# block 1

==> src/rtl/axis_src_pkg.sv <==
`default_nettype none
// ============================================================================
// axis_src_pkg : shared constants and elaboration helpers for axis_stream_source
// Revision     : 1.0
// ============================================================================
package axis_src_pkg;

   localparam int COUNT_WIDTH = 32;

   function automatic int keep_width(input int data_width);
      return data_width / 8;
   endfunction

   function automatic bit is_byte_multiple(input int width);
      return (width > 0) && ((width % 8) == 0);
   endfunction

   function automatic bit is_pow2_min2(input int depth);
      return (depth >= 2) && ((depth & (depth - 1)) == 0);
   endfunction

endpackage
`default_nettype wire

==> src/rtl/axis_src_fifo.sv <==
`default_nettype none
// ============================================================================
// axis_src_fifo : single-clock show-ahead FIFO holding packed beat payloads
// Revision      : 1.0
// ============================================================================
module axis_src_fifo #(
   parameter int WIDTH = 8,
   parameter int DEPTH = 16
) (
   input  logic                     clk,
   input  logic                     rst_n,
   input  logic                     i_push,
   input  logic [WIDTH-1:0]         i_wdata,
   input  logic                     i_pop,
   output logic [WIDTH-1:0]         o_rdata,
   output logic                     o_full,
   output logic                     o_empty,
   output logic [$clog2(DEPTH):0]   o_count
);

   localparam int c_aw = $clog2(DEPTH);

   logic [WIDTH-1:0] r_mem [DEPTH];
   logic [c_aw-1:0]  r_wptr;
   logic [c_aw-1:0]  r_rptr;
   logic [c_aw:0]    r_count;
   logic             w_do_push;
   logic             w_do_pop;

   // Fullness comes from the registered count only, so a push while full is
   // refused even when a pop frees a slot on the same edge.
   assign o_full    = (r_count == (c_aw+1)'(DEPTH));
   assign o_empty   = (r_count == '0);
   assign o_count   = r_count;
   assign o_rdata   = r_mem[r_rptr];
   assign w_do_push = i_push & ~o_full;
   assign w_do_pop  = i_pop & ~o_empty;

   always_ff @(posedge clk) begin
      if (!rst_n) begin
         r_wptr  <= '0;
         r_rptr  <= '0;
         r_count <= '0;
      end else begin
         if (w_do_push) r_wptr <= r_wptr + c_aw'(1);
         if (w_do_pop)  r_rptr <= r_rptr + c_aw'(1);
         r_count <= r_count + (c_aw+1)'(w_do_push) - (c_aw+1)'(w_do_pop);
      end
   end

   always_ff @(posedge clk) begin
      if (w_do_push) r_mem[r_wptr] <= i_wdata;
   end

endmodule
`default_nettype wire

==> src/rtl/axis_stream_source.sv <==
`default_nettype none
// ============================================================================
// axis_stream_source : FIFO-backed AXI4-Stream master with gap and counters
// Revision           : 1.0
// ============================================================================
module axis_stream_source
   import axis_src_pkg::*;
#(
   parameter int DATA_WIDTH = 64,
   parameter int DEST_WIDTH = 8,
   parameter int USER_WIDTH = 8,
   parameter int DEPTH      = 16,
   parameter int GAP_WIDTH  = 8
) (
   input  logic                              clk,
   input  logic                              rst_n,
   input  logic                              wr_en,
   input  logic [DATA_WIDTH-1:0]             wr_data,
   input  logic [keep_width(DATA_WIDTH)-1:0] wr_keep,
   input  logic [DEST_WIDTH-1:0]             wr_dest,
   input  logic [USER_WIDTH-1:0]             wr_user,
   input  logic                              wr_last,
   output logic                              wr_full,
   input  logic                              enable,
   input  logic [GAP_WIDTH-1:0]              gap,
   output logic [DATA_WIDTH-1:0]             m_axis_tdata,
   output logic [keep_width(DATA_WIDTH)-1:0] m_axis_tkeep,
   output logic [DEST_WIDTH-1:0]             m_axis_tdest,
   output logic [USER_WIDTH-1:0]             m_axis_tuser,
   output logic                              m_axis_tlast,
   output logic                              m_axis_tvalid,
   input  logic                              m_axis_tready,
   output logic [$clog2(DEPTH)+1:0]          level,
   output logic [COUNT_WIDTH-1:0]            beat_count,
   output logic [COUNT_WIDTH-1:0]            pkt_count,
   output logic                              overflow
);

   localparam int c_kw    = keep_width(DATA_WIDTH);
   localparam int c_pw    = DATA_WIDTH + c_kw + DEST_WIDTH + USER_WIDTH + 1;
   localparam int c_cnt_w = $clog2(DEPTH) + 1;
   localparam int c_lvl_w = $clog2(DEPTH) + 2;

   if (!is_byte_multiple(DATA_WIDTH)) begin : g_chk_data_width
      $error("axis_stream_source: DATA_WIDTH must be a multiple of 8");
   end
   if (!is_pow2_min2(DEPTH)) begin : g_chk_depth
      $error("axis_stream_source: DEPTH must be a power of two and >= 2");
   end

   logic [c_pw-1:0]       w_wpayload;
   logic [c_pw-1:0]       w_head;
   logic                  w_fifo_empty;
   logic [c_cnt_w-1:0]    w_fifo_count;
   logic                  w_hs;
   logic                  w_gap_ok;
   logic                  w_load;

   logic [DATA_WIDTH-1:0] w_h_data;
   logic [c_kw-1:0]       w_h_keep;
   logic [DEST_WIDTH-1:0] w_h_dest;
   logic [USER_WIDTH-1:0] w_h_user;
   logic                  w_h_last;

   logic [DATA_WIDTH-1:0] r_tdata;
   logic [c_kw-1:0]       r_tkeep;
   logic [DEST_WIDTH-1:0] r_tdest;
   logic [USER_WIDTH-1:0] r_tuser;
   logic                  r_tlast;
   logic                  r_tvalid;
   logic [GAP_WIDTH-1:0]  r_gap;
   logic [COUNT_WIDTH-1:0] r_beat_count;
   logic [COUNT_WIDTH-1:0] r_pkt_count;
   logic                  r_overflow;

   assign w_wpayload = {wr_data, wr_keep, wr_dest, wr_user, wr_last};
   assign {w_h_data, w_h_keep, w_h_dest, w_h_user, w_h_last} = w_head;

   axis_src_fifo #(
      .WIDTH (c_pw),
      .DEPTH (DEPTH)
   ) u_fifo (
      .clk     (clk),
      .rst_n   (rst_n),
      .i_push  (wr_en),
      .i_wdata (w_wpayload),
      .i_pop   (w_load),
      .o_rdata (w_head),
      .o_full  (wr_full),
      .o_empty (w_fifo_empty),
      .o_count (w_fifo_count)
   );

   assign w_hs = r_tvalid & m_axis_tready;

   // The counter is loaded with `gap` on the handshake edge and a new beat may
   // be loaded on the edge where it steps from 1 to 0, giving exactly `gap`
   // idle cycles; with gap=0 the refill happens on the handshake edge itself.
   assign w_gap_ok = w_hs ? (gap == '0) : (r_gap <= GAP_WIDTH'(1));
   assign w_load   = ~w_fifo_empty & enable & w_gap_ok & (~r_tvalid | w_hs);

   always_ff @(posedge clk) begin
      if (!rst_n) begin
         r_tdata      <= '0;
         r_tkeep      <= '0;
         r_tdest      <= '0;
         r_tuser      <= '0;
         r_tlast      <= 1'b0;
         r_tvalid     <= 1'b0;
         r_gap        <= '0;
         r_beat_count <= '0;
         r_pkt_count  <= '0;
         r_overflow   <= 1'b0;
      end else begin
         if (w_load) begin
            r_tdata  <= w_h_data;
            r_tkeep  <= w_h_keep;
            r_tdest  <= w_h_dest;
            r_tuser  <= w_h_user;
            r_tlast  <= w_h_last;
            r_tvalid <= 1'b1;
         end else if (w_hs) begin
            r_tvalid <= 1'b0;
         end

         if (w_hs) begin
            r_gap        <= gap;
            r_beat_count <= r_beat_count + COUNT_WIDTH'(1);
            r_pkt_count  <= r_pkt_count + COUNT_WIDTH'(r_tlast);
         end else if (r_gap != '0) begin
            r_gap <= r_gap - GAP_WIDTH'(1);
         end

         if (wr_en & wr_full) r_overflow <= 1'b1;
      end
   end

   assign m_axis_tdata  = r_tdata;
   assign m_axis_tkeep  = r_tkeep;
   assign m_axis_tdest  = r_tdest;
   assign m_axis_tuser  = r_tuser;
   assign m_axis_tlast  = r_tlast;
   assign m_axis_tvalid = r_tvalid;
   assign level         = c_lvl_w'(w_fifo_count) + c_lvl_w'(r_tvalid);
   assign beat_count    = r_beat_count;
   assign pkt_count     = r_pkt_count;
   assign overflow      = r_overflow;

endmodule
`default_nettype wire

==> config.mk <==
export PLATFORM = sky130hd
export DESIGN_NAME = axis_stream_source
export DESIGN_NICKNAME = d
export VERILOG_FILES = /design/src/rtl/axis_src_pkg.sv /design/src/rtl/axis_src_fifo.sv /design/src/rtl/axis_stream_source.sv
export SDC_FILE = /design/constraint.sdc
export NUM_CORES = 2
export LEC_CHECK = 0
export CAP_MARGIN = 20
export CORE_UTILIZATION = 50
export DETAILED_ROUTE_END_ITERATION = 16
export DONT_BUFFER_PORTS = 1
export GPL_TIMING_DRIVEN = 0
export PLACE_DENSITY = 0.62
export SYNTH_ARGS = -nofsm -noshare
export SYNTH_HDL_FRONTEND = slang
export SYNTH_SLANG_ARGS = --single-unit
==> constraint.sdc <==
create_clock -name clk -period 30.8 [get_ports clk]
set_clock_uncertainty 0.15 [all_clocks]
set_input_delay 9.24 -clock clk [delete_from_list [all_inputs] [get_ports clk]]
set_output_delay 9.24 -clock clk [all_outputs]
set_load 0.03 [all_outputs]
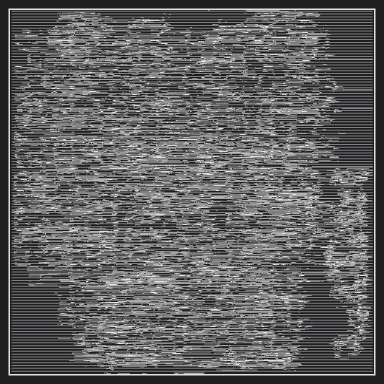
Figure 1: block 1, the metal 1 layer.
Supply wires on this layer in grey.
wire length on this layer: 58.2 mm
main direction: horizontal
longest straight run: 91.1 µm
vias post-DR: 30,400
GRT met1 Usage: 0.322

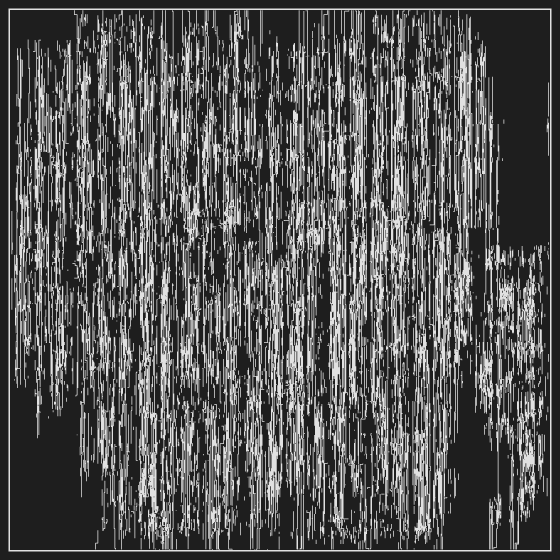
Figure 2: block 1, the metal 2 layer.
main direction: vertical
share of all routed wire: 49%
nets with wire on the layer: 3,013
wire length on this layer: 74.5 mm
final wirelength: 152,000 µm
met2 GRT Util: 0.409

==> metrics.csv <==
metric,value,unit
outcome,"finished, final reports clean",
grt.overflow.total,0,
endpoint_kind,primary output,
row_count,127,
aoi_share,0.0389,
fa_ha_area_frac,0.00489,
finalNetCount,3379,
synth_warnings,0,
drtIter0Drc,3435,
worstPathRequired,21.41,ns
timing.rr.start,u_fifo.r_rptr[0]$_SDFFE_PN0P_,
top_logic_kind,multiplexers,
wl_met1,58200,µm
grt_max_degree,24,
dp_slack,18.41,ns
antenna_found_initial,8,
-- cell type report --
type,instances,area share
sequential,1600,0.667
clock buffer,219,0.0641
antenna,3,0.000108
buffer,167,0.0101
clock inverter,85,0.00958
inverter,19,0.00103
multi-input combinational,1194,0.193
tap,1612,0.0291
timing repair buffer,110,0.0252
-- report_power, final --
| part | switching [mW] | internal (mW) |
|---|---|---|
| sequential | 0.0956 | 2.46 |
| clock | 0.815 | 1.07 |
| combinational | 0.389 | 0.348 |

# block 2

File: src/rtl/rv_pkg.sv
// Shared RV32I memory-stage definitions: load/store width codes, LSU FSM states,
// and the datapath geometry constants.
package rv_pkg;

  localparam int unsigned XLEN          = 32;
  localparam int unsigned DMEM_ADDR_BIT = 12;

  typedef enum logic [2:0] {
    F3_B  = 3'b000,
    F3_H  = 3'b001,
    F3_W  = 3'b010,
    F3_BU = 3'b100,
    F3_HU = 3'b101
  } ls_funct3_e;

  typedef enum logic {
    IDLE       = 1'b0,
    FIRST_DONE = 1'b1
  } lsu_state_t;

  function automatic logic [2:0] access_size(input logic [2:0] funct3);
    logic [2:0] size;
    case (funct3)
      F3_B, F3_BU: size = 3'd1;
      F3_H, F3_HU: size = 3'd2;
      default:     size = 3'd4;
    endcase
    return size;
  endfunction

  function automatic logic illegal_funct3(input logic [2:0] funct3);
    return !(funct3 inside {F3_B, F3_H, F3_W, F3_BU, F3_HU});
  endfunction

endpackage

File: src/rtl/rv_lsu_align.sv
// Combinational lane alignment: byte-strobe mask, shifted store data and the
// extended load result from a {hi, lo} word pair.
module rv_lsu_align #(
  parameter int unsigned XLEN = 32
) (
  input  logic [2:0]        i_funct3,
  input  logic [1:0]        i_off,
  input  logic [XLEN-1:0]   i_wdata,
  input  logic [XLEN-1:0]   i_hi_word,
  input  logic [XLEN-1:0]   i_lo_word,
  output logic [7:0]        o_mask,
  output logic [2*XLEN-1:0] o_wdata_wide,
  output logic [XLEN-1:0]   o_rdata
);
  import rv_pkg::*;

  logic [3:0]        size_mask;
  logic [2*XLEN-1:0] rd_wide;
  logic [XLEN-1:0]   rd_raw;
  logic [5:0]        shamt;

  always_comb begin
    shamt = {1'b0, i_off, 3'b000};
    case (access_size(i_funct3))
      3'd1:    size_mask = 4'b0001;
      3'd2:    size_mask = 4'b0011;
      default: size_mask = 4'b1111;
    endcase
    o_mask       = {4'b0000, size_mask} << i_off;
    o_wdata_wide = {{XLEN{1'b0}}, i_wdata} << shamt;
    // Non-split loads pass the same word as hi and lo, so the shift still works.
    rd_wide      = {i_hi_word, i_lo_word} >> shamt;
    rd_raw       = rd_wide[XLEN-1:0];
    case (i_funct3)
      F3_B:    o_rdata = {{(XLEN-8){rd_raw[7]}}, rd_raw[7:0]};
      F3_H:    o_rdata = {{(XLEN-16){rd_raw[15]}}, rd_raw[15:0]};
      F3_BU:   o_rdata = {{(XLEN-8){1'b0}}, rd_raw[7:0]};
      F3_HU:   o_rdata = {{(XLEN-16){1'b0}}, rd_raw[15:0]};
      default: o_rdata = rd_raw;
    endcase
  end

endmodule

File: src/rtl/rv_lsu.sv
// MEM-stage load/store unit: drives the data memory, extends load data and splits
// word-crossing accesses into two back-to-back word accesses with a one-cycle stall.
module rv_lsu #(
  parameter int unsigned XLEN          = 32,
  parameter int unsigned DMEM_ADDR_BIT = 12
) (
  input  logic                     i_lsu_clk,
  input  logic                     i_lsu_rstn,
  input  logic                     i_lsu_valid,
  input  logic                     i_lsu_we,
  input  logic [2:0]               i_lsu_funct3,
  input  logic [XLEN-1:0]          i_lsu_addr,
  input  logic [XLEN-1:0]          i_lsu_wdata,
  input  logic [XLEN-1:0]          i_lsu_dmem_rdata,
  output logic [DMEM_ADDR_BIT-3:0] o_lsu_dmem_addr,
  output logic                     o_lsu_dmem_wen,
  output logic [XLEN/8-1:0]        o_lsu_dmem_wstrb,
  output logic [XLEN-1:0]          o_lsu_dmem_wdata,
  output logic [XLEN-1:0]          o_lsu_rdata,
  output logic                     o_lsu_stall,
  output logic                     o_lsu_done,
  output logic                     o_lsu_fault,
  output logic [15:0]              o_lsu_split_cnt
);
  import rv_pkg::*;

  localparam int unsigned IDX_W = DMEM_ADDR_BIT - 2;

  lsu_state_t        state_q, state_d;
  logic [XLEN-1:0]   lo_buf_q, lo_buf_d;
  logic [15:0]       split_cnt_q, split_cnt_d;

  logic              fault;
  logic              split;
  logic [1:0]        off;
  logic [IDX_W-1:0]  idx;
  logic [7:0]        mask;
  logic [2*XLEN-1:0] wdata_wide;
  logic [XLEN-1:0]   lo_word;
  logic [XLEN-1:0]   ext_rdata;
  logic              unused_addr_bits;

  assign off              = i_lsu_addr[1:0];
  assign idx              = i_lsu_addr[DMEM_ADDR_BIT-1:2];
  assign fault            = i_lsu_valid & illegal_funct3(i_lsu_funct3);
  assign split            = ({1'b0, off} + access_size(i_lsu_funct3)) > 3'd4;
  assign lo_word          = (state_q == FIRST_DONE) ? lo_buf_q : i_lsu_dmem_rdata;
  assign unused_addr_bits = ^i_lsu_addr[XLEN-1:DMEM_ADDR_BIT];
  assign o_lsu_split_cnt  = split_cnt_q;

  rv_lsu_align #(
    .XLEN(XLEN)
  ) u_align (
    .i_funct3     (i_lsu_funct3),
    .i_off        (off),
    .i_wdata      (i_lsu_wdata),
    .i_hi_word    (i_lsu_dmem_rdata),
    .i_lo_word    (lo_word),
    .o_mask       (mask),
    .o_wdata_wide (wdata_wide),
    .o_rdata      (ext_rdata)
  );

  always_comb begin
    state_d          = state_q;
    lo_buf_d         = lo_buf_q;
    split_cnt_d      = split_cnt_q;
    o_lsu_dmem_addr  = idx;
    o_lsu_dmem_wen   = 1'b0;
    o_lsu_dmem_wstrb = mask[3:0];
    o_lsu_dmem_wdata = wdata_wide[XLEN-1:0];
    o_lsu_rdata      = ext_rdata;
    o_lsu_stall      = 1'b0;
    o_lsu_done       = 1'b0;
    o_lsu_fault      = fault;
    case (state_q)
      IDLE: begin
        if (i_lsu_valid && !fault) begin
          o_lsu_dmem_wen = i_lsu_we;
          if (split) begin
            o_lsu_stall = 1'b1;
            lo_buf_d    = i_lsu_dmem_rdata;
            state_d     = FIRST_DONE;
            if (split_cnt_q != '1) split_cnt_d = split_cnt_q + 16'd1;
          end else begin
            o_lsu_done = 1'b1;
          end
        end
      end
      FIRST_DONE: begin
        // Upper half: next word index (wraps), upper strobe/data lanes.
        o_lsu_dmem_addr  = idx + IDX_W'(1);
        o_lsu_dmem_wstrb = mask[7:4];
        o_lsu_dmem_wdata = wdata_wide[2*XLEN-1:XLEN];
        state_d          = IDLE;
        if (i_lsu_valid && !fault) begin
          o_lsu_dmem_wen = i_lsu_we;
          o_lsu_done     = 1'b1;
        end
      end
      default: state_d = IDLE;
    endcase
    if (!i_lsu_rstn) begin
      o_lsu_dmem_wen   = 1'b0;
      o_lsu_dmem_wstrb = '0;
      o_lsu_rdata      = '0;
      o_lsu_stall      = 1'b0;
      o_lsu_done       = 1'b0;
      o_lsu_fault      = 1'b0;
    end
  end

  always_ff @(posedge i_lsu_clk or negedge i_lsu_rstn) begin
    if (!i_lsu_rstn) begin
      state_q     <= IDLE;
      lo_buf_q    <= '0;
      split_cnt_q <= '0;
    end else begin
      state_q     <= state_d;
      lo_buf_q    <= lo_buf_d;
      split_cnt_q <= split_cnt_d;
    end
  end

endmodule

File: config.mk
export PLATFORM = sky130hd
export DESIGN_NAME = rv_lsu
export DESIGN_NICKNAME = d
export VERILOG_FILES = /design/src/rtl/rv_pkg.sv /design/src/rtl/rv_lsu_align.sv /design/src/rtl/rv_lsu.sv
export SDC_FILE = /design/constraint.sdc
export NUM_CORES = 1
export LEC_CHECK = 0
export ABC_AREA = 1
export ABC_CLOCK_PERIOD_IN_PS = 4900
export CORE_MARGIN = 2
export CORE_UTILIZATION = 45
export CTS_BUF_LIST = sky130_fd_sc_hd__clkbuf_2
export CTS_CLUSTER_DIAMETER = 40
export DETAILED_ROUTE_END_ITERATION = 6
export HOLD_SLACK_MARGIN = 0.15
export PLACE_DENSITY = 0.9
export SLEW_MARGIN = 5
export SYNTH_ARGS = -nofsm -noshare
export SYNTH_HDL_FRONTEND = slang
export SYNTH_SLANG_ARGS = --single-unit
File: constraint.sdc
create_clock -name i_lsu_clk -period 4.9 [get_ports i_lsu_clk]
set_clock_uncertainty 0.15 [all_clocks]
set_input_delay 0.98 -clock i_lsu_clk [delete_from_list [all_inputs] [get_ports i_lsu_clk]]
set_output_delay 0.98 -clock i_lsu_clk [all_outputs]
set_load 0.05 [all_outputs]
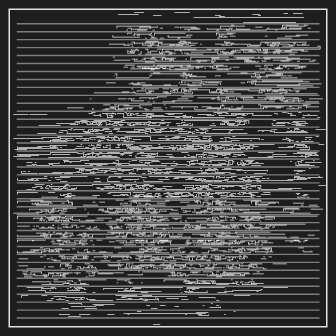
Figure 3: block 2, the metal 1 layer.
Supply wires on this layer in grey.
wire length on this layer: 6,710 µm
longest straight run: 37.7 µm
main direction: horizontal
nets with wire on the layer: 901
GRT met1 Usage: 0.377
final wirelength: 17,800 µm

==> metrics.csv <==
metric,value,unit
crit_start,i_lsu_funct3[1],
synth_seq_share,0.252,
grt.overflow.total,0,
ys_cells,776,
outcome,"finished, final reports clean",
wl_met1,6710,µm
mux_share,0.0288,
most_common_cell,nand2_1,
syn2layout_area_growth,53.0,%
routed.top_layer,met4,
timing.rr.start,state_q$_DFF_PN0_,
p_comb,1.24,mW
aoi_share,0.201,
finalCriticalPeriod,4.45,ns
met3_length,2060,µm
wire_per_inst,16.7,µm
setup_viol_count_final,0,
met2_usage,0.499,
synthCells,776,
cp.arrival,3.32,ns
warnings,46,
p_per_area,278,nW/µm²
power.share.clock,0.107,
ys_chip_area,4870,µm²
top_logic_kind,simple AND/OR/NAND/NOR gates,
crit_family,buffers and inverters,
grt_pass1_wl,28300,µm
ys.flop_type,dfrtp_1,
wl_met2,8420,µm
cts_buffers,5,
[final cells by class]
type,instances,area [µm²],share of cell area
Clock buffer,5,25.0,0.00336
Inverter,83,314,0.0421
Clock inverter,3,41.3,0.00554
Timing Repair Buffer,196,2610,0.350
Sequential cell,49,1230,0.164
Multi-Input combinational cell,594,3070,0.411
Tap cell,136,170,0.0228
[cell families (layout without fill, tap and decap cells)]
logic type      Yosys count  count (layout)
compound gates          165             165
simple gates            388             388
buf+inv                 133             287
fa+ha+maj                 5               5
mux                      14              14
flops                    49              49
xor+xnor                 22              22

# block 3

Figure 4. The metal 1 layer (block 3).
Supply wires on this layer in grey.
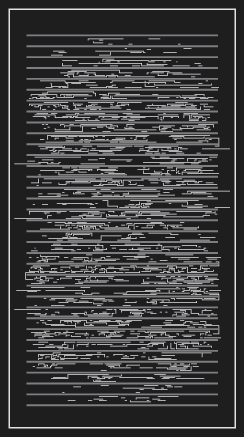
Figure 5. The metal 2 layer (block 3).
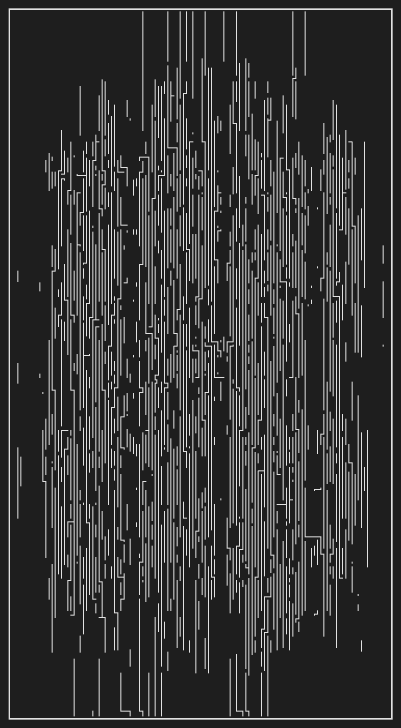
==> src/rtl/bcd_cnt_pkg.sv <==
// Shared types, constants and helpers for the BCD up/down counter.
// Holds the BCD digit type, the largest legal digit and a digit clamp.
package bcd_cnt_pkg;

   typedef logic [3:0] bcd_digit_t;

   localparam bcd_digit_t BCD_MAX = 4'd9;

   // Clamp a raw nibble into the legal BCD range (A..F become 9).
   function automatic bcd_digit_t bcd_sanitise(input bcd_digit_t d);
      return (d > BCD_MAX) ? BCD_MAX : d;
   endfunction

endpackage

==> src/rtl/bcd_digit_step.sv <==
// One BCD digit of the counter's increment/decrement ripple chain.
// Ports: d (current digit), up (1=inc, 0=dec), cin (carry/borrow in),
//        q (stepped digit), cout (carry/borrow out to next digit).
module bcd_digit_step
   import bcd_cnt_pkg::*;
(
   input  bcd_digit_t d,
   input  logic       up,
   input  logic       cin,
   output bcd_digit_t q,
   output logic       cout
);

   always_comb begin
      q    = d;
      cout = 1'b0;
      if (cin) begin
         if (up) begin
            if (d >= BCD_MAX) begin
               q    = 4'd0;
               cout = 1'b1;
            end else begin
               q = d + 4'd1;
            end
         end else begin
            if (d == 4'd0) begin
               q    = BCD_MAX;
               cout = 1'b1;
            end else begin
               q = d - 4'd1;
            end
         end
      end
   end

endmodule

==> src/rtl/bcd_updown_counter_n.sv <==
// NUM_DIGITS-digit BCD up/down counter with wrap/saturate and a limit.
// Ports: clk_out, rst_n (async low), en, dir, sat, clr, limit,
//        load/load_val (only with BCD_CNT_PRESET_EN), digits, tc.
module bcd_updown_counter_n
   import bcd_cnt_pkg::*;
#(
   parameter int NUM_DIGITS = 4
) (
   input  logic                    clk_out,
   input  logic                    rst_n,
   input  logic                    en,
   input  logic                    dir,
   input  logic                    sat,
   input  logic                    clr,
   input  logic [4*NUM_DIGITS-1:0] limit,
`ifdef BCD_CNT_PRESET_EN
   input  logic                    load,
   input  logic [4*NUM_DIGITS-1:0] load_val,
`endif
   output logic [4*NUM_DIGITS-1:0] digits,
   output logic                    tc
);

   localparam int W = 4 * NUM_DIGITS;

   logic [W-1:0]        lim_s;
   logic [W-1:0]        load_s;
   logic                do_load;
   logic [W-1:0]        stepped;
   logic [NUM_DIGITS:0] carry;
   logic                unused_cout;
   logic                at_lim;
   logic                at_zero;
   logic                above;
   logic                decided;
   logic [W-1:0]        digits_d;
   logic                tc_d;

`ifdef BCD_CNT_PRESET_EN
   assign do_load = load;
   for (genvar i = 0; i < NUM_DIGITS; i++) begin : g_load
      assign load_s[4*i +: 4] = bcd_sanitise(load_val[4*i +: 4]);
   end
`else
   assign do_load = 1'b0;
   assign load_s  = '0;
`endif

   for (genvar i = 0; i < NUM_DIGITS; i++) begin : g_lim
      assign lim_s[4*i +: 4] = bcd_sanitise(limit[4*i +: 4]);
   end

   // Units digit always steps; higher digits step on carry/borrow.
   assign carry[0] = 1'b1;

   for (genvar i = 0; i < NUM_DIGITS; i++) begin : g_dig
      bcd_digit_step u_step (
         .d    (digits[4*i +: 4]),
         .up   (dir),
         .cin  (carry[i]),
         .q    (stepped[4*i +: 4]),
         .cout (carry[i+1])
      );
   end

   // Overflow out of the top digit is covered by the limit checks.
   assign unused_cout = carry[NUM_DIGITS];

   assign at_lim  = (digits == lim_s);
   assign at_zero = (digits == '0);

   // Magnitude compare, most-significant digit first.
   always_comb begin
      above   = 1'b0;
      decided = 1'b0;
      for (int i = NUM_DIGITS - 1; i >= 0; i--) begin
         if (!decided && (digits[4*i +: 4] != lim_s[4*i +: 4])) begin
            decided = 1'b1;
            above   = (digits[4*i +: 4] > lim_s[4*i +: 4]);
         end
      end
   end

   always_comb begin
      digits_d = digits;
      tc_d     = 1'b0;
      if (clr) begin
         digits_d = '0;
      end else if (do_load) begin
         digits_d = load_s;
      end else if (en) begin
         if (dir) begin
            if (above) begin
               digits_d = '0;
            end else if (at_lim) begin
               tc_d = 1'b1;
               if (!sat) digits_d = '0;
            end else begin
               digits_d = stepped;
            end
         end else begin
            if (above) begin
               digits_d = lim_s;
            end else if (at_zero) begin
               tc_d = 1'b1;
               if (!sat) digits_d = lim_s;
            end else begin
               digits_d = stepped;
            end
         end
      end
   end

   always_ff @(posedge clk_out or negedge rst_n) begin
      if (!rst_n) begin
         digits <= '0;
         tc     <= 1'b0;
      end else begin
         digits <= digits_d;
         tc     <= tc_d;
      end
   end

endmodule

==> config.mk <==
export PLATFORM = sky130hd
export DESIGN_NAME = bcd_updown_counter_n
export DESIGN_NICKNAME = d
export VERILOG_FILES = /design/src/rtl/bcd_cnt_pkg.sv /design/src/rtl/bcd_digit_step.sv /design/src/rtl/bcd_updown_counter_n.sv
export SDC_FILE = /design/constraint.sdc
export NUM_CORES = 1
export LEC_CHECK = 0
export CORE_ASPECT_RATIO = 2
export CORE_MARGIN = 4
export CORE_UTILIZATION = 56
export CTS_CLUSTER_SIZE = 14
export DETAILED_ROUTE_END_ITERATION = 10
export GPL_TIMING_DRIVEN = 0
export HOLD_SLACK_MARGIN = 0.12
export PLACE_DENSITY = 0.79
export SYNTH_ARGS = -nofsm -noshare
export SYNTH_HDL_FRONTEND = slang
export SYNTH_SLANG_ARGS = --single-unit
==> constraint.sdc <==
create_clock -name clk_out -period 3.05 [get_ports clk_out]
set_input_delay 0.61 -clock clk_out [delete_from_list [all_inputs] [get_ports clk_out]]
set_output_delay 0.61 -clock clk_out [all_outputs]
set_load 0.05 [all_outputs]
==> metrics.csv <==
metric,value,unit
outcome,"finished, final reports clean",
cp_num_buf_inv,1,
clock_power,0.200,mW
worstPathMaxFanout,5,
design.core.area,4420,µm²
ys_chip_area,2590,µm²
cts.sinks,17,
finalNetCount,437,
ctsHtreeMaxLevel,1,
drtIter0Drc,284,
power.total,1.36,mW
post-route-period-util,0.998,
p_comb_frac,0.637,
drv_cap,0,
p_seq_frac,0.216,
comb_area,2230,µm²
worstPathRequired,3.23,ns
track_usage,0.301,
flop_area,425,µm²
hpwl,5960,µm
chip_area,5850,µm²
edf_count,0,
buf_share,0.206,
Notes on Figure 4 above:
wire length on this layer: 3,240 µm
longest straight run: 25.3 µm
share of all routed wire: 33%

Notes on Figure 5 above:
share of all routed wire: 51%
nets with wire on the layer: 391

[routing by layer]
metal / share of wire / wire [µm] / global-route usage
met5: 0 / 0 / 0
met4: 0.088 / 862 / 0.233
met3: 0.066 / 647 / 0.0447
met2: 0.51 / 5000 / 0.507
met1: 0.33 / 3240 / 0.326
[repair_timing]
action / in CTS / in global routing
endpoints found under the setup margin: 16 / 16
pin swaps: 10 / 14
buffers inserted: 21 / 4
resized: 28 / 35
gates cloned: 1 / 1

# block 4

[src/rtl/feature_write_ctrl.sv]
// Stream words -> registered feature-buffer write strobes one cycle after each handshake; s_ready high only in WRITE.
// FEATURE_WRITE_PINGPONG_EN enables multi-tile jobs alternating banks with per-bank busy flags.
module feature_write_ctrl #(
  parameter int FEATURE_WIDTH = 16,
  parameter int ADDR_WIDTH    = 15
) (
  input  logic                       clk,
  input  logic                       rst,
  input  logic                       cfg_start,
  input  logic [ADDR_WIDTH-1:0]      cfg_base_addr,
  input  logic [ADDR_WIDTH-1:0]      cfg_len,
  input  logic [7:0]                 cfg_tiles,
  input  logic                       cfg_bank,
  input  logic                       s_valid,
  output logic                       s_ready,
  input  logic [2*FEATURE_WIDTH-1:0] s_data,
  input  logic [1:0]                 bank_release,
  output logic                       fetcher_to_mem,
  output logic [ADDR_WIDTH-1:0]      wr_feature_addr,
  output logic [2*FEATURE_WIDTH-1:0] wr_feature_data,
  output logic                       wr_feature_sel,
  output logic [1:0]                 bank_busy,
  output logic                       busy,
  output logic                       done
);

  typedef enum logic [1:0] {IDLE, WAIT_BANK, WRITE, DONE} state_t;

  localparam logic [ADDR_WIDTH-1:0] ONE = ADDR_WIDTH'(1);

  state_t                     state_q, state_d;
  logic [ADDR_WIDTH-1:0]      base_q, base_d;
  logic [ADDR_WIDTH-1:0]      len_q, len_d;
  logic [ADDR_WIDTH-1:0]      word_cnt_q, word_cnt_d;
  logic [7:0]                 tiles_q, tiles_d;
  logic [7:0]                 tile_cnt_q, tile_cnt_d;
  logic                       cur_bank_q, cur_bank_d;
  logic [1:0]                 bank_busy_q, bank_busy_d;
  logic                       strb_q, strb_d;
  logic [ADDR_WIDTH-1:0]      addr_q, addr_d;
  logic [2*FEATURE_WIDTH-1:0] data_q, data_d;
  logic                       sel_q, sel_d;
  logic                       hs;
  logic                       tile_end;

`ifndef FEATURE_WRITE_PINGPONG_EN
  logic unused_ok;
  assign unused_ok = ^{cfg_tiles, bank_release};
`endif

  assign s_ready  = (state_q == WRITE);
  assign hs       = s_valid && s_ready;
  assign tile_end = hs && (word_cnt_q == len_q - ONE);

  always_comb begin
    state_d     = state_q;
    base_d      = base_q;
    len_d       = len_q;
    word_cnt_d  = word_cnt_q;
    tiles_d     = tiles_q;
    tile_cnt_d  = tile_cnt_q;
    cur_bank_d  = cur_bank_q;
    strb_d      = 1'b0;
    addr_d      = addr_q;
    data_d      = data_q;
    sel_d       = sel_q;
`ifdef FEATURE_WRITE_PINGPONG_EN
    bank_busy_d = bank_busy_q & ~bank_release;
`else
    bank_busy_d = 2'b00;
`endif

    case (state_q)
      IDLE: begin
        if (cfg_start) begin
          base_d     = cfg_base_addr;
          len_d      = (cfg_len == '0) ? ONE : cfg_len;
`ifdef FEATURE_WRITE_PINGPONG_EN
          tiles_d    = (cfg_tiles == 8'd0) ? 8'd1 : cfg_tiles;
`else
          tiles_d    = 8'd1;
`endif
          word_cnt_d = '0;
          tile_cnt_d = 8'd0;
          cur_bank_d = cfg_bank;
          state_d    = WAIT_BANK;
        end
      end
      WAIT_BANK: begin
        if (!bank_busy_q[cur_bank_q]) state_d = WRITE;
      end
      WRITE: begin
        if (hs) begin
          strb_d     = 1'b1;
          addr_d     = base_q + word_cnt_q;
          data_d     = s_data;
          sel_d      = cur_bank_q;
          word_cnt_d = word_cnt_q + ONE;
        end
        // Set after the release mask so a same-cycle release loses.
        if (tile_end) begin
          word_cnt_d = '0;
`ifdef FEATURE_WRITE_PINGPONG_EN
          bank_busy_d[cur_bank_q] = 1'b1;
`endif
          if (tile_cnt_q == tiles_q - 8'd1) begin
            state_d = DONE;
          end else begin
            tile_cnt_d = tile_cnt_q + 8'd1;
`ifdef FEATURE_WRITE_PINGPONG_EN
            cur_bank_d = ~cur_bank_q;
`endif
            state_d    = WAIT_BANK;
          end
        end
      end
      DONE: begin
        state_d = IDLE;
      end
      default: state_d = IDLE;
    endcase
  end

  always_ff @(posedge clk) begin
    if (!rst) begin
      state_q     <= IDLE;
      base_q      <= '0;
      len_q       <= '0;
      word_cnt_q  <= '0;
      tiles_q     <= 8'd0;
      tile_cnt_q  <= 8'd0;
      cur_bank_q  <= 1'b0;
      bank_busy_q <= 2'b00;
      strb_q      <= 1'b0;
      addr_q      <= '0;
      data_q      <= '0;
      sel_q       <= 1'b0;
    end else begin
      state_q     <= state_d;
      base_q      <= base_d;
      len_q       <= len_d;
      word_cnt_q  <= word_cnt_d;
      tiles_q     <= tiles_d;
      tile_cnt_q  <= tile_cnt_d;
      cur_bank_q  <= cur_bank_d;
      bank_busy_q <= bank_busy_d;
      strb_q      <= strb_d;
      addr_q      <= addr_d;
      data_q      <= data_d;
      sel_q       <= sel_d;
    end
  end

  assign fetcher_to_mem  = strb_q;
  assign wr_feature_addr = addr_q;
  assign wr_feature_data = data_q;
  assign wr_feature_sel  = sel_q;
  assign bank_busy       = bank_busy_q;
  assign busy            = (state_q != IDLE);
  assign done            = (state_q == DONE);

endmodule

[config.mk]
export PLATFORM = sky130hd
export DESIGN_NAME = feature_write_ctrl
export DESIGN_NICKNAME = d
export VERILOG_FILES = /design/src/rtl/feature_write_ctrl.sv
export SDC_FILE = /design/constraint.sdc
export NUM_CORES = 1
export LEC_CHECK = 0
export CELL_PAD_IN_SITES_DETAIL_PLACEMENT = 1
export CELL_PAD_IN_SITES_GLOBAL_PLACEMENT = 1
export CORE_ASPECT_RATIO = 0.5
export CORE_MARGIN = 3
export CORE_UTILIZATION = 33
export CTS_CLUSTER_SIZE = 20
export DETAILED_ROUTE_END_ITERATION = 7
export PLACE_DENSITY = 0.76
export SLEW_MARGIN = 20
export SYNTH_ARGS = -nofsm -noshare
export SYNTH_HDL_FRONTEND = slang
export SYNTH_SLANG_ARGS = --single-unit
[constraint.sdc]
create_clock -name clk -period 2.7 [get_ports clk]
set_input_delay 0.405 -clock clk [delete_from_list [all_inputs] [get_ports clk]]
set_output_delay 0.405 -clock clk [all_outputs]
set_load 0.03 [all_outputs]
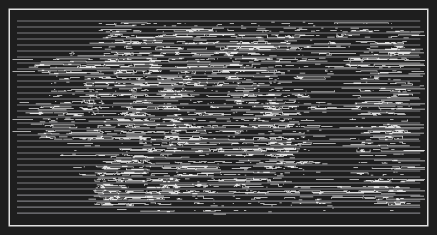
Figure 6: block 4, the metal 1 layer.
Supply wires on this layer in grey.
main direction: horizontal
longest straight run: 40.0 µm
share of all routed wire: 49%
nets with wire on the layer: 848
wire length on this layer: 8,100 µm

==> metrics.csv <==
metric,value,unit
worst_slack,-0.0806,ns
cpPeakStageDelay,0.57,ns
cts_buffers,9,
setup_viol_count_final,14,
worstSkewPairLatency,0.35,ns
ctsHtreeMaxLevel,3,
outcome,finished with violations,
inverters,15,
drc,0,
cts_setup_buffers,2,
clock_path_buffers,2,
whs_endpoint,wr_feature_data[6]$_SDFFE_PN0P_,
p_comb_frac,0.253,
chip_area,18400,µm²
grt_max_degree,105,
stdcell_count,1063,
design.core.area,15900,µm²
clock.fmax,360,MHz
internal-power,2.74,mW
leakagePower,2.85,nW
synth_seq_share,0.385,
tritoncts,built,
violations,setup timing,
finalCriticalPeriod,2.78,ns
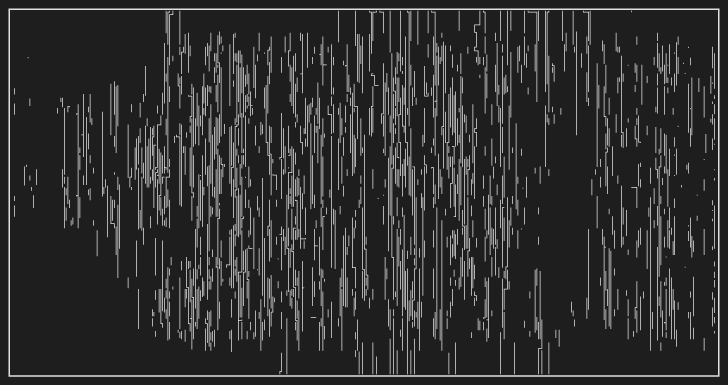
Figure 7: block 4, the metal 2 layer.
wire length on this layer: 7,650 µm
share of all routed wire: 46%
main direction: vertical
nets with wire on the layer: 802
longest straight run: 40.8 µm
final wirelength: 16,600 µm
vias post-DR: 5,371
met2 GRT Util: 0.310

logic make-up (layout without fill, tap and decap cells):
kind of cell,Yosys count,count (layout),share of synthesized area
mux,2,2,0.00385
simple gates,317,317,0.264
other cells,1,2,0.000680
xor+xnor,34,34,0.0540
buf+inv,60,204,0.0444
flops,106,106,0.385
fa+ha+maj,18,18,0.0422
compound gates,158,159,0.206
flip-flops by register name, indices dropped and copies added (netlist names):
signal,cells
wr_feature_data,32
cur_bank_q,1
wr_feature_sel,1
tiles_q,1
base_q,15
tile_cnt_q,8
wr_feature_addr,15
len_q,15
word_cnt_q,15
fetcher_to_mem,1
state_q,2

# block 5

Figure 8. The metal 1 layer (block 5).
Supply wires on this layer in grey.
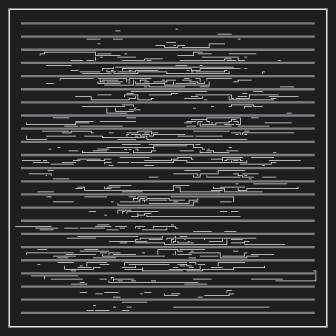
<file path="src/rtl/newton_pkg.sv">
// Shared encodings for the Newton digit-serial datapath: signed-digit codes and
// the digit collector state encoding.
package newton_pkg;

    localparam logic [1:0] SD_ZERO = 2'b00;
    localparam logic [1:0] SD_POS  = 2'b01;
    localparam logic [1:0] SD_NEG  = 2'b10;
    localparam logic [1:0] SD_BAD  = 2'b11;

    typedef enum logic [1:0] {
        IDLE    = 2'b00,
        COLLECT = 2'b01,
        FULL    = 2'b11
    } collector_state_t;

endpackage

</file>
<file path="src/rtl/otf_converter.sv">
// Combinational on-the-fly (Q/QM) signed-digit to two's-complement step.
// Q and QM are carried as their W low bits; o_q is the full W+1-bit next Q.
module otf_converter
    import newton_pkg::*;
#(
    parameter int W = 8
) (
    input  logic [W-1:0] i_q,
    input  logic [W-1:0] i_qm,
    input  logic [1:0]   i_digit,
    output logic [W:0]   o_q,
    output logic [W-1:0] o_qm
);

    // The illegal code falls into the default arm and converts as zero.
    always_comb begin
        o_q  = {i_q, 1'b0};
        o_qm = {i_qm[W-2:0], 1'b1};
        case (i_digit)
            SD_POS: begin
                o_q  = {i_q, 1'b1};
                o_qm = {i_q[W-2:0], 1'b0};
            end
            SD_NEG: begin
                o_q  = {i_qm, 1'b1};
                o_qm = {i_qm[W-2:0], 1'b0};
            end
            default: begin
                o_q  = {i_q, 1'b0};
                o_qm = {i_qm[W-2:0], 1'b1};
            end
        endcase
    end

endmodule

</file>
<file path="src/rtl/sd_digit_collector.sv">
// Collects N_DIGITS signed digits (MSD first) into a two's-complement word with
// a valid/ready output. Define SD_COLLECT_DBUF_EN for a double-buffered output.
module sd_digit_collector
    import newton_pkg::*;
#(
    parameter int N_DIGITS = 8,
    parameter int CNT_W    = 4
) (
    input  logic                clk,
    input  logic                rst_n,
    input  logic                in_valid,
    input  logic [1:0]          in_digit,
    input  logic                in_clear,
    output logic                in_ready,
    output logic                out_valid,
    input  logic                out_ready,
    output logic [N_DIGITS:0]   out_word,
    output logic [CNT_W-1:0]    digit_cnt,
    output logic                err_illegal,
    output logic                err_overflow,
    output logic [1:0]          dbg_state
);

    // Handshakes: a digit transfers on a posedge with in_valid && in_ready;
    // a word transfers on a posedge with out_valid && out_ready. out_valid and
    // out_word never change while out_valid=1 and out_ready=0.

    collector_state_t r_state;
    collector_state_t w_state_nx;
    collector_state_t w_done_state;

    logic [N_DIGITS-1:0] r_q;
    logic [N_DIGITS-1:0] r_qm;
    logic [CNT_W-1:0]    r_cnt;
    logic [N_DIGITS:0]   r_out_word;
    logic                r_out_valid;
    logic                r_err_illegal;
    logic                r_err_overflow;

    logic [N_DIGITS:0]   w_q_nx;
    logic [N_DIGITS-1:0] w_qm_nx;
    logic                w_accept;
    logic                w_last;
    logic                w_overflow;

    otf_converter #(.W(N_DIGITS)) u_otf (
        .i_q     (r_q),
        .i_qm    (r_qm),
        .i_digit (in_digit),
        .o_q     (w_q_nx),
        .o_qm    (w_qm_nx)
    );

    assign w_accept   = in_valid && in_ready && !in_clear;
    assign w_overflow = in_valid && !in_ready && !in_clear;
    assign w_last     = (r_cnt == CNT_W'(N_DIGITS - 1));

`ifdef SD_COLLECT_DBUF_EN
    // Only stall when the finished word has nowhere to go.
    assign w_done_state = (r_out_valid && !out_ready) ? FULL : IDLE;
`else
    assign w_done_state = FULL;
`endif

    always_ff @(posedge clk or negedge rst_n) begin
        if (!rst_n) r_state <= IDLE;
        else        r_state <= w_state_nx;
    end

    always_comb begin
        w_state_nx = r_state;
        case (r_state)
            IDLE, COLLECT: begin
                if (in_clear)      w_state_nx = IDLE;
                else if (w_accept) w_state_nx = w_last ? w_done_state : COLLECT;
            end
            FULL: begin
                if (out_ready) w_state_nx = IDLE;
            end
            default: w_state_nx = IDLE;
        endcase
    end

    always_comb begin
        in_ready  = (r_state != FULL);
        dbg_state = r_state;
    end

`ifdef SD_COLLECT_DBUF_EN
    // MSB of a word parked in Q while the output buffer is still occupied.
    logic r_q_msb;
`endif

    always_ff @(posedge clk or negedge rst_n) begin
        if (!rst_n) begin
            r_q            <= '0;
            r_qm           <= '1;
            r_cnt          <= '0;
            r_out_word     <= '0;
            r_out_valid    <= 1'b0;
            r_err_illegal  <= 1'b0;
            r_err_overflow <= 1'b0;
`ifdef SD_COLLECT_DBUF_EN
            r_q_msb        <= 1'b0;
`endif
        end else begin
            if (w_overflow)                       r_err_overflow <= 1'b1;
            if (w_accept && (in_digit == SD_BAD)) r_err_illegal  <= 1'b1;

            // A parked word in FULL survives a clear.
            if (in_clear && (r_state != FULL)) begin
                r_q   <= '0;
                r_qm  <= '1;
                r_cnt <= '0;
            end else if (w_accept) begin
                if (w_last) begin
`ifdef SD_COLLECT_DBUF_EN
                    if (r_out_valid && !out_ready) begin
                        r_q     <= w_q_nx[N_DIGITS-1:0];
                        r_q_msb <= w_q_nx[N_DIGITS];
                        r_cnt   <= '0;
                    end else begin
                        r_out_word  <= w_q_nx;
                        r_out_valid <= 1'b1;
                        r_q         <= '0;
                        r_qm        <= '1;
                        r_cnt       <= '0;
                    end
`else
                    r_out_word  <= w_q_nx;
                    r_out_valid <= 1'b1;
                    r_q         <= '0;
                    r_qm        <= '1;
                    r_cnt       <= '0;
`endif
                end else begin
                    r_q   <= w_q_nx[N_DIGITS-1:0];
                    r_qm  <= w_qm_nx;
                    r_cnt <= r_cnt + 1'b1;
                end
            end

`ifdef SD_COLLECT_DBUF_EN
            // A completion coinciding with out_ready already refilled the buffer.
            if (r_out_valid && out_ready && !(w_accept && w_last)) begin
                if (r_state == FULL) begin
                    r_out_word <= {r_q_msb, r_q};
                    r_q        <= '0;
                    r_qm       <= '1;
                    r_q_msb    <= 1'b0;
                end else begin
                    r_out_valid <= 1'b0;
                end
            end
`else
            if (r_out_valid && out_ready) r_out_valid <= 1'b0;
`endif
        end
    end

    assign out_valid    = r_out_valid;
    assign out_word     = r_out_word;
    assign digit_cnt    = r_cnt;
    assign err_illegal  = r_err_illegal;
    assign err_overflow = r_err_overflow;

endmodule

</file>
<file path="config.mk">
export PLATFORM = sky130hd
export DESIGN_NAME = sd_digit_collector
export DESIGN_NICKNAME = d
export VERILOG_FILES = /design/src/rtl/newton_pkg.sv /design/src/rtl/otf_converter.sv /design/src/rtl/sd_digit_collector.sv
export SDC_FILE = /design/constraint.sdc
export NUM_CORES = 1
export LEC_CHECK = 0
export CAP_MARGIN = 5
export CELL_PAD_IN_SITES_DETAIL_PLACEMENT = 0
export CELL_PAD_IN_SITES_GLOBAL_PLACEMENT = 1
export CORE_MARGIN = 2
export CORE_UTILIZATION = 42
export DETAILED_ROUTE_END_ITERATION = 7
export PLACE_DENSITY = 0.75
export SYNTH_ARGS = -nofsm -noshare
export SYNTH_HDL_FRONTEND = slang
export SYNTH_SLANG_ARGS = --single-unit
</file>
<file path="constraint.sdc">
create_clock -name clk -period 1.7 [get_ports clk]
set_input_delay 0.34 -clock clk [delete_from_list [all_inputs] [get_ports clk]]
set_output_delay 0.34 -clock clk [all_outputs]
set_load 0.02 [all_outputs]
</file>
==> metrics.csv <==
metric,value,unit
outcome,"finished, final reports clean",
die_h,65.3,µm
inverters,6,
routed.top_layer,met4,
fin_skew,0.00595,ns
synth_top_area_share,0.412,
finalNetCount,177,
grt_pass1_wl,5470,µm
synth_warnings,0,
crit_end,dbg_state[1],
grt_max_degree,35,
busiest_layer,met2,
dp_cells,206,
powerSeq,0.902,mW
drv_cap,0,
signal_buffers,44,
dp_slack,-0.616,ns
cp.arrival,1.29,ns
holdBufCountCts,0,
wire_per_inst,15.2,µm
endpoint_kind,primary output,
worst_slack,0.0688,ns
area_dominant_class,registers,
antenna_found_initial,0,
row_count,22,
aoi_share,0.221,
ys_chip_area,1580,µm²
cpMaxStageDelayCell,clkdlybuf4s50_1,
flops,34,
flop_area,861,µm²
Notes on Figure 8 above:
main direction: horizontal
wire length on this layer: 1,600 µm

timing repair:
action,4_1_cts,5_1_grt
pin swaps,1,2
setup endpoints to repair,25,18
setup buffers,0,1
gates resized,9,3
cells in the final DEF (no fill, tap or decap), types with 2 or more instances in the layout:
cell type,count
or2_4,2
o32ai_1,2
buf_4,17
a22oi_1,7
clkinv_2,2
mux2_2,10
dlymetal6s2s_1,2
dfrtp_1,26
a2bb2oi_1,7
inv_1,4
o21ai_0,3
buf_12,2
dfstp_2,8
nor2_1,4
clkdlybuf4s50_1,19
clkbuf_8,5
a22o_1,17
o21bai_1,2
dlygate4sd2_1,4
ha_1,3

# block 6

===== src/rtl/interrupt_sequencer.sv =====
`default_nettype none
// ============================================================================
// Module   : interrupt_sequencer
// Purpose  : 8259A-style priority resolver and INTA sequencer. It latches IR
//            requests into IRR, applies the mask and resolves the best request
//            against ISR under fully nested, optionally rotating, priority.
//            It drives INT, runs the two-pulse INTA handshake that delivers
//            {T7_T3, id}, and services automatic, non-specific and specific
//            EOI.
// Ports    : CLK, RESET (sync, active high)
//            IR[7:0], IMR[7:0], LTIM, AEOI, T7_T3[4:0]   - requests / config
//            INTA, EOI_CMD, EOI_SPECIFIC, EOI_LEVEL[2:0], ROTATE_EN
//            INT, VECTOR_OUT[7:0], VECTOR_VALID          - CPU side
//            IRR_OUT[7:0], ISR_OUT[7:0]                  - register read-back
// Revision : 1.0 - initial release
// ============================================================================
module interrupt_sequencer #(
  parameter int         NUM_IR   = 8,
  parameter logic [2:0] LP_RESET = 3'd7
) (
  input  logic              CLK,
  input  logic              RESET,
  input  logic [NUM_IR-1:0] IR,
  input  logic [NUM_IR-1:0] IMR,
  input  logic              LTIM,
  input  logic              AEOI,
  input  logic [4:0]        T7_T3,
  input  logic              INTA,
  input  logic              EOI_CMD,
  input  logic              EOI_SPECIFIC,
  input  logic [2:0]        EOI_LEVEL,
  input  logic              ROTATE_EN,
  output logic              INT,
  output logic [7:0]        VECTOR_OUT,
  output logic              VECTOR_VALID,
  output logic [NUM_IR-1:0] IRR_OUT,
  output logic [NUM_IR-1:0] ISR_OUT
);

  typedef enum logic [0:0] {
    S_IDLE = 1'b0,
    S_ACK  = 1'b1
  } state_t;

  state_t            state, state_n;
  logic [NUM_IR-1:0] irr, irr_n;
  logic [NUM_IR-1:0] isr, isr_n;
  logic [NUM_IR-1:0] ir_prev;
  logic [2:0]        lp, lp_n;
  logic [2:0]        ack_id, ack_id_n;
  logic              spurious, spur_n;
  logic              int_n;
  logic [7:0]        vec_n;
  logic              vv_n;

  // Priority resolution results
  logic              cand_found, isr_found, winner_valid;
  logic [2:0]        cand_pos, isr_pos;
  logic [2:0]        cand_id, isr_id;
  logic [NUM_IR-1:0] pending;
  logic              eoi_rotated;

  assign pending = irr & ~IMR;
  assign IRR_OUT = irr;
  assign ISR_OUT = isr;

  // Walk from lowest priority (position 7 = LP) to highest (position 0 =
  // LP+1) so the last hit is the highest-priority set bit. Position is the
  // priority rank; smaller means more urgent.
  always_comb begin
    logic [2:0] lvl;
    lvl        = '0;
    cand_found = 1'b0;
    cand_pos   = '0;
    cand_id    = '0;
    isr_found  = 1'b0;
    isr_pos    = '0;
    isr_id     = '0;
    for (int k = NUM_IR - 1; k >= 0; k--) begin
      lvl = lp + 3'(k) + 3'd1;
      if (pending[lvl]) begin
        cand_found = 1'b1;
        cand_pos   = 3'(k);
        cand_id    = lvl;
      end
      if (isr[lvl]) begin
        isr_found = 1'b1;
        isr_pos   = 3'(k);
        isr_id    = lvl;
      end
    end
    winner_valid = cand_found && (!isr_found || (cand_pos < isr_pos));
  end

  // Next-state and output logic
  always_comb begin
    state_n     = state;
    int_n       = INT;
    isr_n       = isr;
    lp_n        = lp;
    ack_id_n    = ack_id;
    spur_n      = spurious;
    vec_n       = VECTOR_OUT;
    vv_n        = 1'b0;
    eoi_rotated = 1'b0;

    if (LTIM) begin
      irr_n = IR;
    end else begin
      irr_n = irr | (IR & ~ir_prev);
    end

    // EOI selection is made on the pre-edge ISR; the INTA set below is
    // applied afterwards so it wins on a shared bit.
    if (EOI_CMD) begin
      if (EOI_SPECIFIC) begin
        isr_n[EOI_LEVEL] = 1'b0;
        if (ROTATE_EN) begin
          lp_n        = EOI_LEVEL;
          eoi_rotated = 1'b1;
        end
      end else if (isr_found) begin
        isr_n[isr_id] = 1'b0;
        if (ROTATE_EN) begin
          lp_n        = isr_id;
          eoi_rotated = 1'b1;
        end
      end
    end

    case (state)
      S_IDLE: begin
        int_n = winner_valid;
        if (INTA && INT) begin
          int_n   = 1'b0;
          state_n = S_ACK;
          if (winner_valid) begin
            ack_id_n       = cand_id;
            spur_n         = 1'b0;
            isr_n[cand_id] = 1'b1;
            if (!LTIM) begin
              irr_n[cand_id] = 1'b0;
            end
          end else begin
            // Request vanished before the first acknowledge.
            ack_id_n = 3'd7;
            spur_n   = 1'b1;
          end
        end
      end
      S_ACK: begin
        int_n = 1'b0;
        if (INTA) begin
          vv_n    = 1'b1;
          vec_n   = {T7_T3, ack_id};
          state_n = S_IDLE;
          if (AEOI && !spurious) begin
            isr_n[ack_id] = 1'b0;
            if (ROTATE_EN && !eoi_rotated) begin
              lp_n = ack_id;
            end
          end
        end
      end
      default: state_n = S_IDLE;
    endcase
  end

  always_ff @(posedge CLK) begin
    if (RESET) begin
      state        <= S_IDLE;
      irr          <= '0;
      isr          <= '0;
      ir_prev      <= '0;
      lp           <= LP_RESET;
      ack_id       <= '0;
      spurious     <= 1'b0;
      INT          <= 1'b0;
      VECTOR_OUT   <= 8'h00;
      VECTOR_VALID <= 1'b0;
    end else begin
      state        <= state_n;
      irr          <= irr_n;
      isr          <= isr_n;
      ir_prev      <= IR;
      lp           <= lp_n;
      ack_id       <= ack_id_n;
      spurious     <= spur_n;
      INT          <= int_n;
      VECTOR_OUT   <= vec_n;
      VECTOR_VALID <= vv_n;
    end
  end

endmodule
`default_nettype wire


===== config.mk =====
export PLATFORM = sky130hd
export DESIGN_NAME = interrupt_sequencer
export DESIGN_NICKNAME = d
export VERILOG_FILES = /design/src/rtl/interrupt_sequencer.sv
export SDC_FILE = /design/constraint.sdc
export NUM_CORES = 1
export LEC_CHECK = 0
export CAP_MARGIN = 20
export CORE_ASPECT_RATIO = 1.2
export CORE_UTILIZATION = 40
export CTS_BUF_LIST = sky130_fd_sc_hd__clkbuf_4 sky130_fd_sc_hd__clkbuf_8 sky130_fd_sc_hd__clkbuf_16
export DETAILED_ROUTE_END_ITERATION = 6
export SLEW_MARGIN = 10
export SYNTH_ARGS = -nofsm -noshare
export SYNTH_HDL_FRONTEND = slang
export SYNTH_SLANG_ARGS = --single-unit

===== constraint.sdc =====
create_clock -name CLK -period 5.1 [get_ports CLK]
set_input_delay 1.02 -clock CLK [delete_from_list [all_inputs] [get_ports CLK]]
set_output_delay 1.02 -clock CLK [all_outputs]
set_load 0.005 [all_outputs]

==> metrics.csv <==
metric,value,unit
cts_setup_buffers,0,
dr.pass1.iters,4,
timing.rr.start,lp[0]$_SDFF_PP1_,
fill_cells,912,
outcome,"finished, final reports clean",
setup_viol_count_final,0,
rr_worst_depth,16,
antenna_cells,0,
ys_types,70,
n_clock_buffer,7,
p_per_area,316,nW/µm²
syn-num-nets,520,
met2_usage,0.403,
drc,0,
most_common_cell,nand2_1,
finalNetCount,571,
die_h,112,µm
grt.overflow.total,0,
drv_cap,0,
placed_area,4690,µm²
final_util,0.504,
cts-root-buf,clkbuf_16,
hpwl,9320,µm
post-synth-top-area-cell,dfxtp_1,
ys.flop_type,dfxtp_1,
viasPerCell,6.02,
post-route-period-util,0.868,
setup_tns,0,ns
==> logic make-up after synthesis <==
kind of cell / synth area share
AOI/OAI and AO/OA: 0.231
xor gates and xnor gates: 0.0147
adders and majority gates: 0.0156
buffers and inverters: 0.0551
DFF: 0.210
muxes: 0.222
and+or+nand+nor: 0.252
==> power breakdown <==
group          total (mW)  internal (mW)  switching [mW]
Combinational       0.814          0.348           0.466
Sequential          0.397          0.356          0.0405
Clock               0.322          0.199           0.123
Total                1.53          0.904           0.629
==> worst min-delay path, stage by stage, from the launching register on <==
cell and delay (ns):
dfxtp_1 0.31, nand2_1 0.05, a21oi_1 0.05
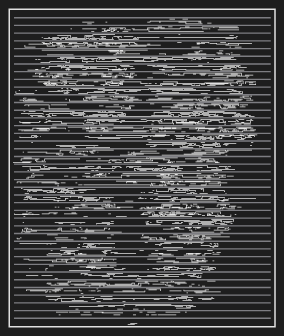
Figure 9: block 6, the metal 1 layer.
Supply wires on this layer in grey.
wire length on this layer: 5,200 µm
main direction: horizontal
final wirelength: 12,000 µm
GRT met1 Usage: 0.312
vias post-DR: 3,958

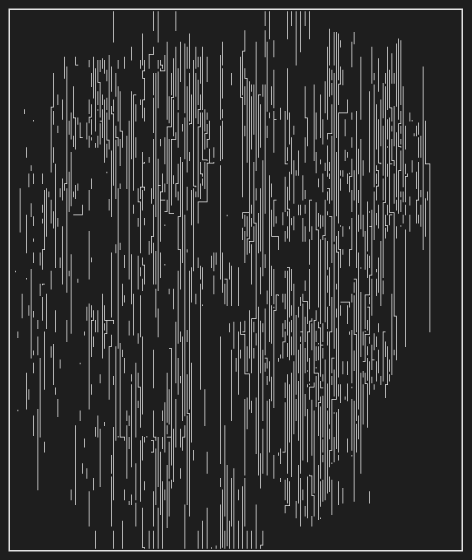
Figure 10: block 6, the metal 2 layer.
share of all routed wire: 49%
longest straight run: 41.5 µm

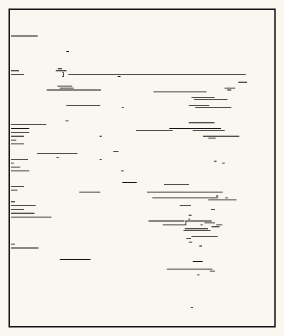
Figure 11: block 6, the metal 3 layer.
longest straight run: 62.3 µm
share of all routed wire: 4.7%


# block 7

Figure 12. The metal 1 layer (block 7).
Supply wires on this layer in grey.
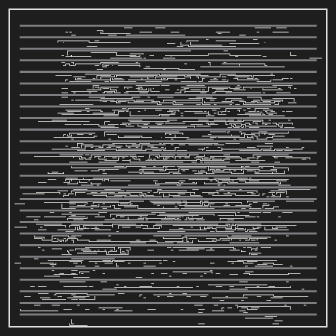
Figure 13. The metal 2 layer (block 7).
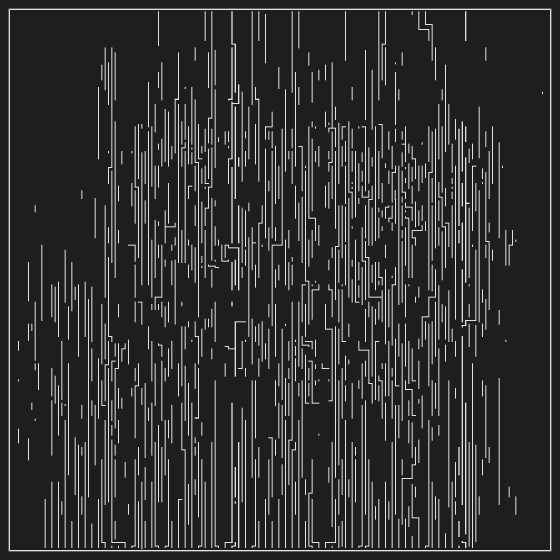
**src/rtl/alu_pkg.sv**
```systemverilog
// Shared types and constants for the kernel ALU: operation classes, per-class
// function codes, CPSR flag bit positions and kernel cache geometry.
package alu_pkg;

    localparam int KROWS  = 3;
    localparam int KWIDTH = 24;

    typedef enum logic [1:0] {
        ARITH  = 2'b00,
        LOGIC  = 2'b01,
        KERNEL = 2'b10,
        SHIFT  = 2'b11
    } funtype_e;

    // ARITH class
    localparam logic [1:0] ARITH_ADD = 2'b00;
    localparam logic [1:0] ARITH_SUB = 2'b01;
    localparam logic [1:0] ARITH_MUL = 2'b10;
    localparam logic [1:0] ARITH_MOV = 2'b11;

    // LOGIC class
    localparam logic [1:0] LOGIC_AND = 2'b00;
    localparam logic [1:0] LOGIC_ORR = 2'b01;
    localparam logic [1:0] LOGIC_EOR = 2'b10;
    localparam logic [1:0] LOGIC_MVN = 2'b11;

    // KERNEL class
    localparam logic [1:0] KERN_ADD  = 2'b00;
    localparam logic [1:0] KERN_MUL  = 2'b01;
    localparam logic [1:0] KERN_SUB  = 2'b10;
    localparam logic [1:0] KERN_LD   = 2'b11;

    // SHIFT class
    localparam logic [1:0] SHIFT_LSL = 2'b00;
    localparam logic [1:0] SHIFT_LSR = 2'b01;
    localparam logic [1:0] SHIFT_ASR = 2'b10;
    localparam logic [1:0] SHIFT_ROR = 2'b11;

    // CPSR flag bit positions
    localparam int CPSR_N = 3;
    localparam int CPSR_Z = 2;
    localparam int CPSR_C = 1;
    localparam int CPSR_V = 0;

endpackage

```
**src/rtl/kernel_operand_sel.sv**
```systemverilog
// Effective operand B mux. For KERNEL-class operations with a valid row
// selected, OPB is an element index into that cache row (out-of-range index
// yields 0); in every other case OPB passes straight through.
module kernel_operand_sel
    import alu_pkg::*;
#(
    parameter int BUS = 4
) (
    input  logic [1:0]        funtype_i,
    input  logic [1:0]        kernelsel_i,
    input  logic [BUS-1:0]    opb_i,
    input  logic [KWIDTH-1:0] cache_i [0:KROWS-1],
    output logic [BUS-1:0]    eb_o
);

    localparam int NELEM = KWIDTH / BUS;

    logic [KWIDTH-1:0] row;
    logic [BUS-1:0]    elem [0:NELEM-1];

    // Pick the selected cache row; the "no kernel" code gives an all-zero row
    always_comb begin
        row = '0;
        case (kernelsel_i)
            2'd0:    row = cache_i[0];
            2'd1:    row = cache_i[1];
            2'd2:    row = cache_i[2];
            default: row = '0;
        endcase
    end

    // Split the row into BUS-wide elements, element 0 in the low bits
    for (genvar gi = 0; gi < NELEM; gi++) begin : g_elem
        assign elem[gi] = row[gi*BUS +: BUS];
    end

    // Index the row by OPB; comparing against each element index avoids an
    // out-of-range array access when OPB can exceed the element count
    always_comb begin
        eb_o = opb_i;
        if (funtype_i == KERNEL && kernelsel_i < 2'(KROWS)) begin
            eb_o = '0;
            for (int i = 0; i < NELEM; i++) begin
                if (opb_i == BUS'(i)) begin
                    eb_o = elem[i];
                end
            end
        end
    end

endmodule

```
**src/rtl/kernel_alu.sv**
```systemverilog
// Registered integer ALU for the execute stage: arithmetic, logic, kernel
// (cache operand) and shift operations with NZCV flags, one cycle latency.
// Build option: define ALU_MUL_EN to include the multiplier; without it the
// MUL codes return result 0 with only Z set.
module kernel_alu
    import alu_pkg::*;
#(
    parameter int BUS = 4
) (
    input  logic              clk,
    input  logic              rst_n,
    input  logic [BUS-1:0]    OPA,
    input  logic [BUS-1:0]    OPB,
    input  logic [1:0]        kernelsel,
    input  logic [KWIDTH-1:0] cache [0:KROWS-1],
    input  logic [1:0]        FUNTYPE,
    input  logic [1:0]        FUNCODE,
    output logic [BUS-1:0]    result,
    output logic [3:0]        CPSR,
    output logic [BUS-1:0]    operandB
);

    logic [BUS-1:0] eb;
    logic [BUS:0]   sum;
    logic [BUS-1:0] diff;
    logic           sub_c;
    logic           sub_v;
    logic [31:0]    amt;
    logic [BUS:0]   lsl_ext;
    logic [BUS:0]   rsh_ext;
    logic [BUS-1:0] asr_res;
    logic [BUS-1:0] ror_res;
    logic           shift_c;
    logic [BUS-1:0] mul_res;
    logic           mul_c;

    logic [BUS-1:0] result_d, result_q;
    logic [3:0]     cpsr_d, cpsr_q;
    logic [BUS-1:0] operandb_d, operandb_q;

    logic [BUS-1:0] res;
    logic           c_flag;
    logic           v_flag;

    kernel_operand_sel #(.BUS(BUS)) u_sel (
        .funtype_i   (FUNTYPE),
        .kernelsel_i (kernelsel),
        .opb_i       (OPB),
        .cache_i     (cache),
        .eb_o        (eb)
    );

    // Shared datapath pieces reused by several operation classes
    assign sum   = {1'b0, OPA} + {1'b0, eb};
    assign diff  = OPA - eb;
    assign sub_c = (OPA >= eb);
    assign sub_v = (OPA[BUS-1] != eb[BUS-1]) && (diff[BUS-1] != OPA[BUS-1]);

    // Shifts: the extra bit of each widened vector catches the last bit shifted out
    assign amt     = 32'(eb) % BUS;
    assign lsl_ext = {1'b0, OPA} << amt;
    assign rsh_ext = {OPA, 1'b0} >> amt;
    assign asr_res = BUS'($signed(OPA) >>> amt);
    assign ror_res = (OPA >> amt) | (OPA << (BUS - amt));

`ifdef ALU_MUL_EN
    logic [2*BUS-1:0] prod;
    assign prod    = {{BUS{1'b0}}, OPA} * {{BUS{1'b0}}, eb};
    assign mul_res = prod[BUS-1:0];
    assign mul_c   = |prod[2*BUS-1:BUS];
`else
    assign mul_res = '0;
    assign mul_c   = 1'b0;
`endif

    // Select the result and C/V flags for the requested operation
    always_comb begin
        res     = '0;
        c_flag  = 1'b0;
        v_flag  = 1'b0;
        shift_c = 1'b0;
        case (funtype_e'(FUNTYPE))
            ARITH: begin
                case (FUNCODE)
                    ARITH_ADD: begin res = sum[BUS-1:0]; c_flag = sum[BUS]; end
                    ARITH_SUB: begin res = diff; c_flag = sub_c; v_flag = sub_v; end
                    ARITH_MUL: begin res = mul_res; c_flag = mul_c; end
                    default:   res = eb;
                endcase
            end
            LOGIC: begin
                case (FUNCODE)
                    LOGIC_AND: res = OPA & eb;
                    LOGIC_ORR: res = OPA | eb;
                    LOGIC_EOR: res = OPA ^ eb;
                    default:   res = ~eb;
                endcase
            end
            KERNEL: begin
                case (FUNCODE)
                    KERN_ADD: begin res = sum[BUS-1:0]; c_flag = sum[BUS]; end
                    KERN_MUL: begin res = mul_res; c_flag = mul_c; end
                    KERN_SUB: begin res = diff; c_flag = sub_c; v_flag = sub_v; end
                    default:  res = eb;
                endcase
            end
            default: begin
                // amount 0 leaves both extension bits at 0, so C stays clear
                case (FUNCODE)
                    SHIFT_LSL: begin res = lsl_ext[BUS-1:0]; shift_c = lsl_ext[BUS]; end
                    SHIFT_LSR: begin res = rsh_ext[BUS:1];   shift_c = rsh_ext[0]; end
                    SHIFT_ASR: begin res = asr_res;          shift_c = rsh_ext[0]; end
                    default:   begin res = ror_res;          shift_c = rsh_ext[0]; end
                endcase
                c_flag = shift_c;
            end
        endcase
    end

    // Assemble the next register values
    always_comb begin
        result_d       = res;
        operandb_d     = eb;
        cpsr_d         = '0;
        cpsr_d[CPSR_N] = res[BUS-1];
        cpsr_d[CPSR_Z] = (res == '0);
        cpsr_d[CPSR_C] = c_flag;
        cpsr_d[CPSR_V] = v_flag;
    end

    // Output register stage with synchronous active-low reset
    always_ff @(posedge clk) begin
        if (!rst_n) begin
            result_q   <= '0;
            cpsr_q     <= '0;
            operandb_q <= '0;
        end else begin
            result_q   <= result_d;
            cpsr_q     <= cpsr_d;
            operandb_q <= operandb_d;
        end
    end

    assign result   = result_q;
    assign CPSR     = cpsr_q;
    assign operandB = operandb_q;

endmodule

```
**config.mk**
```make
export PLATFORM = sky130hd
export DESIGN_NAME = kernel_alu
export DESIGN_NICKNAME = d
export VERILOG_FILES = /design/src/rtl/alu_pkg.sv /design/src/rtl/kernel_operand_sel.sv /design/src/rtl/kernel_alu.sv
export SDC_FILE = /design/constraint.sdc
export NUM_CORES = 1
export LEC_CHECK = 0
export ABC_CLOCK_PERIOD_IN_PS = 7700
export CAP_MARGIN = 20
export CORE_MARGIN = 2
export CORE_UTILIZATION = 48
export CTS_CLUSTER_SIZE = 20
export DETAILED_ROUTE_END_ITERATION = 10
export PLACE_DENSITY = 0.89
export SKIP_CTS_REPAIR_TIMING = 1
export SLEW_MARGIN = 10
export SYNTH_ARGS = -nofsm -noshare
export SYNTH_HDL_FRONTEND = slang
export SYNTH_SLANG_ARGS = --single-unit
```
**constraint.sdc**
```tcl
create_clock -name clk -period 7.7 [get_ports clk]
set_clock_uncertainty 0.2 [all_clocks]
set_input_delay 0.77 -clock clk [delete_from_list [all_inputs] [get_ports clk]]
set_output_delay 0.77 -clock clk [all_outputs]
set_load 0.01 [all_outputs]
```
==> metrics.csv <==
metric,value,unit
fin_area,3380,µm²
mux_share,0.124,
grt_pass1_vias,2697,
slew_violations,0,
fill_cells,400,
ys_types,68,
cp.arrival,5.70,ns
synth_seq_share,0.0925,
logic_gates,265,
min_path_cells,2,
viasPerCell,6.19,
most_common_cell,nor2_1,
inverters,25,
clock_path_buffers,2,
grt_max_degree,22,
outcome,"finished, final reports clean",
final_util,0.711,
drtIter0Drc,337,
p_sw,0.126,mW
min_path_type,input pin to register,
drv_cap,0,
clk_pin_slew,0.05,ns
switching_share,0.389,
comb_area,1930,µm²
## Picture notes: Figure 12
share of all routed wire: 40%
nets with wire on the layer: 447
GRT met1 Usage: 0.412
vias post-DR: 2,928
final wirelength: 8070 µm

## Picture notes: Figure 13
wire length on this layer: 3,910 µm
nets with wire on the layer: 426
share of all routed wire: 48%
main direction: vertical
longest straight run: 27.2 µm
met2 GRT Util: 0.490

power by group through the flow:
stage	Sequential, mW	Combinational, mW	Clock [mW]
after floorplan	0.0665	0.117	0
after global placement	0.0638	0.194	0
after detailed placement	0.0641	0.198	0
after CTS	0.0630	0.199	0.0583
after global routing	0.0633	0.219	0.0612
final	0.0629	0.203	0.0584
registers in the layout (all words and copies together) (netlist names):
signal    cells
operandB      4
result        4
CPSR          3

# block 8

Figure 14. The metal 1 layer (block 8).
Supply wires on this layer in grey.
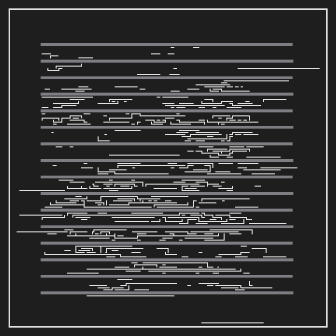
Figure 15. The metal 2 layer (block 8).
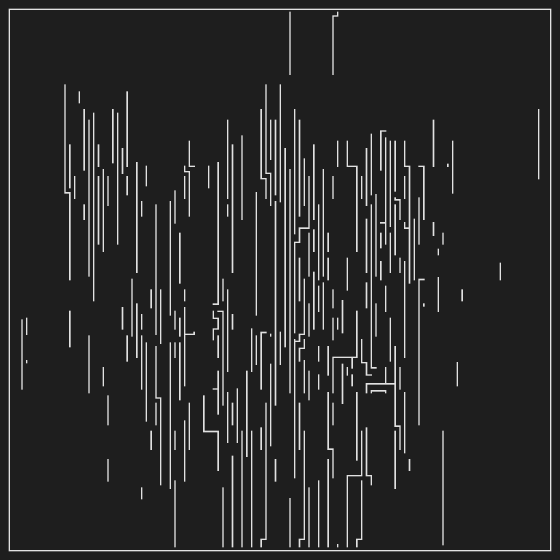
File: config.mk
export PLATFORM = sky130hd
export DESIGN_NAME = multicycle_controller
export DESIGN_NICKNAME = d
export VERILOG_FILES = /design/src/rtl/ctrl_pkg.sv /design/src/rtl/mem_wait_timer.sv /design/src/rtl/multicycle_controller.sv
export SDC_FILE = /design/constraint.sdc
export NUM_CORES = 1
export LEC_CHECK = 0
export CORE_MARGIN = 5
export CORE_UTILIZATION = 47
export DETAILED_ROUTE_END_ITERATION = 8
export GPL_ROUTABILITY_DRIVEN = 0
export PLACE_DENSITY = 0.83
export SYNTH_ARGS = -nofsm -noshare
export SYNTH_HDL_FRONTEND = slang
export SYNTH_SLANG_ARGS = --single-unit
export TNS_END_PERCENT = 100
File: constraint.sdc
create_clock -name clk -period 3.8 [get_ports clk]
set_input_delay 0.57 -clock clk [delete_from_list [all_inputs] [get_ports clk]]
set_output_delay 0.57 -clock clk [all_outputs]
set_load 0.05 [all_outputs]
File: src/rtl/ctrl_pkg.sv
// ctrl_pkg
// Shared constants for the multi-cycle RV32I control unit: FSM state codes,
// RV32I major opcodes, ALU operation selects, ALU operand selects,
// write-back selects and fault codes. There are no ports; the controller
// and its timer import this package.
package ctrl_pkg;

  // FSM state codes, kept as plain constants for legacy tools
  localparam logic [3:0] S_FETCH    = 4'd0;
  localparam logic [3:0] S_DECODE   = 4'd1;
  localparam logic [3:0] S_EXEC_R   = 4'd2;
  localparam logic [3:0] S_EXEC_I   = 4'd3;
  localparam logic [3:0] S_EXEC_LUI = 4'd4;
  localparam logic [3:0] S_MEM_ADDR = 4'd5;
  localparam logic [3:0] S_MEM_RD   = 4'd6;
  localparam logic [3:0] S_MEM_WR   = 4'd7;
  localparam logic [3:0] S_WB_ALU   = 4'd8;
  localparam logic [3:0] S_WB_MEM   = 4'd9;
  localparam logic [3:0] S_BRANCH   = 4'd10;
  localparam logic [3:0] S_JAL      = 4'd11;
  localparam logic [3:0] S_TRAP     = 4'd12;

  // RV32I major opcodes, IR[6:0]
  localparam logic [6:0] OP_R      = 7'b0110011;
  localparam logic [6:0] OP_I      = 7'b0010011;
  localparam logic [6:0] OP_LOAD   = 7'b0000011;
  localparam logic [6:0] OP_STORE  = 7'b0100011;
  localparam logic [6:0] OP_BRANCH = 7'b1100011;
  localparam logic [6:0] OP_JAL    = 7'b1101111;
  localparam logic [6:0] OP_LUI    = 7'b0110111;

  localparam logic [1:0] ALU_OP_ADD    = 2'b00;
  localparam logic [1:0] ALU_OP_SUB    = 2'b01;
  localparam logic [1:0] ALU_OP_RFUNCT = 2'b10;
  localparam logic [1:0] ALU_OP_IFUNCT = 2'b11;

  localparam logic [1:0] SRC_A_PC   = 2'b00;
  localparam logic [1:0] SRC_A_RS1  = 2'b01;
  localparam logic [1:0] SRC_A_ZERO = 2'b10;

  localparam logic [1:0] SRC_B_RS2  = 2'b00;
  localparam logic [1:0] SRC_B_FOUR = 2'b01;
  localparam logic [1:0] SRC_B_IMM  = 2'b10;

  localparam logic [1:0] WB_SEL_ALUOUT = 2'b00;
  localparam logic [1:0] WB_SEL_MDR    = 2'b01;
  localparam logic [1:0] WB_SEL_PC4    = 2'b10;

  localparam logic [1:0] FAULT_NONE    = 2'b00;
  localparam logic [1:0] FAULT_ILLEGAL = 2'b01;
  localparam logic [1:0] FAULT_TIMEOUT = 2'b10;

  // States that hold a memory request and wait on mem_ready
  function automatic logic is_wait_state(input logic [3:0] s);
    return (s == S_FETCH) || (s == S_MEM_RD) || (s == S_MEM_WR);
  endfunction

endpackage

File: src/rtl/mem_wait_timer.sv
// mem_wait_timer
// Counts consecutive cycles spent waiting on mem_ready.
// Ports:
//   clk, reset  clock and synchronous active-high reset
//   clear       zero the count (takes priority over inc)
//   inc         one more waiting cycle has elapsed
//   expired     the cycle in progress is the MEM_TIMEOUT-th waiting cycle
module mem_wait_timer
  import ctrl_pkg::*;
#(
  parameter int MEM_TIMEOUT = 15
) (
  input  logic clk,
  input  logic reset,
  input  logic clear,
  input  logic inc,
  output logic expired
);

  localparam int TW = $clog2(MEM_TIMEOUT + 1);

  logic [TW-1:0] count;

  // count holds the number of earlier waiting cycles, so the trap fires in
  // the same cycle the total reaches MEM_TIMEOUT; the count never has to
  // advance past MEM_TIMEOUT-1.
  always_ff @(posedge clk) begin
    if (reset || clear) begin
      count <= '0;
    end else if (inc) begin
      count <= count + 1'b1;
    end
  end

  assign expired = (count == TW'(MEM_TIMEOUT - 1));

endmodule

File: src/rtl/multicycle_controller.sv
// multicycle_controller
// FSM control unit for the multi-cycle RV32I core. It sequences
// FETCH/DECODE/EXECUTE/MEM/WB, stalls on mem_ready, and enters a sticky
// TRAP on an illegal opcode or a memory wait timeout.
// Ports:
//   clk, reset     clock and synchronous active-high reset
//   opcode         IR[6:0], valid from DECODE onward
//   br_taken       branch-compare result from the datapath
//   mem_ready      memory completed the current access this cycle
//   pc_write, ir_write, alu_src_a, alu_src_b, alu_op, mem_read, mem_write,
//   iord, mem_to_reg, reg_write, pc_src   datapath/memory control strobes
//   trap, fault_code   sticky fault flag and cause
// Optional feature: defining CTRL_PERF_CNT_EN adds the cycle_cnt and
// instret_cnt performance counters (parameter CNT_W).
module multicycle_controller
  import ctrl_pkg::*;
#(
  parameter int MEM_TIMEOUT = 15
`ifdef CTRL_PERF_CNT_EN
  , parameter int CNT_W = 32
`endif
) (
  input  logic       clk,
  input  logic       reset,
  input  logic [6:0] opcode,
  input  logic       br_taken,
  input  logic       mem_ready,
  output logic       pc_write,
  output logic       ir_write,
  output logic [1:0] alu_src_a,
  output logic [1:0] alu_src_b,
  output logic [1:0] alu_op,
  output logic       mem_read,
  output logic       mem_write,
  output logic       iord,
  output logic [1:0] mem_to_reg,
  output logic       reg_write,
  output logic       pc_src,
  output logic       trap,
  output logic [1:0] fault_code
`ifdef CTRL_PERF_CNT_EN
  ,
  output logic [CNT_W-1:0] cycle_cnt,
  output logic [CNT_W-1:0] instret_cnt
`endif
);

  logic [3:0] state, next_state;
  logic [1:0] fault_q, fault_next;
  logic       fault_set;
  logic       wait_inc, expired;

  // Only cycles that hold a request without mem_ready advance the timer;
  // every other cycle clears it, so each access starts from zero.
  assign wait_inc = is_wait_state(state) && !mem_ready;

  mem_wait_timer #(.MEM_TIMEOUT(MEM_TIMEOUT)) u_timer (
    .clk    (clk),
    .reset  (reset),
    .clear  (!wait_inc),
    .inc    (wait_inc),
    .expired(expired)
  );

  // Next state and control decode. Strobes depend on the state plus
  // mem_ready/br_taken; register and PC writes are only raised once
  // mem_ready arrives. Reset forces every output low in the same cycle,
  // which also aborts an in-flight access.
  always_comb begin
    next_state = state;
    fault_set  = 1'b0;
    fault_next = FAULT_NONE;
    pc_write   = 1'b0;
    ir_write   = 1'b0;
    alu_src_a  = SRC_A_PC;
    alu_src_b  = SRC_B_RS2;
    alu_op     = ALU_OP_ADD;
    mem_read   = 1'b0;
    mem_write  = 1'b0;
    iord       = 1'b0;
    mem_to_reg = WB_SEL_ALUOUT;
    reg_write  = 1'b0;
    pc_src     = 1'b0;
    trap       = 1'b0;
    fault_code = fault_q;

    case (state)
      S_FETCH: begin
        mem_read  = 1'b1;
        alu_src_a = SRC_A_PC;
        alu_src_b = SRC_B_FOUR;
        alu_op    = ALU_OP_ADD;
        if (mem_ready) begin
          ir_write   = 1'b1;
          pc_write   = 1'b1;
          next_state = S_DECODE;
        end else if (expired) begin
          next_state = S_TRAP;
          fault_set  = 1'b1;
          fault_next = FAULT_TIMEOUT;
        end
      end
      S_DECODE: begin
        alu_src_a = SRC_A_PC;
        alu_src_b = SRC_B_IMM;
        alu_op    = ALU_OP_ADD;
        case (opcode)
          OP_R:               next_state = S_EXEC_R;
          OP_I:               next_state = S_EXEC_I;
          OP_LOAD, OP_STORE:  next_state = S_MEM_ADDR;
          OP_BRANCH:          next_state = S_BRANCH;
          OP_JAL:             next_state = S_JAL;
          OP_LUI:             next_state = S_EXEC_LUI;
          default: begin
            next_state = S_TRAP;
            fault_set  = 1'b1;
            fault_next = FAULT_ILLEGAL;
          end
        endcase
      end
      S_EXEC_R: begin
        alu_src_a  = SRC_A_RS1;
        alu_src_b  = SRC_B_RS2;
        alu_op     = ALU_OP_RFUNCT;
        next_state = S_WB_ALU;
      end
      S_EXEC_I: begin
        alu_src_a  = SRC_A_RS1;
        alu_src_b  = SRC_B_IMM;
        alu_op     = ALU_OP_IFUNCT;
        next_state = S_WB_ALU;
      end
      S_EXEC_LUI: begin
        alu_src_a  = SRC_A_ZERO;
        alu_src_b  = SRC_B_IMM;
        alu_op     = ALU_OP_ADD;
        next_state = S_WB_ALU;
      end
      S_MEM_ADDR: begin
        alu_src_a  = SRC_A_RS1;
        alu_src_b  = SRC_B_IMM;
        alu_op     = ALU_OP_ADD;
        next_state = (opcode == OP_STORE) ? S_MEM_WR : S_MEM_RD;
      end
      S_MEM_RD, S_MEM_WR: begin
        mem_read  = (state == S_MEM_RD);
        mem_write = (state == S_MEM_WR);
        iord      = 1'b1;
        if (mem_ready) begin
          next_state = (state == S_MEM_RD) ? S_WB_MEM : S_FETCH;
        end else if (expired) begin
          next_state = S_TRAP;
          fault_set  = 1'b1;
          fault_next = FAULT_TIMEOUT;
        end
      end
      S_WB_ALU: begin
        reg_write  = 1'b1;
        mem_to_reg = WB_SEL_ALUOUT;
        next_state = S_FETCH;
      end
      S_WB_MEM: begin
        reg_write  = 1'b1;
        mem_to_reg = WB_SEL_MDR;
        next_state = S_FETCH;
      end
      S_BRANCH: begin
        alu_src_a  = SRC_A_RS1;
        alu_src_b  = SRC_B_RS2;
        alu_op     = ALU_OP_SUB;
        pc_src     = 1'b1;
        pc_write   = br_taken;
        next_state = S_FETCH;
      end
      S_JAL: begin
        reg_write  = 1'b1;
        mem_to_reg = WB_SEL_PC4;
        pc_src     = 1'b1;
        pc_write   = 1'b1;
        next_state = S_FETCH;
      end
      S_TRAP: begin
        trap = 1'b1;
      end
      default: begin
        next_state = S_FETCH;
      end
    endcase

    if (reset) begin
      pc_write   = 1'b0;
      ir_write   = 1'b0;
      alu_src_a  = SRC_A_PC;
      alu_src_b  = SRC_B_RS2;
      alu_op     = ALU_OP_ADD;
      mem_read   = 1'b0;
      mem_write  = 1'b0;
      iord       = 1'b0;
      mem_to_reg = WB_SEL_ALUOUT;
      reg_write  = 1'b0;
      pc_src     = 1'b0;
      trap       = 1'b0;
      fault_code = FAULT_NONE;
    end
  end

  // State and sticky fault cause; only reset can leave TRAP.
  always_ff @(posedge clk) begin
    if (reset) begin
      state   <= S_FETCH;
      fault_q <= FAULT_NONE;
    end else begin
      state <= next_state;
      if (fault_set) begin
        fault_q <= fault_next;
      end
    end
  end

`ifdef CTRL_PERF_CNT_EN
  // Both counters freeze in TRAP; an instruction retires whenever the
  // FSM returns to FETCH from another state.
  always_ff @(posedge clk) begin
    if (reset) begin
      cycle_cnt   <= '0;
      instret_cnt <= '0;
    end else if (state != S_TRAP) begin
      cycle_cnt <= cycle_cnt + 1'b1;
      if ((next_state == S_FETCH) && (state != S_FETCH)) begin
        instret_cnt <= instret_cnt + 1'b1;
      end
    end
  end
`endif

endmodule
==> metrics.csv <==
metric,value,unit
path_cells,clkdlybuf4s50_1 -> buf_4 -> or2_1 -> nor2b_1 -> and2_1 -> clkdlybuf4s50_1,
maxPowerGroup,registers,
logic_gates,96,
dp_cells,154,
worstPathMaxFanout,13,
clock_path_buffers,2,
row_count,15,
outcome,"finished, final reports clean",
dp_slack,0.676,ns
flops,10,
leakagePower,0.404,nW
p_seq_frac,0.375,
peakVddDrop,0.214,mV
fill_cells,149,
whs_endpoint,fault_q[0]$_SDFFE_PP0P_,
holdBufCountCts,0,
design.core.area,1690,µm²
area_dominant_class,multi-input combinational cells,
min_path_cells,2,
crit_start,reset,
warnings,27,
io_pins,29,
clk_pin_slew,0.07,ns
cp_num_buf_inv,3,
cp.depth,6,
worstSkewPairLatency,0.26,ns
drv_cap,0,
## Picture notes: Figure 14
longest straight run: 24.4 µm
share of all routed wire: 45%
main direction: horizontal
nets with wire on the layer: 138
wire length on this layer: 1,010 µm
final wirelength: 2230 µm
GRT met1 Usage: 0.220

## Picture notes: Figure 15
nets with wire on the layer: 134
main direction: vertical
share of all routed wire: 49%
wire length on this layer: 1,090 µm
longest straight run: 21.4 µm
met2 GRT Util: 0.303
vias post-DR: 932

cells by family (layout without fill, tap and decap cells):
| kind of cell | Yosys count | in the layout | synth area share |
|---|---|---|---|
| AOI/OAI and AO/OA | 29 | 29 | 0.230 |
| buffers and inverters | 10 | 35 | 0.0545 |
| muxes | 1 | 1 | 0.0136 |
| xor gates and xnor gates | 3 | 3 | 0.0318 |
| and+or+nand+nor | 61 | 61 | 0.397 |
| adders and majority gates | 2 | 2 | 0.0303 |
| DFF | 10 | 10 | 0.242 |
flip-flops by register name, summed over array words and instances, names as in the netlist:
signal,count
u_timer.count,4
fault_q,2
state,4

# block 9

Figure 16. The metal 1 layer (block 9).
Supply wires on this layer in grey.
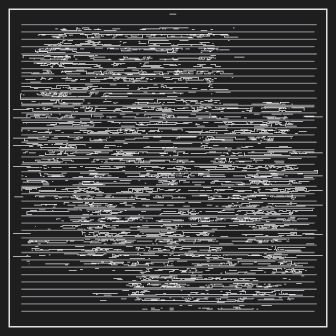
Figure 17. The metal 2 layer (block 9).
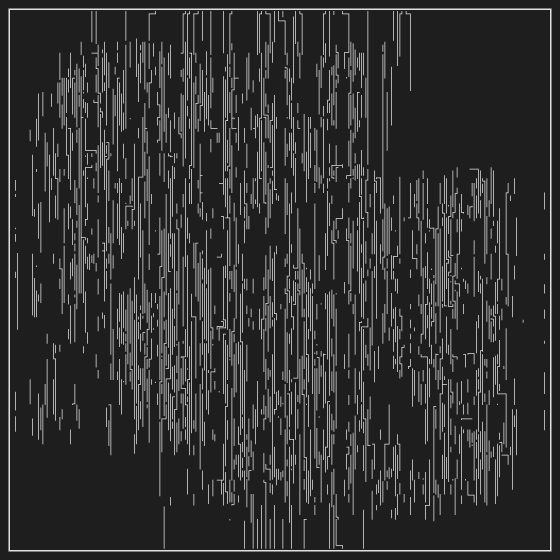
Figure 18. The metal 3 layer (block 9).
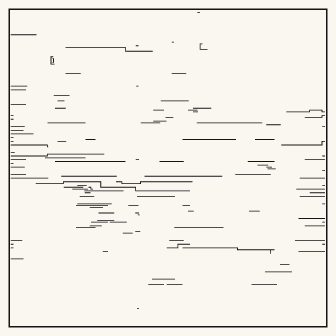
===== config.mk =====
export PLATFORM = sky130hd
export DESIGN_NAME = spi_slave_sync
export DESIGN_NICKNAME = d
export VERILOG_FILES = /design/src/rtl/spi_slave_sync.sv
export SDC_FILE = /design/constraint.sdc
export NUM_CORES = 1
export LEC_CHECK = 0
export CAP_MARGIN = 40
export CORE_MARGIN = 4
export CORE_UTILIZATION = 55
export DETAILED_ROUTE_END_ITERATION = 6
export PLACE_DENSITY = 0.84
export SLEW_MARGIN = 20
export SYNTH_ARGS = -nofsm -noshare
export SYNTH_HDL_FRONTEND = slang
export SYNTH_SLANG_ARGS = --single-unit

===== constraint.sdc =====
create_clock -name clock -period 2.3 [get_ports clock]
set_clock_uncertainty 0.1 [all_clocks]
set_input_delay 0.23 -clock clock [delete_from_list [all_inputs] [get_ports clock]]
set_output_delay 0.23 -clock clock [all_outputs]
set_load 0.1 [all_outputs]

===== src/rtl/spi_slave_sync.sv =====
// spi_slave_sync: SPI register slave that runs entirely in the system clock
// domain. SCLK, CS and MOSI are oversampled through 2-FF synchronisers, and a
// third flop on SCLK/CS supplies edge detection. A frame is
// {rw, adr[ADR_W-1:0], data[DATA_W-1:0]}, MSB first, with rw=1 meaning read.
//
// Ports:
//   clock, reset      system clock, synchronous active-high reset
//   sclk, cs, mosi    asynchronous SPI pins (cs active-low)
//   miso, miso_oe     SPI data out and its tristate enable
//   adr               address captured from the last complete address field
//   wr_data           write data from the last complete write frame
//   wr_strobe         one-cycle pulse: adr/wr_data hold a write
//   rd_req            one-cycle pulse: read of adr requested
//   rd_valid, rd_data read response from the register file
//   rd_err            sticky: read response missed its deadline
//   frame_err         one-cycle pulse: CS deasserted mid-frame
//   busy              a frame is in progress
//
// Handshake: wr_strobe and rd_req are single-cycle pulses with no back-pressure.
// A response is accepted when rd_valid is high in any cycle after rd_req and
// before the MISO shift register loads; at the load cycle itself rd_valid is
// forwarded straight into the shift register. Later responses are dropped.
module spi_slave_sync #(
    parameter int ADR_W  = 8,
    parameter int DATA_W = 32,
    parameter int CPOL   = 0,
    parameter int CPHA   = 0
) (
    input  logic              clock,
    input  logic              reset,
    input  logic              sclk,
    input  logic              cs,
    input  logic              mosi,
    output logic              miso,
    output logic              miso_oe,
    output logic [ADR_W-1:0]  adr,
    output logic [DATA_W-1:0] wr_data,
    output logic              wr_strobe,
    output logic              rd_req,
    input  logic              rd_valid,
    input  logic [DATA_W-1:0] rd_data,
    output logic              rd_err,
    output logic              frame_err,
    output logic              busy
);
    localparam int FRAME = 1 + ADR_W + DATA_W;
    localparam int CNT_W = $clog2(FRAME + 1);
    localparam int MAX_W = (ADR_W > DATA_W) ? ADR_W : DATA_W;
    localparam int SH_W  = (MAX_W < 2) ? 2 : MAX_W;
    // bit_cnt counts sample edges seen in the frame.
    localparam logic [CNT_W-1:0] ADR_END    = CNT_W'(ADR_W);      // before last address sample
    localparam logic [CNT_W-1:0] DATA_START = CNT_W'(ADR_W + 1);  // address field complete
    localparam logic [CNT_W-1:0] LAST_CNT   = CNT_W'(FRAME - 1);  // before last data sample
    localparam logic [CNT_W-1:0] FRAME_CNT  = CNT_W'(FRAME);
    localparam logic             SCLK_IDLE  = (CPOL != 0);

    typedef enum logic [2:0] {
        S_WAIT_CS, S_IDLE, S_CMD, S_ADR, S_DATA, S_DONE
    } state_t;

    state_t state_q, state_d;

    logic sclk_meta_q, sclk_sync_q, sclk_dly_q, sclk_meta_d, sclk_sync_d, sclk_dly_d;
    logic cs_meta_q, cs_sync_q, cs_dly_q, cs_meta_d, cs_sync_d, cs_dly_d;
    logic mosi_meta_q, mosi_sync_q, mosi_meta_d, mosi_sync_d;

    logic [CNT_W-1:0]  bit_cnt_q, bit_cnt_d;
    logic              rw_q, rw_d;
    logic [SH_W-2:0]   shift_in_q, shift_in_d;
    logic [DATA_W-1:0] shift_out_q, shift_out_d;
    logic [DATA_W-1:0] rd_lat_q, rd_lat_d;
    logic              rd_have_q, rd_have_d;
    logic              rd_win_q, rd_win_d;
    logic              adr_done_q, adr_done_d;
    logic [ADR_W-1:0]  adr_q, adr_d;
    logic [DATA_W-1:0] wr_data_q, wr_data_d;
    logic              wr_strobe_q, wr_strobe_d;
    logic              rd_req_q, rd_req_d;
    logic              rd_err_q, rd_err_d;
    logic              frame_err_q, frame_err_d;

    logic              sclk_rise, sclk_fall, lead_e, trail_e, sample_e, shift_e;
    logic              cs_rise, cs_fall, last_data, abort, load_now;
    logic [SH_W-1:0]   shift_nx;
    logic [CNT_W-1:0]  cnt_inc;

    // Edge qualification, shared by the FSM and the datapath.
    always_comb begin
        sclk_meta_d = sclk;
        sclk_sync_d = sclk_meta_q;
        sclk_dly_d  = sclk_sync_q;
        cs_meta_d   = cs;
        cs_sync_d   = cs_meta_q;
        cs_dly_d    = cs_sync_q;
        mosi_meta_d = mosi;
        mosi_sync_d = mosi_meta_q;

        sclk_rise = sclk_sync_q & ~sclk_dly_q;
        sclk_fall = ~sclk_sync_q & sclk_dly_q;
        lead_e    = (CPOL == 0) ? sclk_rise : sclk_fall;
        trail_e   = (CPOL == 0) ? sclk_fall : sclk_rise;
        sample_e  = (CPHA == 0) ? lead_e : trail_e;
        shift_e   = (CPHA == 0) ? trail_e : lead_e;
        cs_rise   = cs_sync_q & ~cs_dly_q;
        cs_fall   = ~cs_sync_q & cs_dly_q;

        shift_nx  = {shift_in_q, mosi_sync_q};
        cnt_inc   = (bit_cnt_q == FRAME_CNT) ? bit_cnt_q : bit_cnt_q + 1'b1;
        last_data = (bit_cnt_q == LAST_CNT);
        // A final sample edge coinciding with CS rising completes the frame.
        abort     = cs_rise && ((state_q == S_CMD) || (state_q == S_ADR) ||
                                ((state_q == S_DATA) && !(sample_e && last_data)));
        // CPHA=1 loads on the first data shift edge; CPHA=0 has no such edge
        // before the first data sample, so it loads one clock after the address.
        load_now  = rw_q && (state_q == S_DATA) &&
                    ((CPHA != 0) ? (shift_e && (bit_cnt_q == DATA_START)) : adr_done_q);
    end

    // FSM: state register
    always_ff @(posedge clock) begin
        if (reset) state_q <= S_WAIT_CS;
        else       state_q <= state_d;
    end

    // FSM: next state
    always_comb begin
        state_d = state_q;
        case (state_q)
            S_WAIT_CS: if (cs_sync_q) state_d = S_IDLE;
            S_IDLE:    if (cs_fall) state_d = S_CMD;
            S_CMD:     if (cs_rise) state_d = S_IDLE;
                       else if (sample_e) state_d = S_ADR;
            S_ADR:     if (cs_rise) state_d = S_IDLE;
                       else if (sample_e && (bit_cnt_q == ADR_END)) state_d = S_DATA;
            S_DATA:    if (sample_e && last_data) state_d = S_DONE;
                       else if (cs_rise) state_d = S_IDLE;
            // Level test so a CS rise that coincided with the last bit still exits.
            S_DONE:    if (cs_sync_q) state_d = S_IDLE;
            default:   state_d = S_WAIT_CS;
        endcase
    end

    // FSM: outputs. WAIT_CS is not a frame, so busy stays low out of reset.
    always_comb begin
        busy    = (state_q == S_CMD) || (state_q == S_ADR) ||
                  (state_q == S_DATA) || (state_q == S_DONE);
        miso_oe = busy && !cs_sync_q;
    end

    // Datapath next-state
    always_comb begin
        bit_cnt_d   = bit_cnt_q;
        rw_d        = rw_q;
        shift_in_d  = shift_in_q;
        shift_out_d = shift_out_q;
        rd_lat_d    = rd_lat_q;
        rd_have_d   = rd_have_q;
        rd_win_d    = rd_win_q;
        adr_done_d  = 1'b0;
        adr_d       = adr_q;
        wr_data_d   = wr_data_q;
        wr_strobe_d = 1'b0;
        rd_req_d    = 1'b0;
        rd_err_d    = rd_err_q;
        frame_err_d = abort;

        if (rd_win_q && rd_valid) begin
            rd_have_d = 1'b1;
            rd_lat_d  = rd_data;
        end

        case (state_q)
            S_IDLE: begin
                shift_out_d = '0;
                rd_win_d    = 1'b0;
                rd_have_d   = 1'b0;
                if (cs_fall) begin
                    rd_err_d  = 1'b0;
                    bit_cnt_d = '0;
                end
            end
            S_CMD: if (!cs_rise && sample_e) begin
                rw_d      = mosi_sync_q;
                bit_cnt_d = cnt_inc;
            end
            S_ADR: if (!cs_rise && sample_e) begin
                shift_in_d = shift_nx[SH_W-2:0];
                bit_cnt_d  = cnt_inc;
                if (bit_cnt_q == ADR_END) begin
                    adr_d      = shift_nx[ADR_W-1:0];
                    rd_req_d   = rw_q;
                    rd_win_d   = rw_q;
                    adr_done_d = 1'b1;
                end
            end
            S_DATA: begin
                if (sample_e) begin
                    shift_in_d = shift_nx[SH_W-2:0];
                    bit_cnt_d  = cnt_inc;
                    if (last_data && !rw_q) begin
                        wr_data_d   = shift_nx[DATA_W-1:0];
                        wr_strobe_d = 1'b1;
                    end
                end
                if (load_now) begin
                    rd_win_d  = 1'b0;
                    rd_have_d = 1'b0;
                    if (rd_have_q) begin
                        shift_out_d = rd_lat_q;
                    end else if (rd_win_q && rd_valid) begin
                        shift_out_d = rd_data;
                    end else begin
                        shift_out_d = '0;
                        rd_err_d    = 1'b1;
                    end
                end else if (shift_e && (bit_cnt_q > DATA_START)) begin
                    // Only shift edges after the first data sample advance MISO.
                    shift_out_d = shift_out_q << 1;
                end
            end
            default: ;
        endcase
    end

    always_ff @(posedge clock) begin
        if (reset) begin
            sclk_meta_q <= SCLK_IDLE;
            sclk_sync_q <= SCLK_IDLE;
            sclk_dly_q  <= SCLK_IDLE;
            // CS flops clear low so WAIT_CS needs a genuinely observed CS high.
            cs_meta_q   <= 1'b0;
            cs_sync_q   <= 1'b0;
            cs_dly_q    <= 1'b0;
            mosi_meta_q <= 1'b0;
            mosi_sync_q <= 1'b0;
            bit_cnt_q   <= '0;
            rw_q        <= 1'b0;
            shift_in_q  <= '0;
            shift_out_q <= '0;
            rd_lat_q    <= '0;
            rd_have_q   <= 1'b0;
            rd_win_q    <= 1'b0;
            adr_done_q  <= 1'b0;
            adr_q       <= '0;
            wr_data_q   <= '0;
            wr_strobe_q <= 1'b0;
            rd_req_q    <= 1'b0;
            rd_err_q    <= 1'b0;
            frame_err_q <= 1'b0;
        end else begin
            sclk_meta_q <= sclk_meta_d;
            sclk_sync_q <= sclk_sync_d;
            sclk_dly_q  <= sclk_dly_d;
            cs_meta_q   <= cs_meta_d;
            cs_sync_q   <= cs_sync_d;
            cs_dly_q    <= cs_dly_d;
            mosi_meta_q <= mosi_meta_d;
            mosi_sync_q <= mosi_sync_d;
            bit_cnt_q   <= bit_cnt_d;
            rw_q        <= rw_d;
            shift_in_q  <= shift_in_d;
            shift_out_q <= shift_out_d;
            rd_lat_q    <= rd_lat_d;
            rd_have_q   <= rd_have_d;
            rd_win_q    <= rd_win_d;
            adr_done_q  <= adr_done_d;
            adr_q       <= adr_d;
            wr_data_q   <= wr_data_d;
            wr_strobe_q <= wr_strobe_d;
            rd_req_q    <= rd_req_d;
            rd_err_q    <= rd_err_d;
            frame_err_q <= frame_err_d;
        end
    end

    assign miso      = shift_out_q[DATA_W-1];
    assign adr       = adr_q;
    assign wr_data   = wr_data_q;
    assign wr_strobe = wr_strobe_q;
    assign rd_req    = rd_req_q;
    assign rd_err    = rd_err_q;
    assign frame_err = frame_err_q;
endmodule

==> metrics.csv <==
metric,value,unit
gp_congestion,0.880,
r2r-end,bit_cnt_q[5]$_SDFFE_PP0P_,
cts_buffers,17,
mux_share,0.0217,
syn-num-nets,854,
tritoncts,built,
layout-drive-gt1-share,0.137,
max-slew-margin-rel,0.560,
cts.sinks,160,
fp_util,0.567,
hold_ws,0.227,ns
drc,0,
hold_violations,0,
viasPerCell,5.66,
cts_setup_buffers,0,
worstSetupPathType,register to register,
crit_end,bit_cnt_q[5]$_SDFFE_PP0P_,
outcome,"finished, final reports clean",
Notes on Figure 16 above:
longest straight run: 40.5 µm
main direction: horizontal
nets with wire on the layer: 844
share of all routed wire: 42%
wire length on this layer: 6,550 µm
vias post-DR: 5,794
GRT met1 Usage: 0.286

Notes on Figure 17 above:
nets with wire on the layer: 750
main direction: vertical
longest straight run: 46.9 µm
wire length on this layer: 7,710 µm
share of all routed wire: 50%
final wirelength: 15,500 µm
met2 GRT Util: 0.381

Notes on Figure 18 above:
share of all routed wire: 5.9%
main direction: horizontal
longest straight run: 28.5 µm
met3 Usage GRT: 0.0530

synthesized netlist by cell type (13+ instances only):
master	number	area share
nand2_1	229	0.13
nor2_1	57	0.033
a211oi_1	33	0.038
a21oi_1	104	0.080
clkbuf_1	32	0.018
nor2b_1	20	0.019
dfxtp_1	160	0.49
a22oi_1	32	0.037
buf_2	17	0.013
o21ai_0	38	0.029
mux2i_1	13	0.020
layout make-up:
cell class | instances | area share
clock inverters | 15 | 0.0205
clock buffers | 17 | 0.0532
well taps | 143 | 0.0224
inverters | 7 | 0.00329
flip-flops and latches | 160 | 0.401
repair buffers | 100 | 0.119
multi-input cells | 582 | 0.380

# block 10

Figure 19. The metal 1 layer (block 10).
Supply wires on this layer in grey.
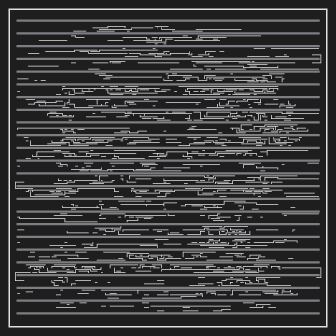
Figure 20. The metal 2 layer (block 10).
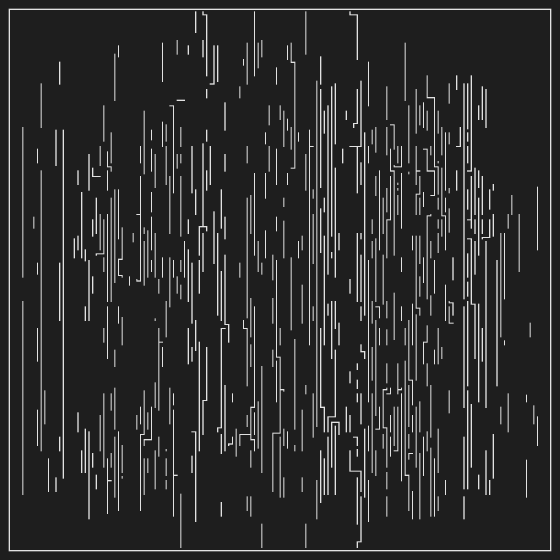
## config.mk

```make
export PLATFORM = sky130hd
export DESIGN_NAME = pll_reset_sequencer
export DESIGN_NICKNAME = d
export VERILOG_FILES = /design/src/rtl/pll_reset_sequencer.sv
export SDC_FILE = /design/constraint.sdc
export NUM_CORES = 1
export LEC_CHECK = 0
export ABC_AREA = 1
export CAP_MARGIN = 20
export CORE_UTILIZATION = 65
export CTS_BUF_LIST = sky130_fd_sc_hd__clkbuf_2
export DETAILED_ROUTE_END_ITERATION = 7
export PLACE_DENSITY = 0.86
export SYNTH_ARGS = -nofsm -noshare
export SYNTH_HDL_FRONTEND = slang
export SYNTH_SLANG_ARGS = --single-unit
```

## constraint.sdc

```tcl
create_clock -name refclk -period 5.71 [get_ports refclk]
set_input_delay 0.8565 -clock refclk [delete_from_list [all_inputs] [get_ports refclk]]
set_output_delay 0.8565 -clock refclk [all_outputs]
set_load 0.005 [all_outputs]
```

## src/rtl/pll_reset_sequencer.sv

```systemverilog
// PLL bring-up sequencer: holds the PLL in reset, waits for stable lock with
// timeout/retry, then releases downstream domain resets one at a time.
module pll_reset_sequencer #(
    parameter int unsigned RST_HOLD_CYCLES     = 16,
    parameter int unsigned LOCK_STABLE_CYCLES  = 1024,
    parameter int unsigned LOCK_TIMEOUT_CYCLES = 65536,
    parameter int unsigned RELEASE_GAP         = 8,
    parameter int unsigned NUM_DOMAINS         = 3
) (
    input  logic                   refclk,
    input  logic                   rst,
    input  logic                   pll_locked,
    input  logic                   relock_req,
    output logic                   pll_rst,
    output logic [NUM_DOMAINS-1:0] domain_reset,
    output logic                   ready,
    output logic                   lock_lost,
    output logic [3:0]             retry_count,
    output logic                   timeout_err
);

    localparam int unsigned HOLD_W = $clog2(RST_HOLD_CYCLES + 1);
    localparam int unsigned STAB_W = $clog2(LOCK_STABLE_CYCLES + 1);
    localparam int unsigned TOUT_W = $clog2(LOCK_TIMEOUT_CYCLES + 1);
    localparam int unsigned GAP_W  = $clog2(RELEASE_GAP + 1);

    localparam logic [HOLD_W-1:0] HOLD_LAST = HOLD_W'(RST_HOLD_CYCLES - 1);
    localparam logic [STAB_W-1:0] STAB_LAST = STAB_W'(LOCK_STABLE_CYCLES - 1);
    localparam logic [TOUT_W-1:0] TOUT_LAST = TOUT_W'(LOCK_TIMEOUT_CYCLES - 1);
    localparam logic [GAP_W-1:0]  GAP_LAST  = GAP_W'(RELEASE_GAP - 1);

    typedef enum logic [1:0] {
        S_RESET,
        S_WAIT_LOCK,
        S_RELEASE,
        S_RUN
    } state_t;

    state_t state_q, state_d;

    logic lock_meta_q;
    logic lock_s_q;

    logic [HOLD_W-1:0]      hold_cnt_q,    hold_cnt_d;
    logic [STAB_W-1:0]      stable_cnt_q,  stable_cnt_d;
    logic [TOUT_W-1:0]      timeout_cnt_q, timeout_cnt_d;
    logic [GAP_W-1:0]       gap_cnt_q,     gap_cnt_d;

    logic                   pll_rst_q,      pll_rst_d;
    logic [NUM_DOMAINS-1:0] domain_reset_q, domain_reset_d;
    logic                   ready_q,        ready_d;
    logic                   lock_lost_q,    lock_lost_d;
    logic [3:0]             retry_count_q,  retry_count_d;
    logic                   timeout_err_q,  timeout_err_d;

    logic                   restart;

    // pll_locked is asynchronous to refclk; only lock_s_q is used for decisions.
    always_ff @(posedge refclk or posedge rst) begin
        if (rst) begin
            lock_meta_q <= 1'b0;
            lock_s_q    <= 1'b0;
        end else begin
            lock_meta_q <= pll_locked;
            lock_s_q    <= lock_meta_q;
        end
    end

    always_comb begin
        state_d        = state_q;
        hold_cnt_d     = hold_cnt_q;
        stable_cnt_d   = stable_cnt_q;
        timeout_cnt_d  = timeout_cnt_q;
        gap_cnt_d      = gap_cnt_q;
        pll_rst_d      = pll_rst_q;
        domain_reset_d = domain_reset_q;
        ready_d        = ready_q;
        lock_lost_d    = 1'b0;
        retry_count_d  = retry_count_q;
        timeout_err_d  = timeout_err_q;
        restart        = 1'b0;

        case (state_q)
            S_RESET: begin
                pll_rst_d      = 1'b1;
                domain_reset_d = '1;
                ready_d        = 1'b0;
                if (hold_cnt_q == HOLD_LAST) begin
                    state_d   = S_WAIT_LOCK;
                    pll_rst_d = 1'b0;
                end else begin
                    hold_cnt_d = hold_cnt_q + 1'b1;
                end
            end

            S_WAIT_LOCK: begin
                timeout_cnt_d = timeout_cnt_q + 1'b1;
                stable_cnt_d  = lock_s_q ? stable_cnt_q + 1'b1 : '0;
                // Stable lock takes priority over a timeout landing on the same cycle.
                if (relock_req) begin
                    restart = 1'b1;
                end else if (lock_s_q && stable_cnt_q == STAB_LAST) begin
                    state_d = S_RELEASE;
                end else if (timeout_cnt_q == TOUT_LAST) begin
                    state_d       = S_RESET;
                    pll_rst_d     = 1'b1;
                    timeout_err_d = 1'b1;
                    if (retry_count_q != 4'd15) begin
                        retry_count_d = retry_count_q + 4'd1;
                    end
                end
            end

            S_RELEASE: begin
                if (!lock_s_q || relock_req) begin
                    restart     = 1'b1;
                    lock_lost_d = ~lock_s_q;
                end else if (domain_reset_q == '0) begin
                    state_d = S_RUN;
                    ready_d = 1'b1;
                end else if (gap_cnt_q == GAP_LAST) begin
                    // Shifting in zeros from the bottom releases index 0 first.
                    domain_reset_d = domain_reset_q << 1;
                    gap_cnt_d      = '0;
                end else begin
                    gap_cnt_d = gap_cnt_q + 1'b1;
                end
            end

            S_RUN: begin
                if (!lock_s_q || relock_req) begin
                    restart     = 1'b1;
                    lock_lost_d = ~lock_s_q;
                end else begin
                    ready_d = 1'b1;
                end
            end

            default: begin
                state_d = S_RESET;
            end
        endcase

        if (restart) begin
            state_d        = S_RESET;
            pll_rst_d      = 1'b1;
            domain_reset_d = '1;
            ready_d        = 1'b0;
        end

        if (state_d != state_q) begin
            hold_cnt_d    = '0;
            stable_cnt_d  = '0;
            timeout_cnt_d = '0;
            gap_cnt_d     = '0;
        end
    end

    always_ff @(posedge refclk or posedge rst) begin
        if (rst) begin
            state_q        <= S_RESET;
            hold_cnt_q     <= '0;
            stable_cnt_q   <= '0;
            timeout_cnt_q  <= '0;
            gap_cnt_q      <= '0;
            pll_rst_q      <= 1'b1;
            domain_reset_q <= '1;
            ready_q        <= 1'b0;
            lock_lost_q    <= 1'b0;
            retry_count_q  <= '0;
            timeout_err_q  <= 1'b0;
        end else begin
            state_q        <= state_d;
            hold_cnt_q     <= hold_cnt_d;
            stable_cnt_q   <= stable_cnt_d;
            timeout_cnt_q  <= timeout_cnt_d;
            gap_cnt_q      <= gap_cnt_d;
            pll_rst_q      <= pll_rst_d;
            domain_reset_q <= domain_reset_d;
            ready_q        <= ready_d;
            lock_lost_q    <= lock_lost_d;
            retry_count_q  <= retry_count_d;
            timeout_err_q  <= timeout_err_d;
        end
    end

    assign pll_rst      = pll_rst_q;
    assign domain_reset = domain_reset_q;
    assign ready        = ready_q;
    assign lock_lost    = lock_lost_q;
    assign retry_count  = retry_count_q;
    assign timeout_err  = timeout_err_q;

endmodule

```

==> metrics.csv <==
metric,value,unit
outcome,"finished, final reports clean",
worstPathMaxFanout,25,
fill_cells,300,
synth_area,2800,µm²
met3_length,129,µm
io_pins,15,
ys_sh_simple,0.293,
regMostFlops,timeout_cnt_q,
ys_top_cells_by_count,"nand2_1 (60), dfrtp_1 (48), nor2_1 (45), inv_1 (33), nand4_1 (30)",
reg2reg_slack,2.93,ns
synthCells,328,
setup_tns,0,ns
clk_pin_slew,0.25,ns
reg_top3,"timeout_cnt_q (17), stable_cnt_q (11), hold_cnt_q (5)",
chip_area,4570,µm²
ys_cells,328,
power.total,0.778,mW
cp.depth,16,
ys.flop_type,dfrtp_1,
## Picture notes: Figure 19
share of all routed wire: 48%
wire length on this layer: 2,350 µm
longest straight run: 27.6 µm
main direction: horizontal
nets with wire on the layer: 326

## Picture notes: Figure 20
longest straight run: 43.5 µm
wire length on this layer: 2,320 µm
share of all routed wire: 48%
vias post-DR: 2,196
met2 GRT Util: 0.399
final wirelength: 4890 µm

## power breakdown
part,internal [mW],switching (mW),total [mW],leakage [nW]
combinational,0.0644,0.126,0.190,0.713
clock,0.0328,0.117,0.149,0.0292
sequential,0.408,0.0305,0.438,0.693
total,0.505,0.273,0.778,1.44
## area by class of cell
type / instances / area [µm²] / area share
clock buffers: 6 / 30.0 / 0.0100
flip-flops and latches: 52 / 1310 / 0.435
multi-input cells: 231 / 1290 / 0.431
clock inverters: 2 / 16.3 / 0.00542
repair buffers: 15 / 160 / 0.0534
inverters: 35 / 131 / 0.0438
well taps: 50 / 62.6 / 0.0209

# block 11

Figure 21. The metal 1 layer (block 11).
Supply wires on this layer in grey.
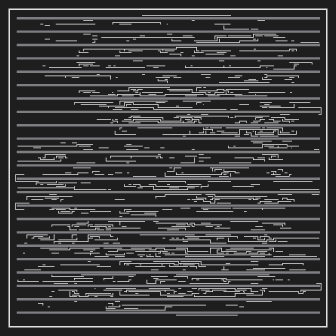
Figure 22. The metal 2 layer (block 11).
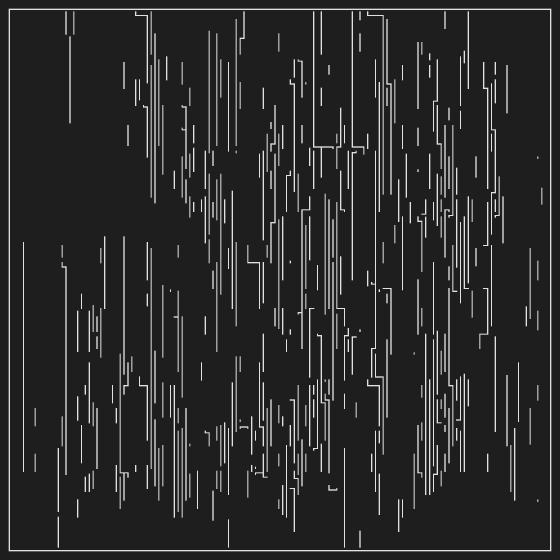
Figure 23. The metal 3 layer (block 11).
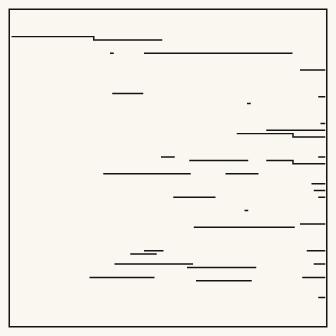
==> src/rtl/uart_rx_bcd.sv <==
// Receiver for the two-digit BCD link: 7O1 UART frames are decoded by mid-bit sampling.
// The "<d1><d0><CR>" triplets are then reassembled into two BCD digits with a one-cycle strobe.
module uart_rx_bcd #(
  parameter int BIT_CYCLES  = 279,
  parameter int SYNC_STAGES = 2
) (
  input  logic       clk,
  input  logic       rst,
  input  logic       rx_in,
  output logic [6:0] bcd1,
  output logic [6:0] bcd0,
  output logic       valid,
  output logic [6:0] char_out,
  output logic       char_valid,
  output logic       parity_err,
  output logic       frame_err,
  output logic       seq_err,
  output logic [2:0] dbg_state
);

  localparam int CNT_W = $clog2(BIT_CYCLES);
  localparam logic [CNT_W-1:0] HALF_M1   = CNT_W'(BIT_CYCLES / 2 - 1);
  localparam logic [CNT_W-1:0] FULL_M1   = CNT_W'(BIT_CYCLES - 1);
  localparam logic [CNT_W-1:0] SYNC_WAIT = CNT_W'(SYNC_STAGES);

  typedef enum logic [2:0] {
    S_WAIT_IDLE = 3'd0,
    S_IDLE      = 3'd1,
    S_START     = 3'd2,
    S_DATA      = 3'd3,
    S_PARITY    = 3'd4,
    S_STOP      = 3'd5
  } state_t;

  state_t                 r_state;
  state_t                 w_next_state;
  logic [SYNC_STAGES-1:0] r_sync;
  logic [CNT_W-1:0]       r_cnt;
  logic [2:0]             r_bit_idx;
  logic [6:0]             r_shift;
  logic                   r_par;
  logic [1:0]             r_slot;
  logic [3:0]             r_d1;
  logic [3:0]             r_d0;
  logic                   w_rx;
  logic                   w_mid;
  logic                   w_full;
  logic                   w_shift;
  logic                   w_par_cap;
  logic                   w_char_ok;
  logic                   w_perr;
  logic                   w_ferr;
  logic                   w_cnt_clr;
  logic                   w_par_ok;
  logic                   w_is_digit;

  assign w_rx       = r_sync[SYNC_STAGES-1];
  assign w_mid      = (r_cnt == HALF_M1);
  assign w_full     = (r_cnt == FULL_M1);
  assign w_par_ok   = ^{r_shift, r_par};
  assign w_cnt_clr  = (w_next_state != r_state) || w_shift;
  assign w_is_digit = (char_out >= 7'h30) && (char_out <= 7'h39);
  assign dbg_state  = r_state;

  always_ff @(posedge clk) begin
    if (!rst) r_sync <= '1;
    else      r_sync <= {r_sync[SYNC_STAGES-2:0], rx_in};
  end

  always_ff @(posedge clk) begin
    if (!rst) r_state <= S_WAIT_IDLE;
    else      r_state <= w_next_state;
  end

  always_comb begin
    w_next_state = r_state;
    w_shift      = 1'b0;
    w_par_cap    = 1'b0;
    w_char_ok    = 1'b0;
    w_perr       = 1'b0;
    w_ferr       = 1'b0;
    case (r_state)
      // The synchronizer resets to 1, so its contents are ignored until they
      // have been flushed with real line samples.
      S_WAIT_IDLE: if (w_rx && (r_cnt >= SYNC_WAIT)) w_next_state = S_IDLE;
      S_IDLE:      if (!w_rx) w_next_state = S_START;
      S_START:     if (w_mid) w_next_state = w_rx ? S_IDLE : S_DATA;
      S_DATA: begin
        if (w_full) begin
          w_shift = 1'b1;
          if (r_bit_idx == 3'd6) w_next_state = S_PARITY;
        end
      end
      S_PARITY: begin
        if (w_full) begin
          w_par_cap    = 1'b1;
          w_next_state = S_STOP;
        end
      end
      S_STOP: begin
        if (w_full) begin
          if (!w_rx) begin
            w_ferr       = 1'b1;
            w_next_state = S_WAIT_IDLE;
          end else begin
            w_perr       = !w_par_ok;
            w_char_ok    = w_par_ok;
            w_next_state = S_IDLE;
          end
        end
      end
      default: w_next_state = S_WAIT_IDLE;
    endcase
  end

  always_ff @(posedge clk) begin
    if (!rst) begin
      r_cnt      <= '0;
      r_bit_idx  <= '0;
      r_shift    <= '0;
      r_par      <= 1'b0;
      char_out   <= '0;
      char_valid <= 1'b0;
      parity_err <= 1'b0;
      frame_err  <= 1'b0;
    end else begin
      r_cnt      <= w_cnt_clr ? '0 : r_cnt + CNT_W'(1);
      char_valid <= 1'b0;
      parity_err <= 1'b0;
      frame_err  <= 1'b0;
      if (r_state == S_START) begin
        r_bit_idx <= '0;
      end else if (w_shift) begin
        r_shift   <= {w_rx, r_shift[6:1]};
        r_bit_idx <= r_bit_idx + 3'd1;
      end
      if (w_par_cap) r_par <= w_rx;
      if (w_char_ok) begin
        char_out   <= r_shift;
        char_valid <= 1'b1;
      end
      if (w_perr) parity_err <= 1'b1;
      if (w_ferr) frame_err  <= 1'b1;
    end
  end

  // Triplet assembler: any unexpected good character restarts at slot 0.
  always_ff @(posedge clk) begin
    if (!rst) begin
      r_slot  <= '0;
      r_d1    <= '0;
      r_d0    <= '0;
      bcd1    <= '0;
      bcd0    <= '0;
      valid   <= 1'b0;
      seq_err <= 1'b0;
    end else begin
      valid   <= 1'b0;
      seq_err <= 1'b0;
      if (char_valid) begin
        case (r_slot)
          2'd0: begin
            if (w_is_digit) begin
              r_d1   <= char_out[3:0];
              r_slot <= 2'd1;
            end else begin
              seq_err <= 1'b1;
              r_slot  <= 2'd0;
            end
          end
          2'd1: begin
            if (w_is_digit) begin
              r_d0   <= char_out[3:0];
              r_slot <= 2'd2;
            end else begin
              seq_err <= 1'b1;
              r_slot  <= 2'd0;
            end
          end
          default: begin
            if (char_out == 7'h0D) begin
              bcd1  <= {3'b000, r_d1};
              bcd0  <= {3'b000, r_d0};
              valid <= 1'b1;
            end else begin
              seq_err <= 1'b1;
            end
            r_slot <= 2'd0;
          end
        endcase
      end else if (parity_err || frame_err) begin
        r_slot <= 2'd0;
      end
    end
  end

endmodule

==> config.mk <==
export PLATFORM = sky130hd
export DESIGN_NAME = uart_rx_bcd
export DESIGN_NICKNAME = d
export VERILOG_FILES = /design/src/rtl/uart_rx_bcd.sv
export SDC_FILE = /design/constraint.sdc
export NUM_CORES = 1
export LEC_CHECK = 0
export ABC_CLOCK_PERIOD_IN_PS = 2620
export CAP_MARGIN = 25
export CORE_UTILIZATION = 62
export CTS_BUF_LIST = sky130_fd_sc_hd__clkbuf_8 sky130_fd_sc_hd__clkbuf_16
export DETAILED_ROUTE_END_ITERATION = 8
export DONT_BUFFER_PORTS = 1
export PLACE_DENSITY_LB_ADDON = 0.2
export SLEW_MARGIN = 20
export SYNTH_ARGS = -nofsm -noshare
export SYNTH_HDL_FRONTEND = slang
export SYNTH_SLANG_ARGS = --single-unit
==> constraint.sdc <==
create_clock -name clk -period 2.62 [get_ports clk]
set_input_delay 0.524 -clock clk [delete_from_list [all_inputs] [get_ports clk]]
set_output_delay 0.524 -clock clk [all_outputs]
set_load 0.005 [all_outputs]
==> metrics.csv <==
metric,value,unit
regMostFlops,r_cnt,
comb_area,1200,µm²
most-common-layout-cells,"dfxtp_1 (55), nor2_1 (43), mux2i_1 (23)",
synth_top_area_share,0.459,
largest_reg_flops,9,
worstPathRequired,2.79,ns
drc,0,
crit_start,r_cnt[5]$_SDFF_PP0_,
crit_top_cell,or4_1,
synth_warnings,0,
routed.top_layer,met4,
cpPeakStageDelay,0.83,ns
min_path_cells,1,
cts.sinks,55,
setup_tns,0,ns
outcome,"finished, final reports clean",
most_common_cell,dfxtp_1,
synthCells,263,
worstPathMaxFanout,12,
ys_sh_simple,0.227,
ys_top_cells_by_count,"dfxtp_1 (55), nor2_1 (43), mux2i_1 (23), nand3_1 (14), a21oi_1 (13)",
About Figure 21:
wire length on this layer: 2,040 µm
share of all routed wire: 48%
longest straight run: 21.6 µm
nets with wire on the layer: 248
main direction: horizontal
final wirelength: 4270 µm
GRT met1 Usage: 0.294
vias post-DR: 1,743

About Figure 22:
wire length on this layer: 1,890 µm
nets with wire on the layer: 210

About Figure 23:
share of all routed wire: 6.3%
longest straight run: 29.9 µm
main direction: horizontal
wire length on this layer: 268 µm
nets with wire on the layer: 26
met3 Usage GRT: 0.0500

==> per-stage QoR <==
| stage | worst slack [ns] | power (mW) | instances |
|---|---|---|---|
| detailed placement | 0.364 | 1.07 | 301 |
| CTS | 0.343 | 1.48 | 307 |
| global route | 0.227 | 1.54 | 307 |
| finish | 0.348 | 1.46 | 307 |
| floorplan | 0.572 | 1.04 | 268 |
| global placement | 0.398 | 1.07 | 301 |
==> power breakdown <==
part / switching, mW / total, mW / internal, mW
clock network: 0.240 / 0.415 / 0.175
logic: 0.0965 / 0.162 / 0.0650
registers: 0.0321 / 0.888 / 0.856

# block 12

Figure 24. The metal 1 layer (block 12).
Supply wires on this layer in grey.
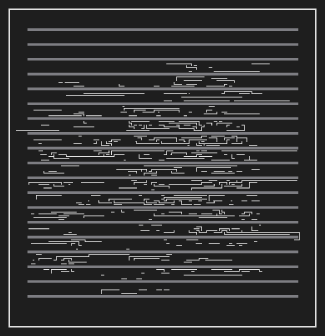
Figure 25. The metal 2 layer (block 12).
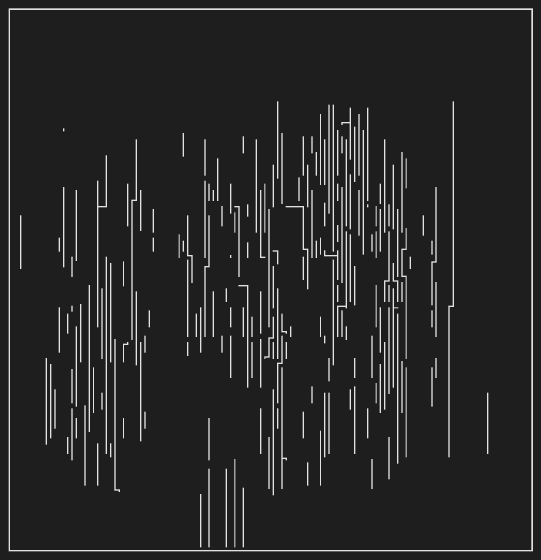
<file path="src/rtl/audio_frame_sequencer.sv">
// ============================================================================
// Module   : audio_frame_sequencer
// Purpose  : 512 Hz frame sequencer that emits single-cycle length, sweep and
//            envelope enables for the four audio channels.
// Revision : 1.0
// ============================================================================
`default_nettype none

module audio_frame_sequencer #(
    parameter int CLK_DIV = 32768,
    parameter int DIV_W   = 15
) (
    input  logic       clock,
    input  logic       reset,
    input  logic       ce,
    input  logic       sound_enable,
    output logic       frame_tick,
    output logic       length_tick,
    output logic       sweep_tick,
    output logic       envelope_tick,
    output logic [2:0] step
);

    localparam logic [DIV_W-1:0] C_PRESC_LAST = DIV_W'(CLK_DIV - 1);

    logic [DIV_W-1:0] prescaler_q, prescaler_d;
    logic [2:0]       step_q, step_d;
    logic             frame_q, frame_d;
    logic             length_q, length_d;
    logic             sweep_q, sweep_d;
    logic             envelope_q, envelope_d;
    logic             w_advance;

    assign w_advance = (prescaler_q == C_PRESC_LAST);

    // Strobes default low every cycle, so a pulse can never outlive one clock
    // or survive a stall; the master enable clears regardless of ce.
    always_comb begin
        prescaler_d = prescaler_q;
        step_d      = step_q;
        frame_d     = 1'b0;
        length_d    = 1'b0;
        sweep_d     = 1'b0;
        envelope_d  = 1'b0;
        if (!sound_enable) begin
            prescaler_d = '0;
            step_d      = 3'd0;
        end else if (ce) begin
            if (w_advance) begin
                prescaler_d = '0;
                step_d      = step_q + 3'd1;
                frame_d     = 1'b1;
                length_d    = ~step_q[0];
                sweep_d     = (step_q[1:0] == 2'b10);
                envelope_d  = (step_q == 3'd7);
            end else begin
                prescaler_d = prescaler_q + 1'b1;
            end
        end
    end

    always_ff @(posedge clock or posedge reset) begin
        if (reset) begin
            prescaler_q <= '0;
            step_q      <= 3'd0;
            frame_q     <= 1'b0;
            length_q    <= 1'b0;
            sweep_q     <= 1'b0;
            envelope_q  <= 1'b0;
        end else begin
            prescaler_q <= prescaler_d;
            step_q      <= step_d;
            frame_q     <= frame_d;
            length_q    <= length_d;
            sweep_q     <= sweep_d;
            envelope_q  <= envelope_d;
        end
    end

    assign frame_tick    = frame_q;
    assign length_tick   = length_q;
    assign sweep_tick    = sweep_q;
    assign envelope_tick = envelope_q;
    assign step          = step_q;

endmodule

`default_nettype wire
</file>
<file path="config.mk">
export PLATFORM = sky130hd
export DESIGN_NAME = audio_frame_sequencer
export DESIGN_NICKNAME = d
export VERILOG_FILES = /design/src/rtl/audio_frame_sequencer.sv
export SDC_FILE = /design/constraint.sdc
export NUM_CORES = 1
export LEC_CHECK = 0
export ABC_AREA = 1
export ABC_CLOCK_PERIOD_IN_PS = 1740
export CORE_AREA = 3 3 53 55
export CTS_CLUSTER_DIAMETER = 60
export DETAILED_ROUTE_END_ITERATION = 10
export DIE_AREA = 0 0 56 58
export MAX_ROUTING_LAYER = met4
export PLACE_DENSITY = 0.8
export RECOVER_POWER = 100
export SLEW_MARGIN = 10
export SYNTH_ARGS = -nofsm -noshare
export SYNTH_HDL_FRONTEND = slang
export SYNTH_SLANG_ARGS = --single-unit
</file>
<file path="constraint.sdc">
create_clock -name clock -period 1.74 [get_ports clock]
set_input_delay 0.261 -clock clock [delete_from_list [all_inputs] [get_ports clock]]
set_output_delay 0.261 -clock clock [all_outputs]
set_load 0.02 [all_outputs]
</file>
==> metrics.csv <==
metric,value,unit
outcome,"finished, final reports clean",
timing.rr.start,prescaler_q[0]$_DFFE_PP0P_,
chip_area,3250,µm²
p_seq_frac,0.600,
cts.sinks,22,
min_from,step[2]$_DFFE_PP0P_,
ys.flops,22,
leakagePower,0.733,nW
whs_endpoint,step[2]$_DFFE_PP0P_,
ys_cells,156,
gp_congestion,0.873,
holdBufCountCts,0,
ctsResizeCount,0,
top_logic_kind,simple AND/OR/NAND/NOR gates,
cp.arrival,1.38,ns
cpPeakStageDelay,0.68,ns
synth_seq_share,0.462,
viasPerCell,4.68,
min_path_cells,2,
peakVddDrop,0.537,mV
track_usage,0.151,
dr.pass1.iters,4,
cpMaxStageDelayCell,dlygate4sd3_1,
ys.flop_type,dfrtp_1,
## Picture notes: Figure 24
share of all routed wire: 43%
nets with wire on the layer: 165
final wirelength: 2060 µm
GRT met1 Usage: 0.169
vias post-DR: 941

## Picture notes: Figure 25
main direction: vertical
nets with wire on the layer: 140
wire length on this layer: 1,050 µm
longest straight run: 21.9 µm

[layout make-up]
class | count | area (µm²)
fill | 231 | 1080
sequential | 22 | 551
multi-input combinational | 103 | 500
inverter | 31 | 119
timing repair buffer | 11 | 104
tap | 30 | 37.5
clock buffer | 4 | 36.3
[metal layers]
layer / wire length (µm) / vias to the layer above
met5: 0 / -
met4: 14 / 0
met3: 105 / 2
met2: 1050 / 12
met1: 883 / 433
li1: - / 494
[state kept, by name, summed over array words and instances (netlist names)]
signal	count
sweep_tick	1
step	3
frame_tick	1
envelope_tick	1
length_tick	1
prescaler_q	15


==> gallery <==
The metal 3 layer.
image #1
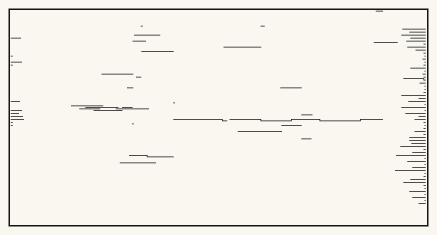
image #2
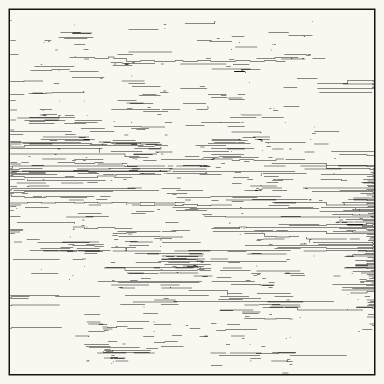
image #3
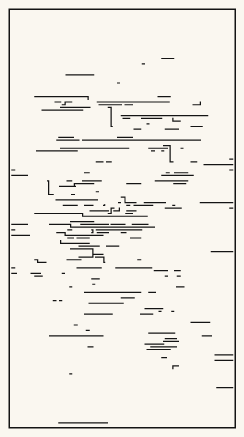
image #4
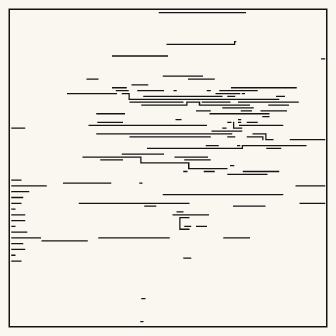
image #5
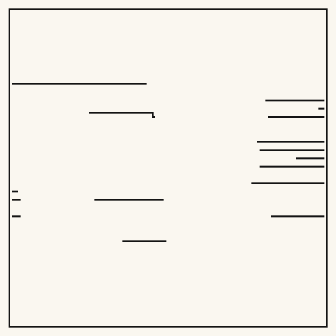
image #6
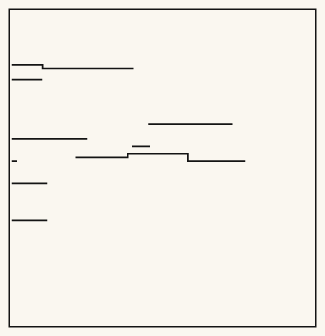
Block 7 is image #4.
Block 4 is image #1.
Block 3 is image #3.
Block 1 is image #2.
Block 12 is image #6.
Block 8 is image #5.


==> gallery <==
The metal 3 layer.
panel A
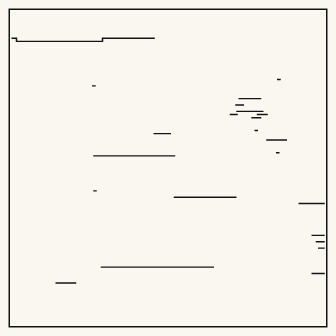
panel B
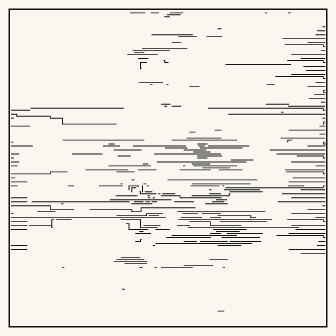
panel C
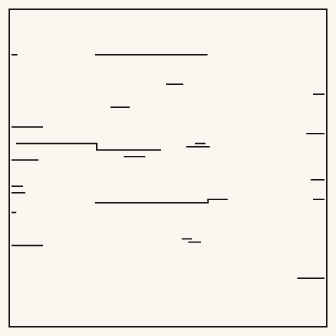
panel B: block 2
panel A: block 10
panel C: block 5

Power is estimated from default activity; no workload was simulated.
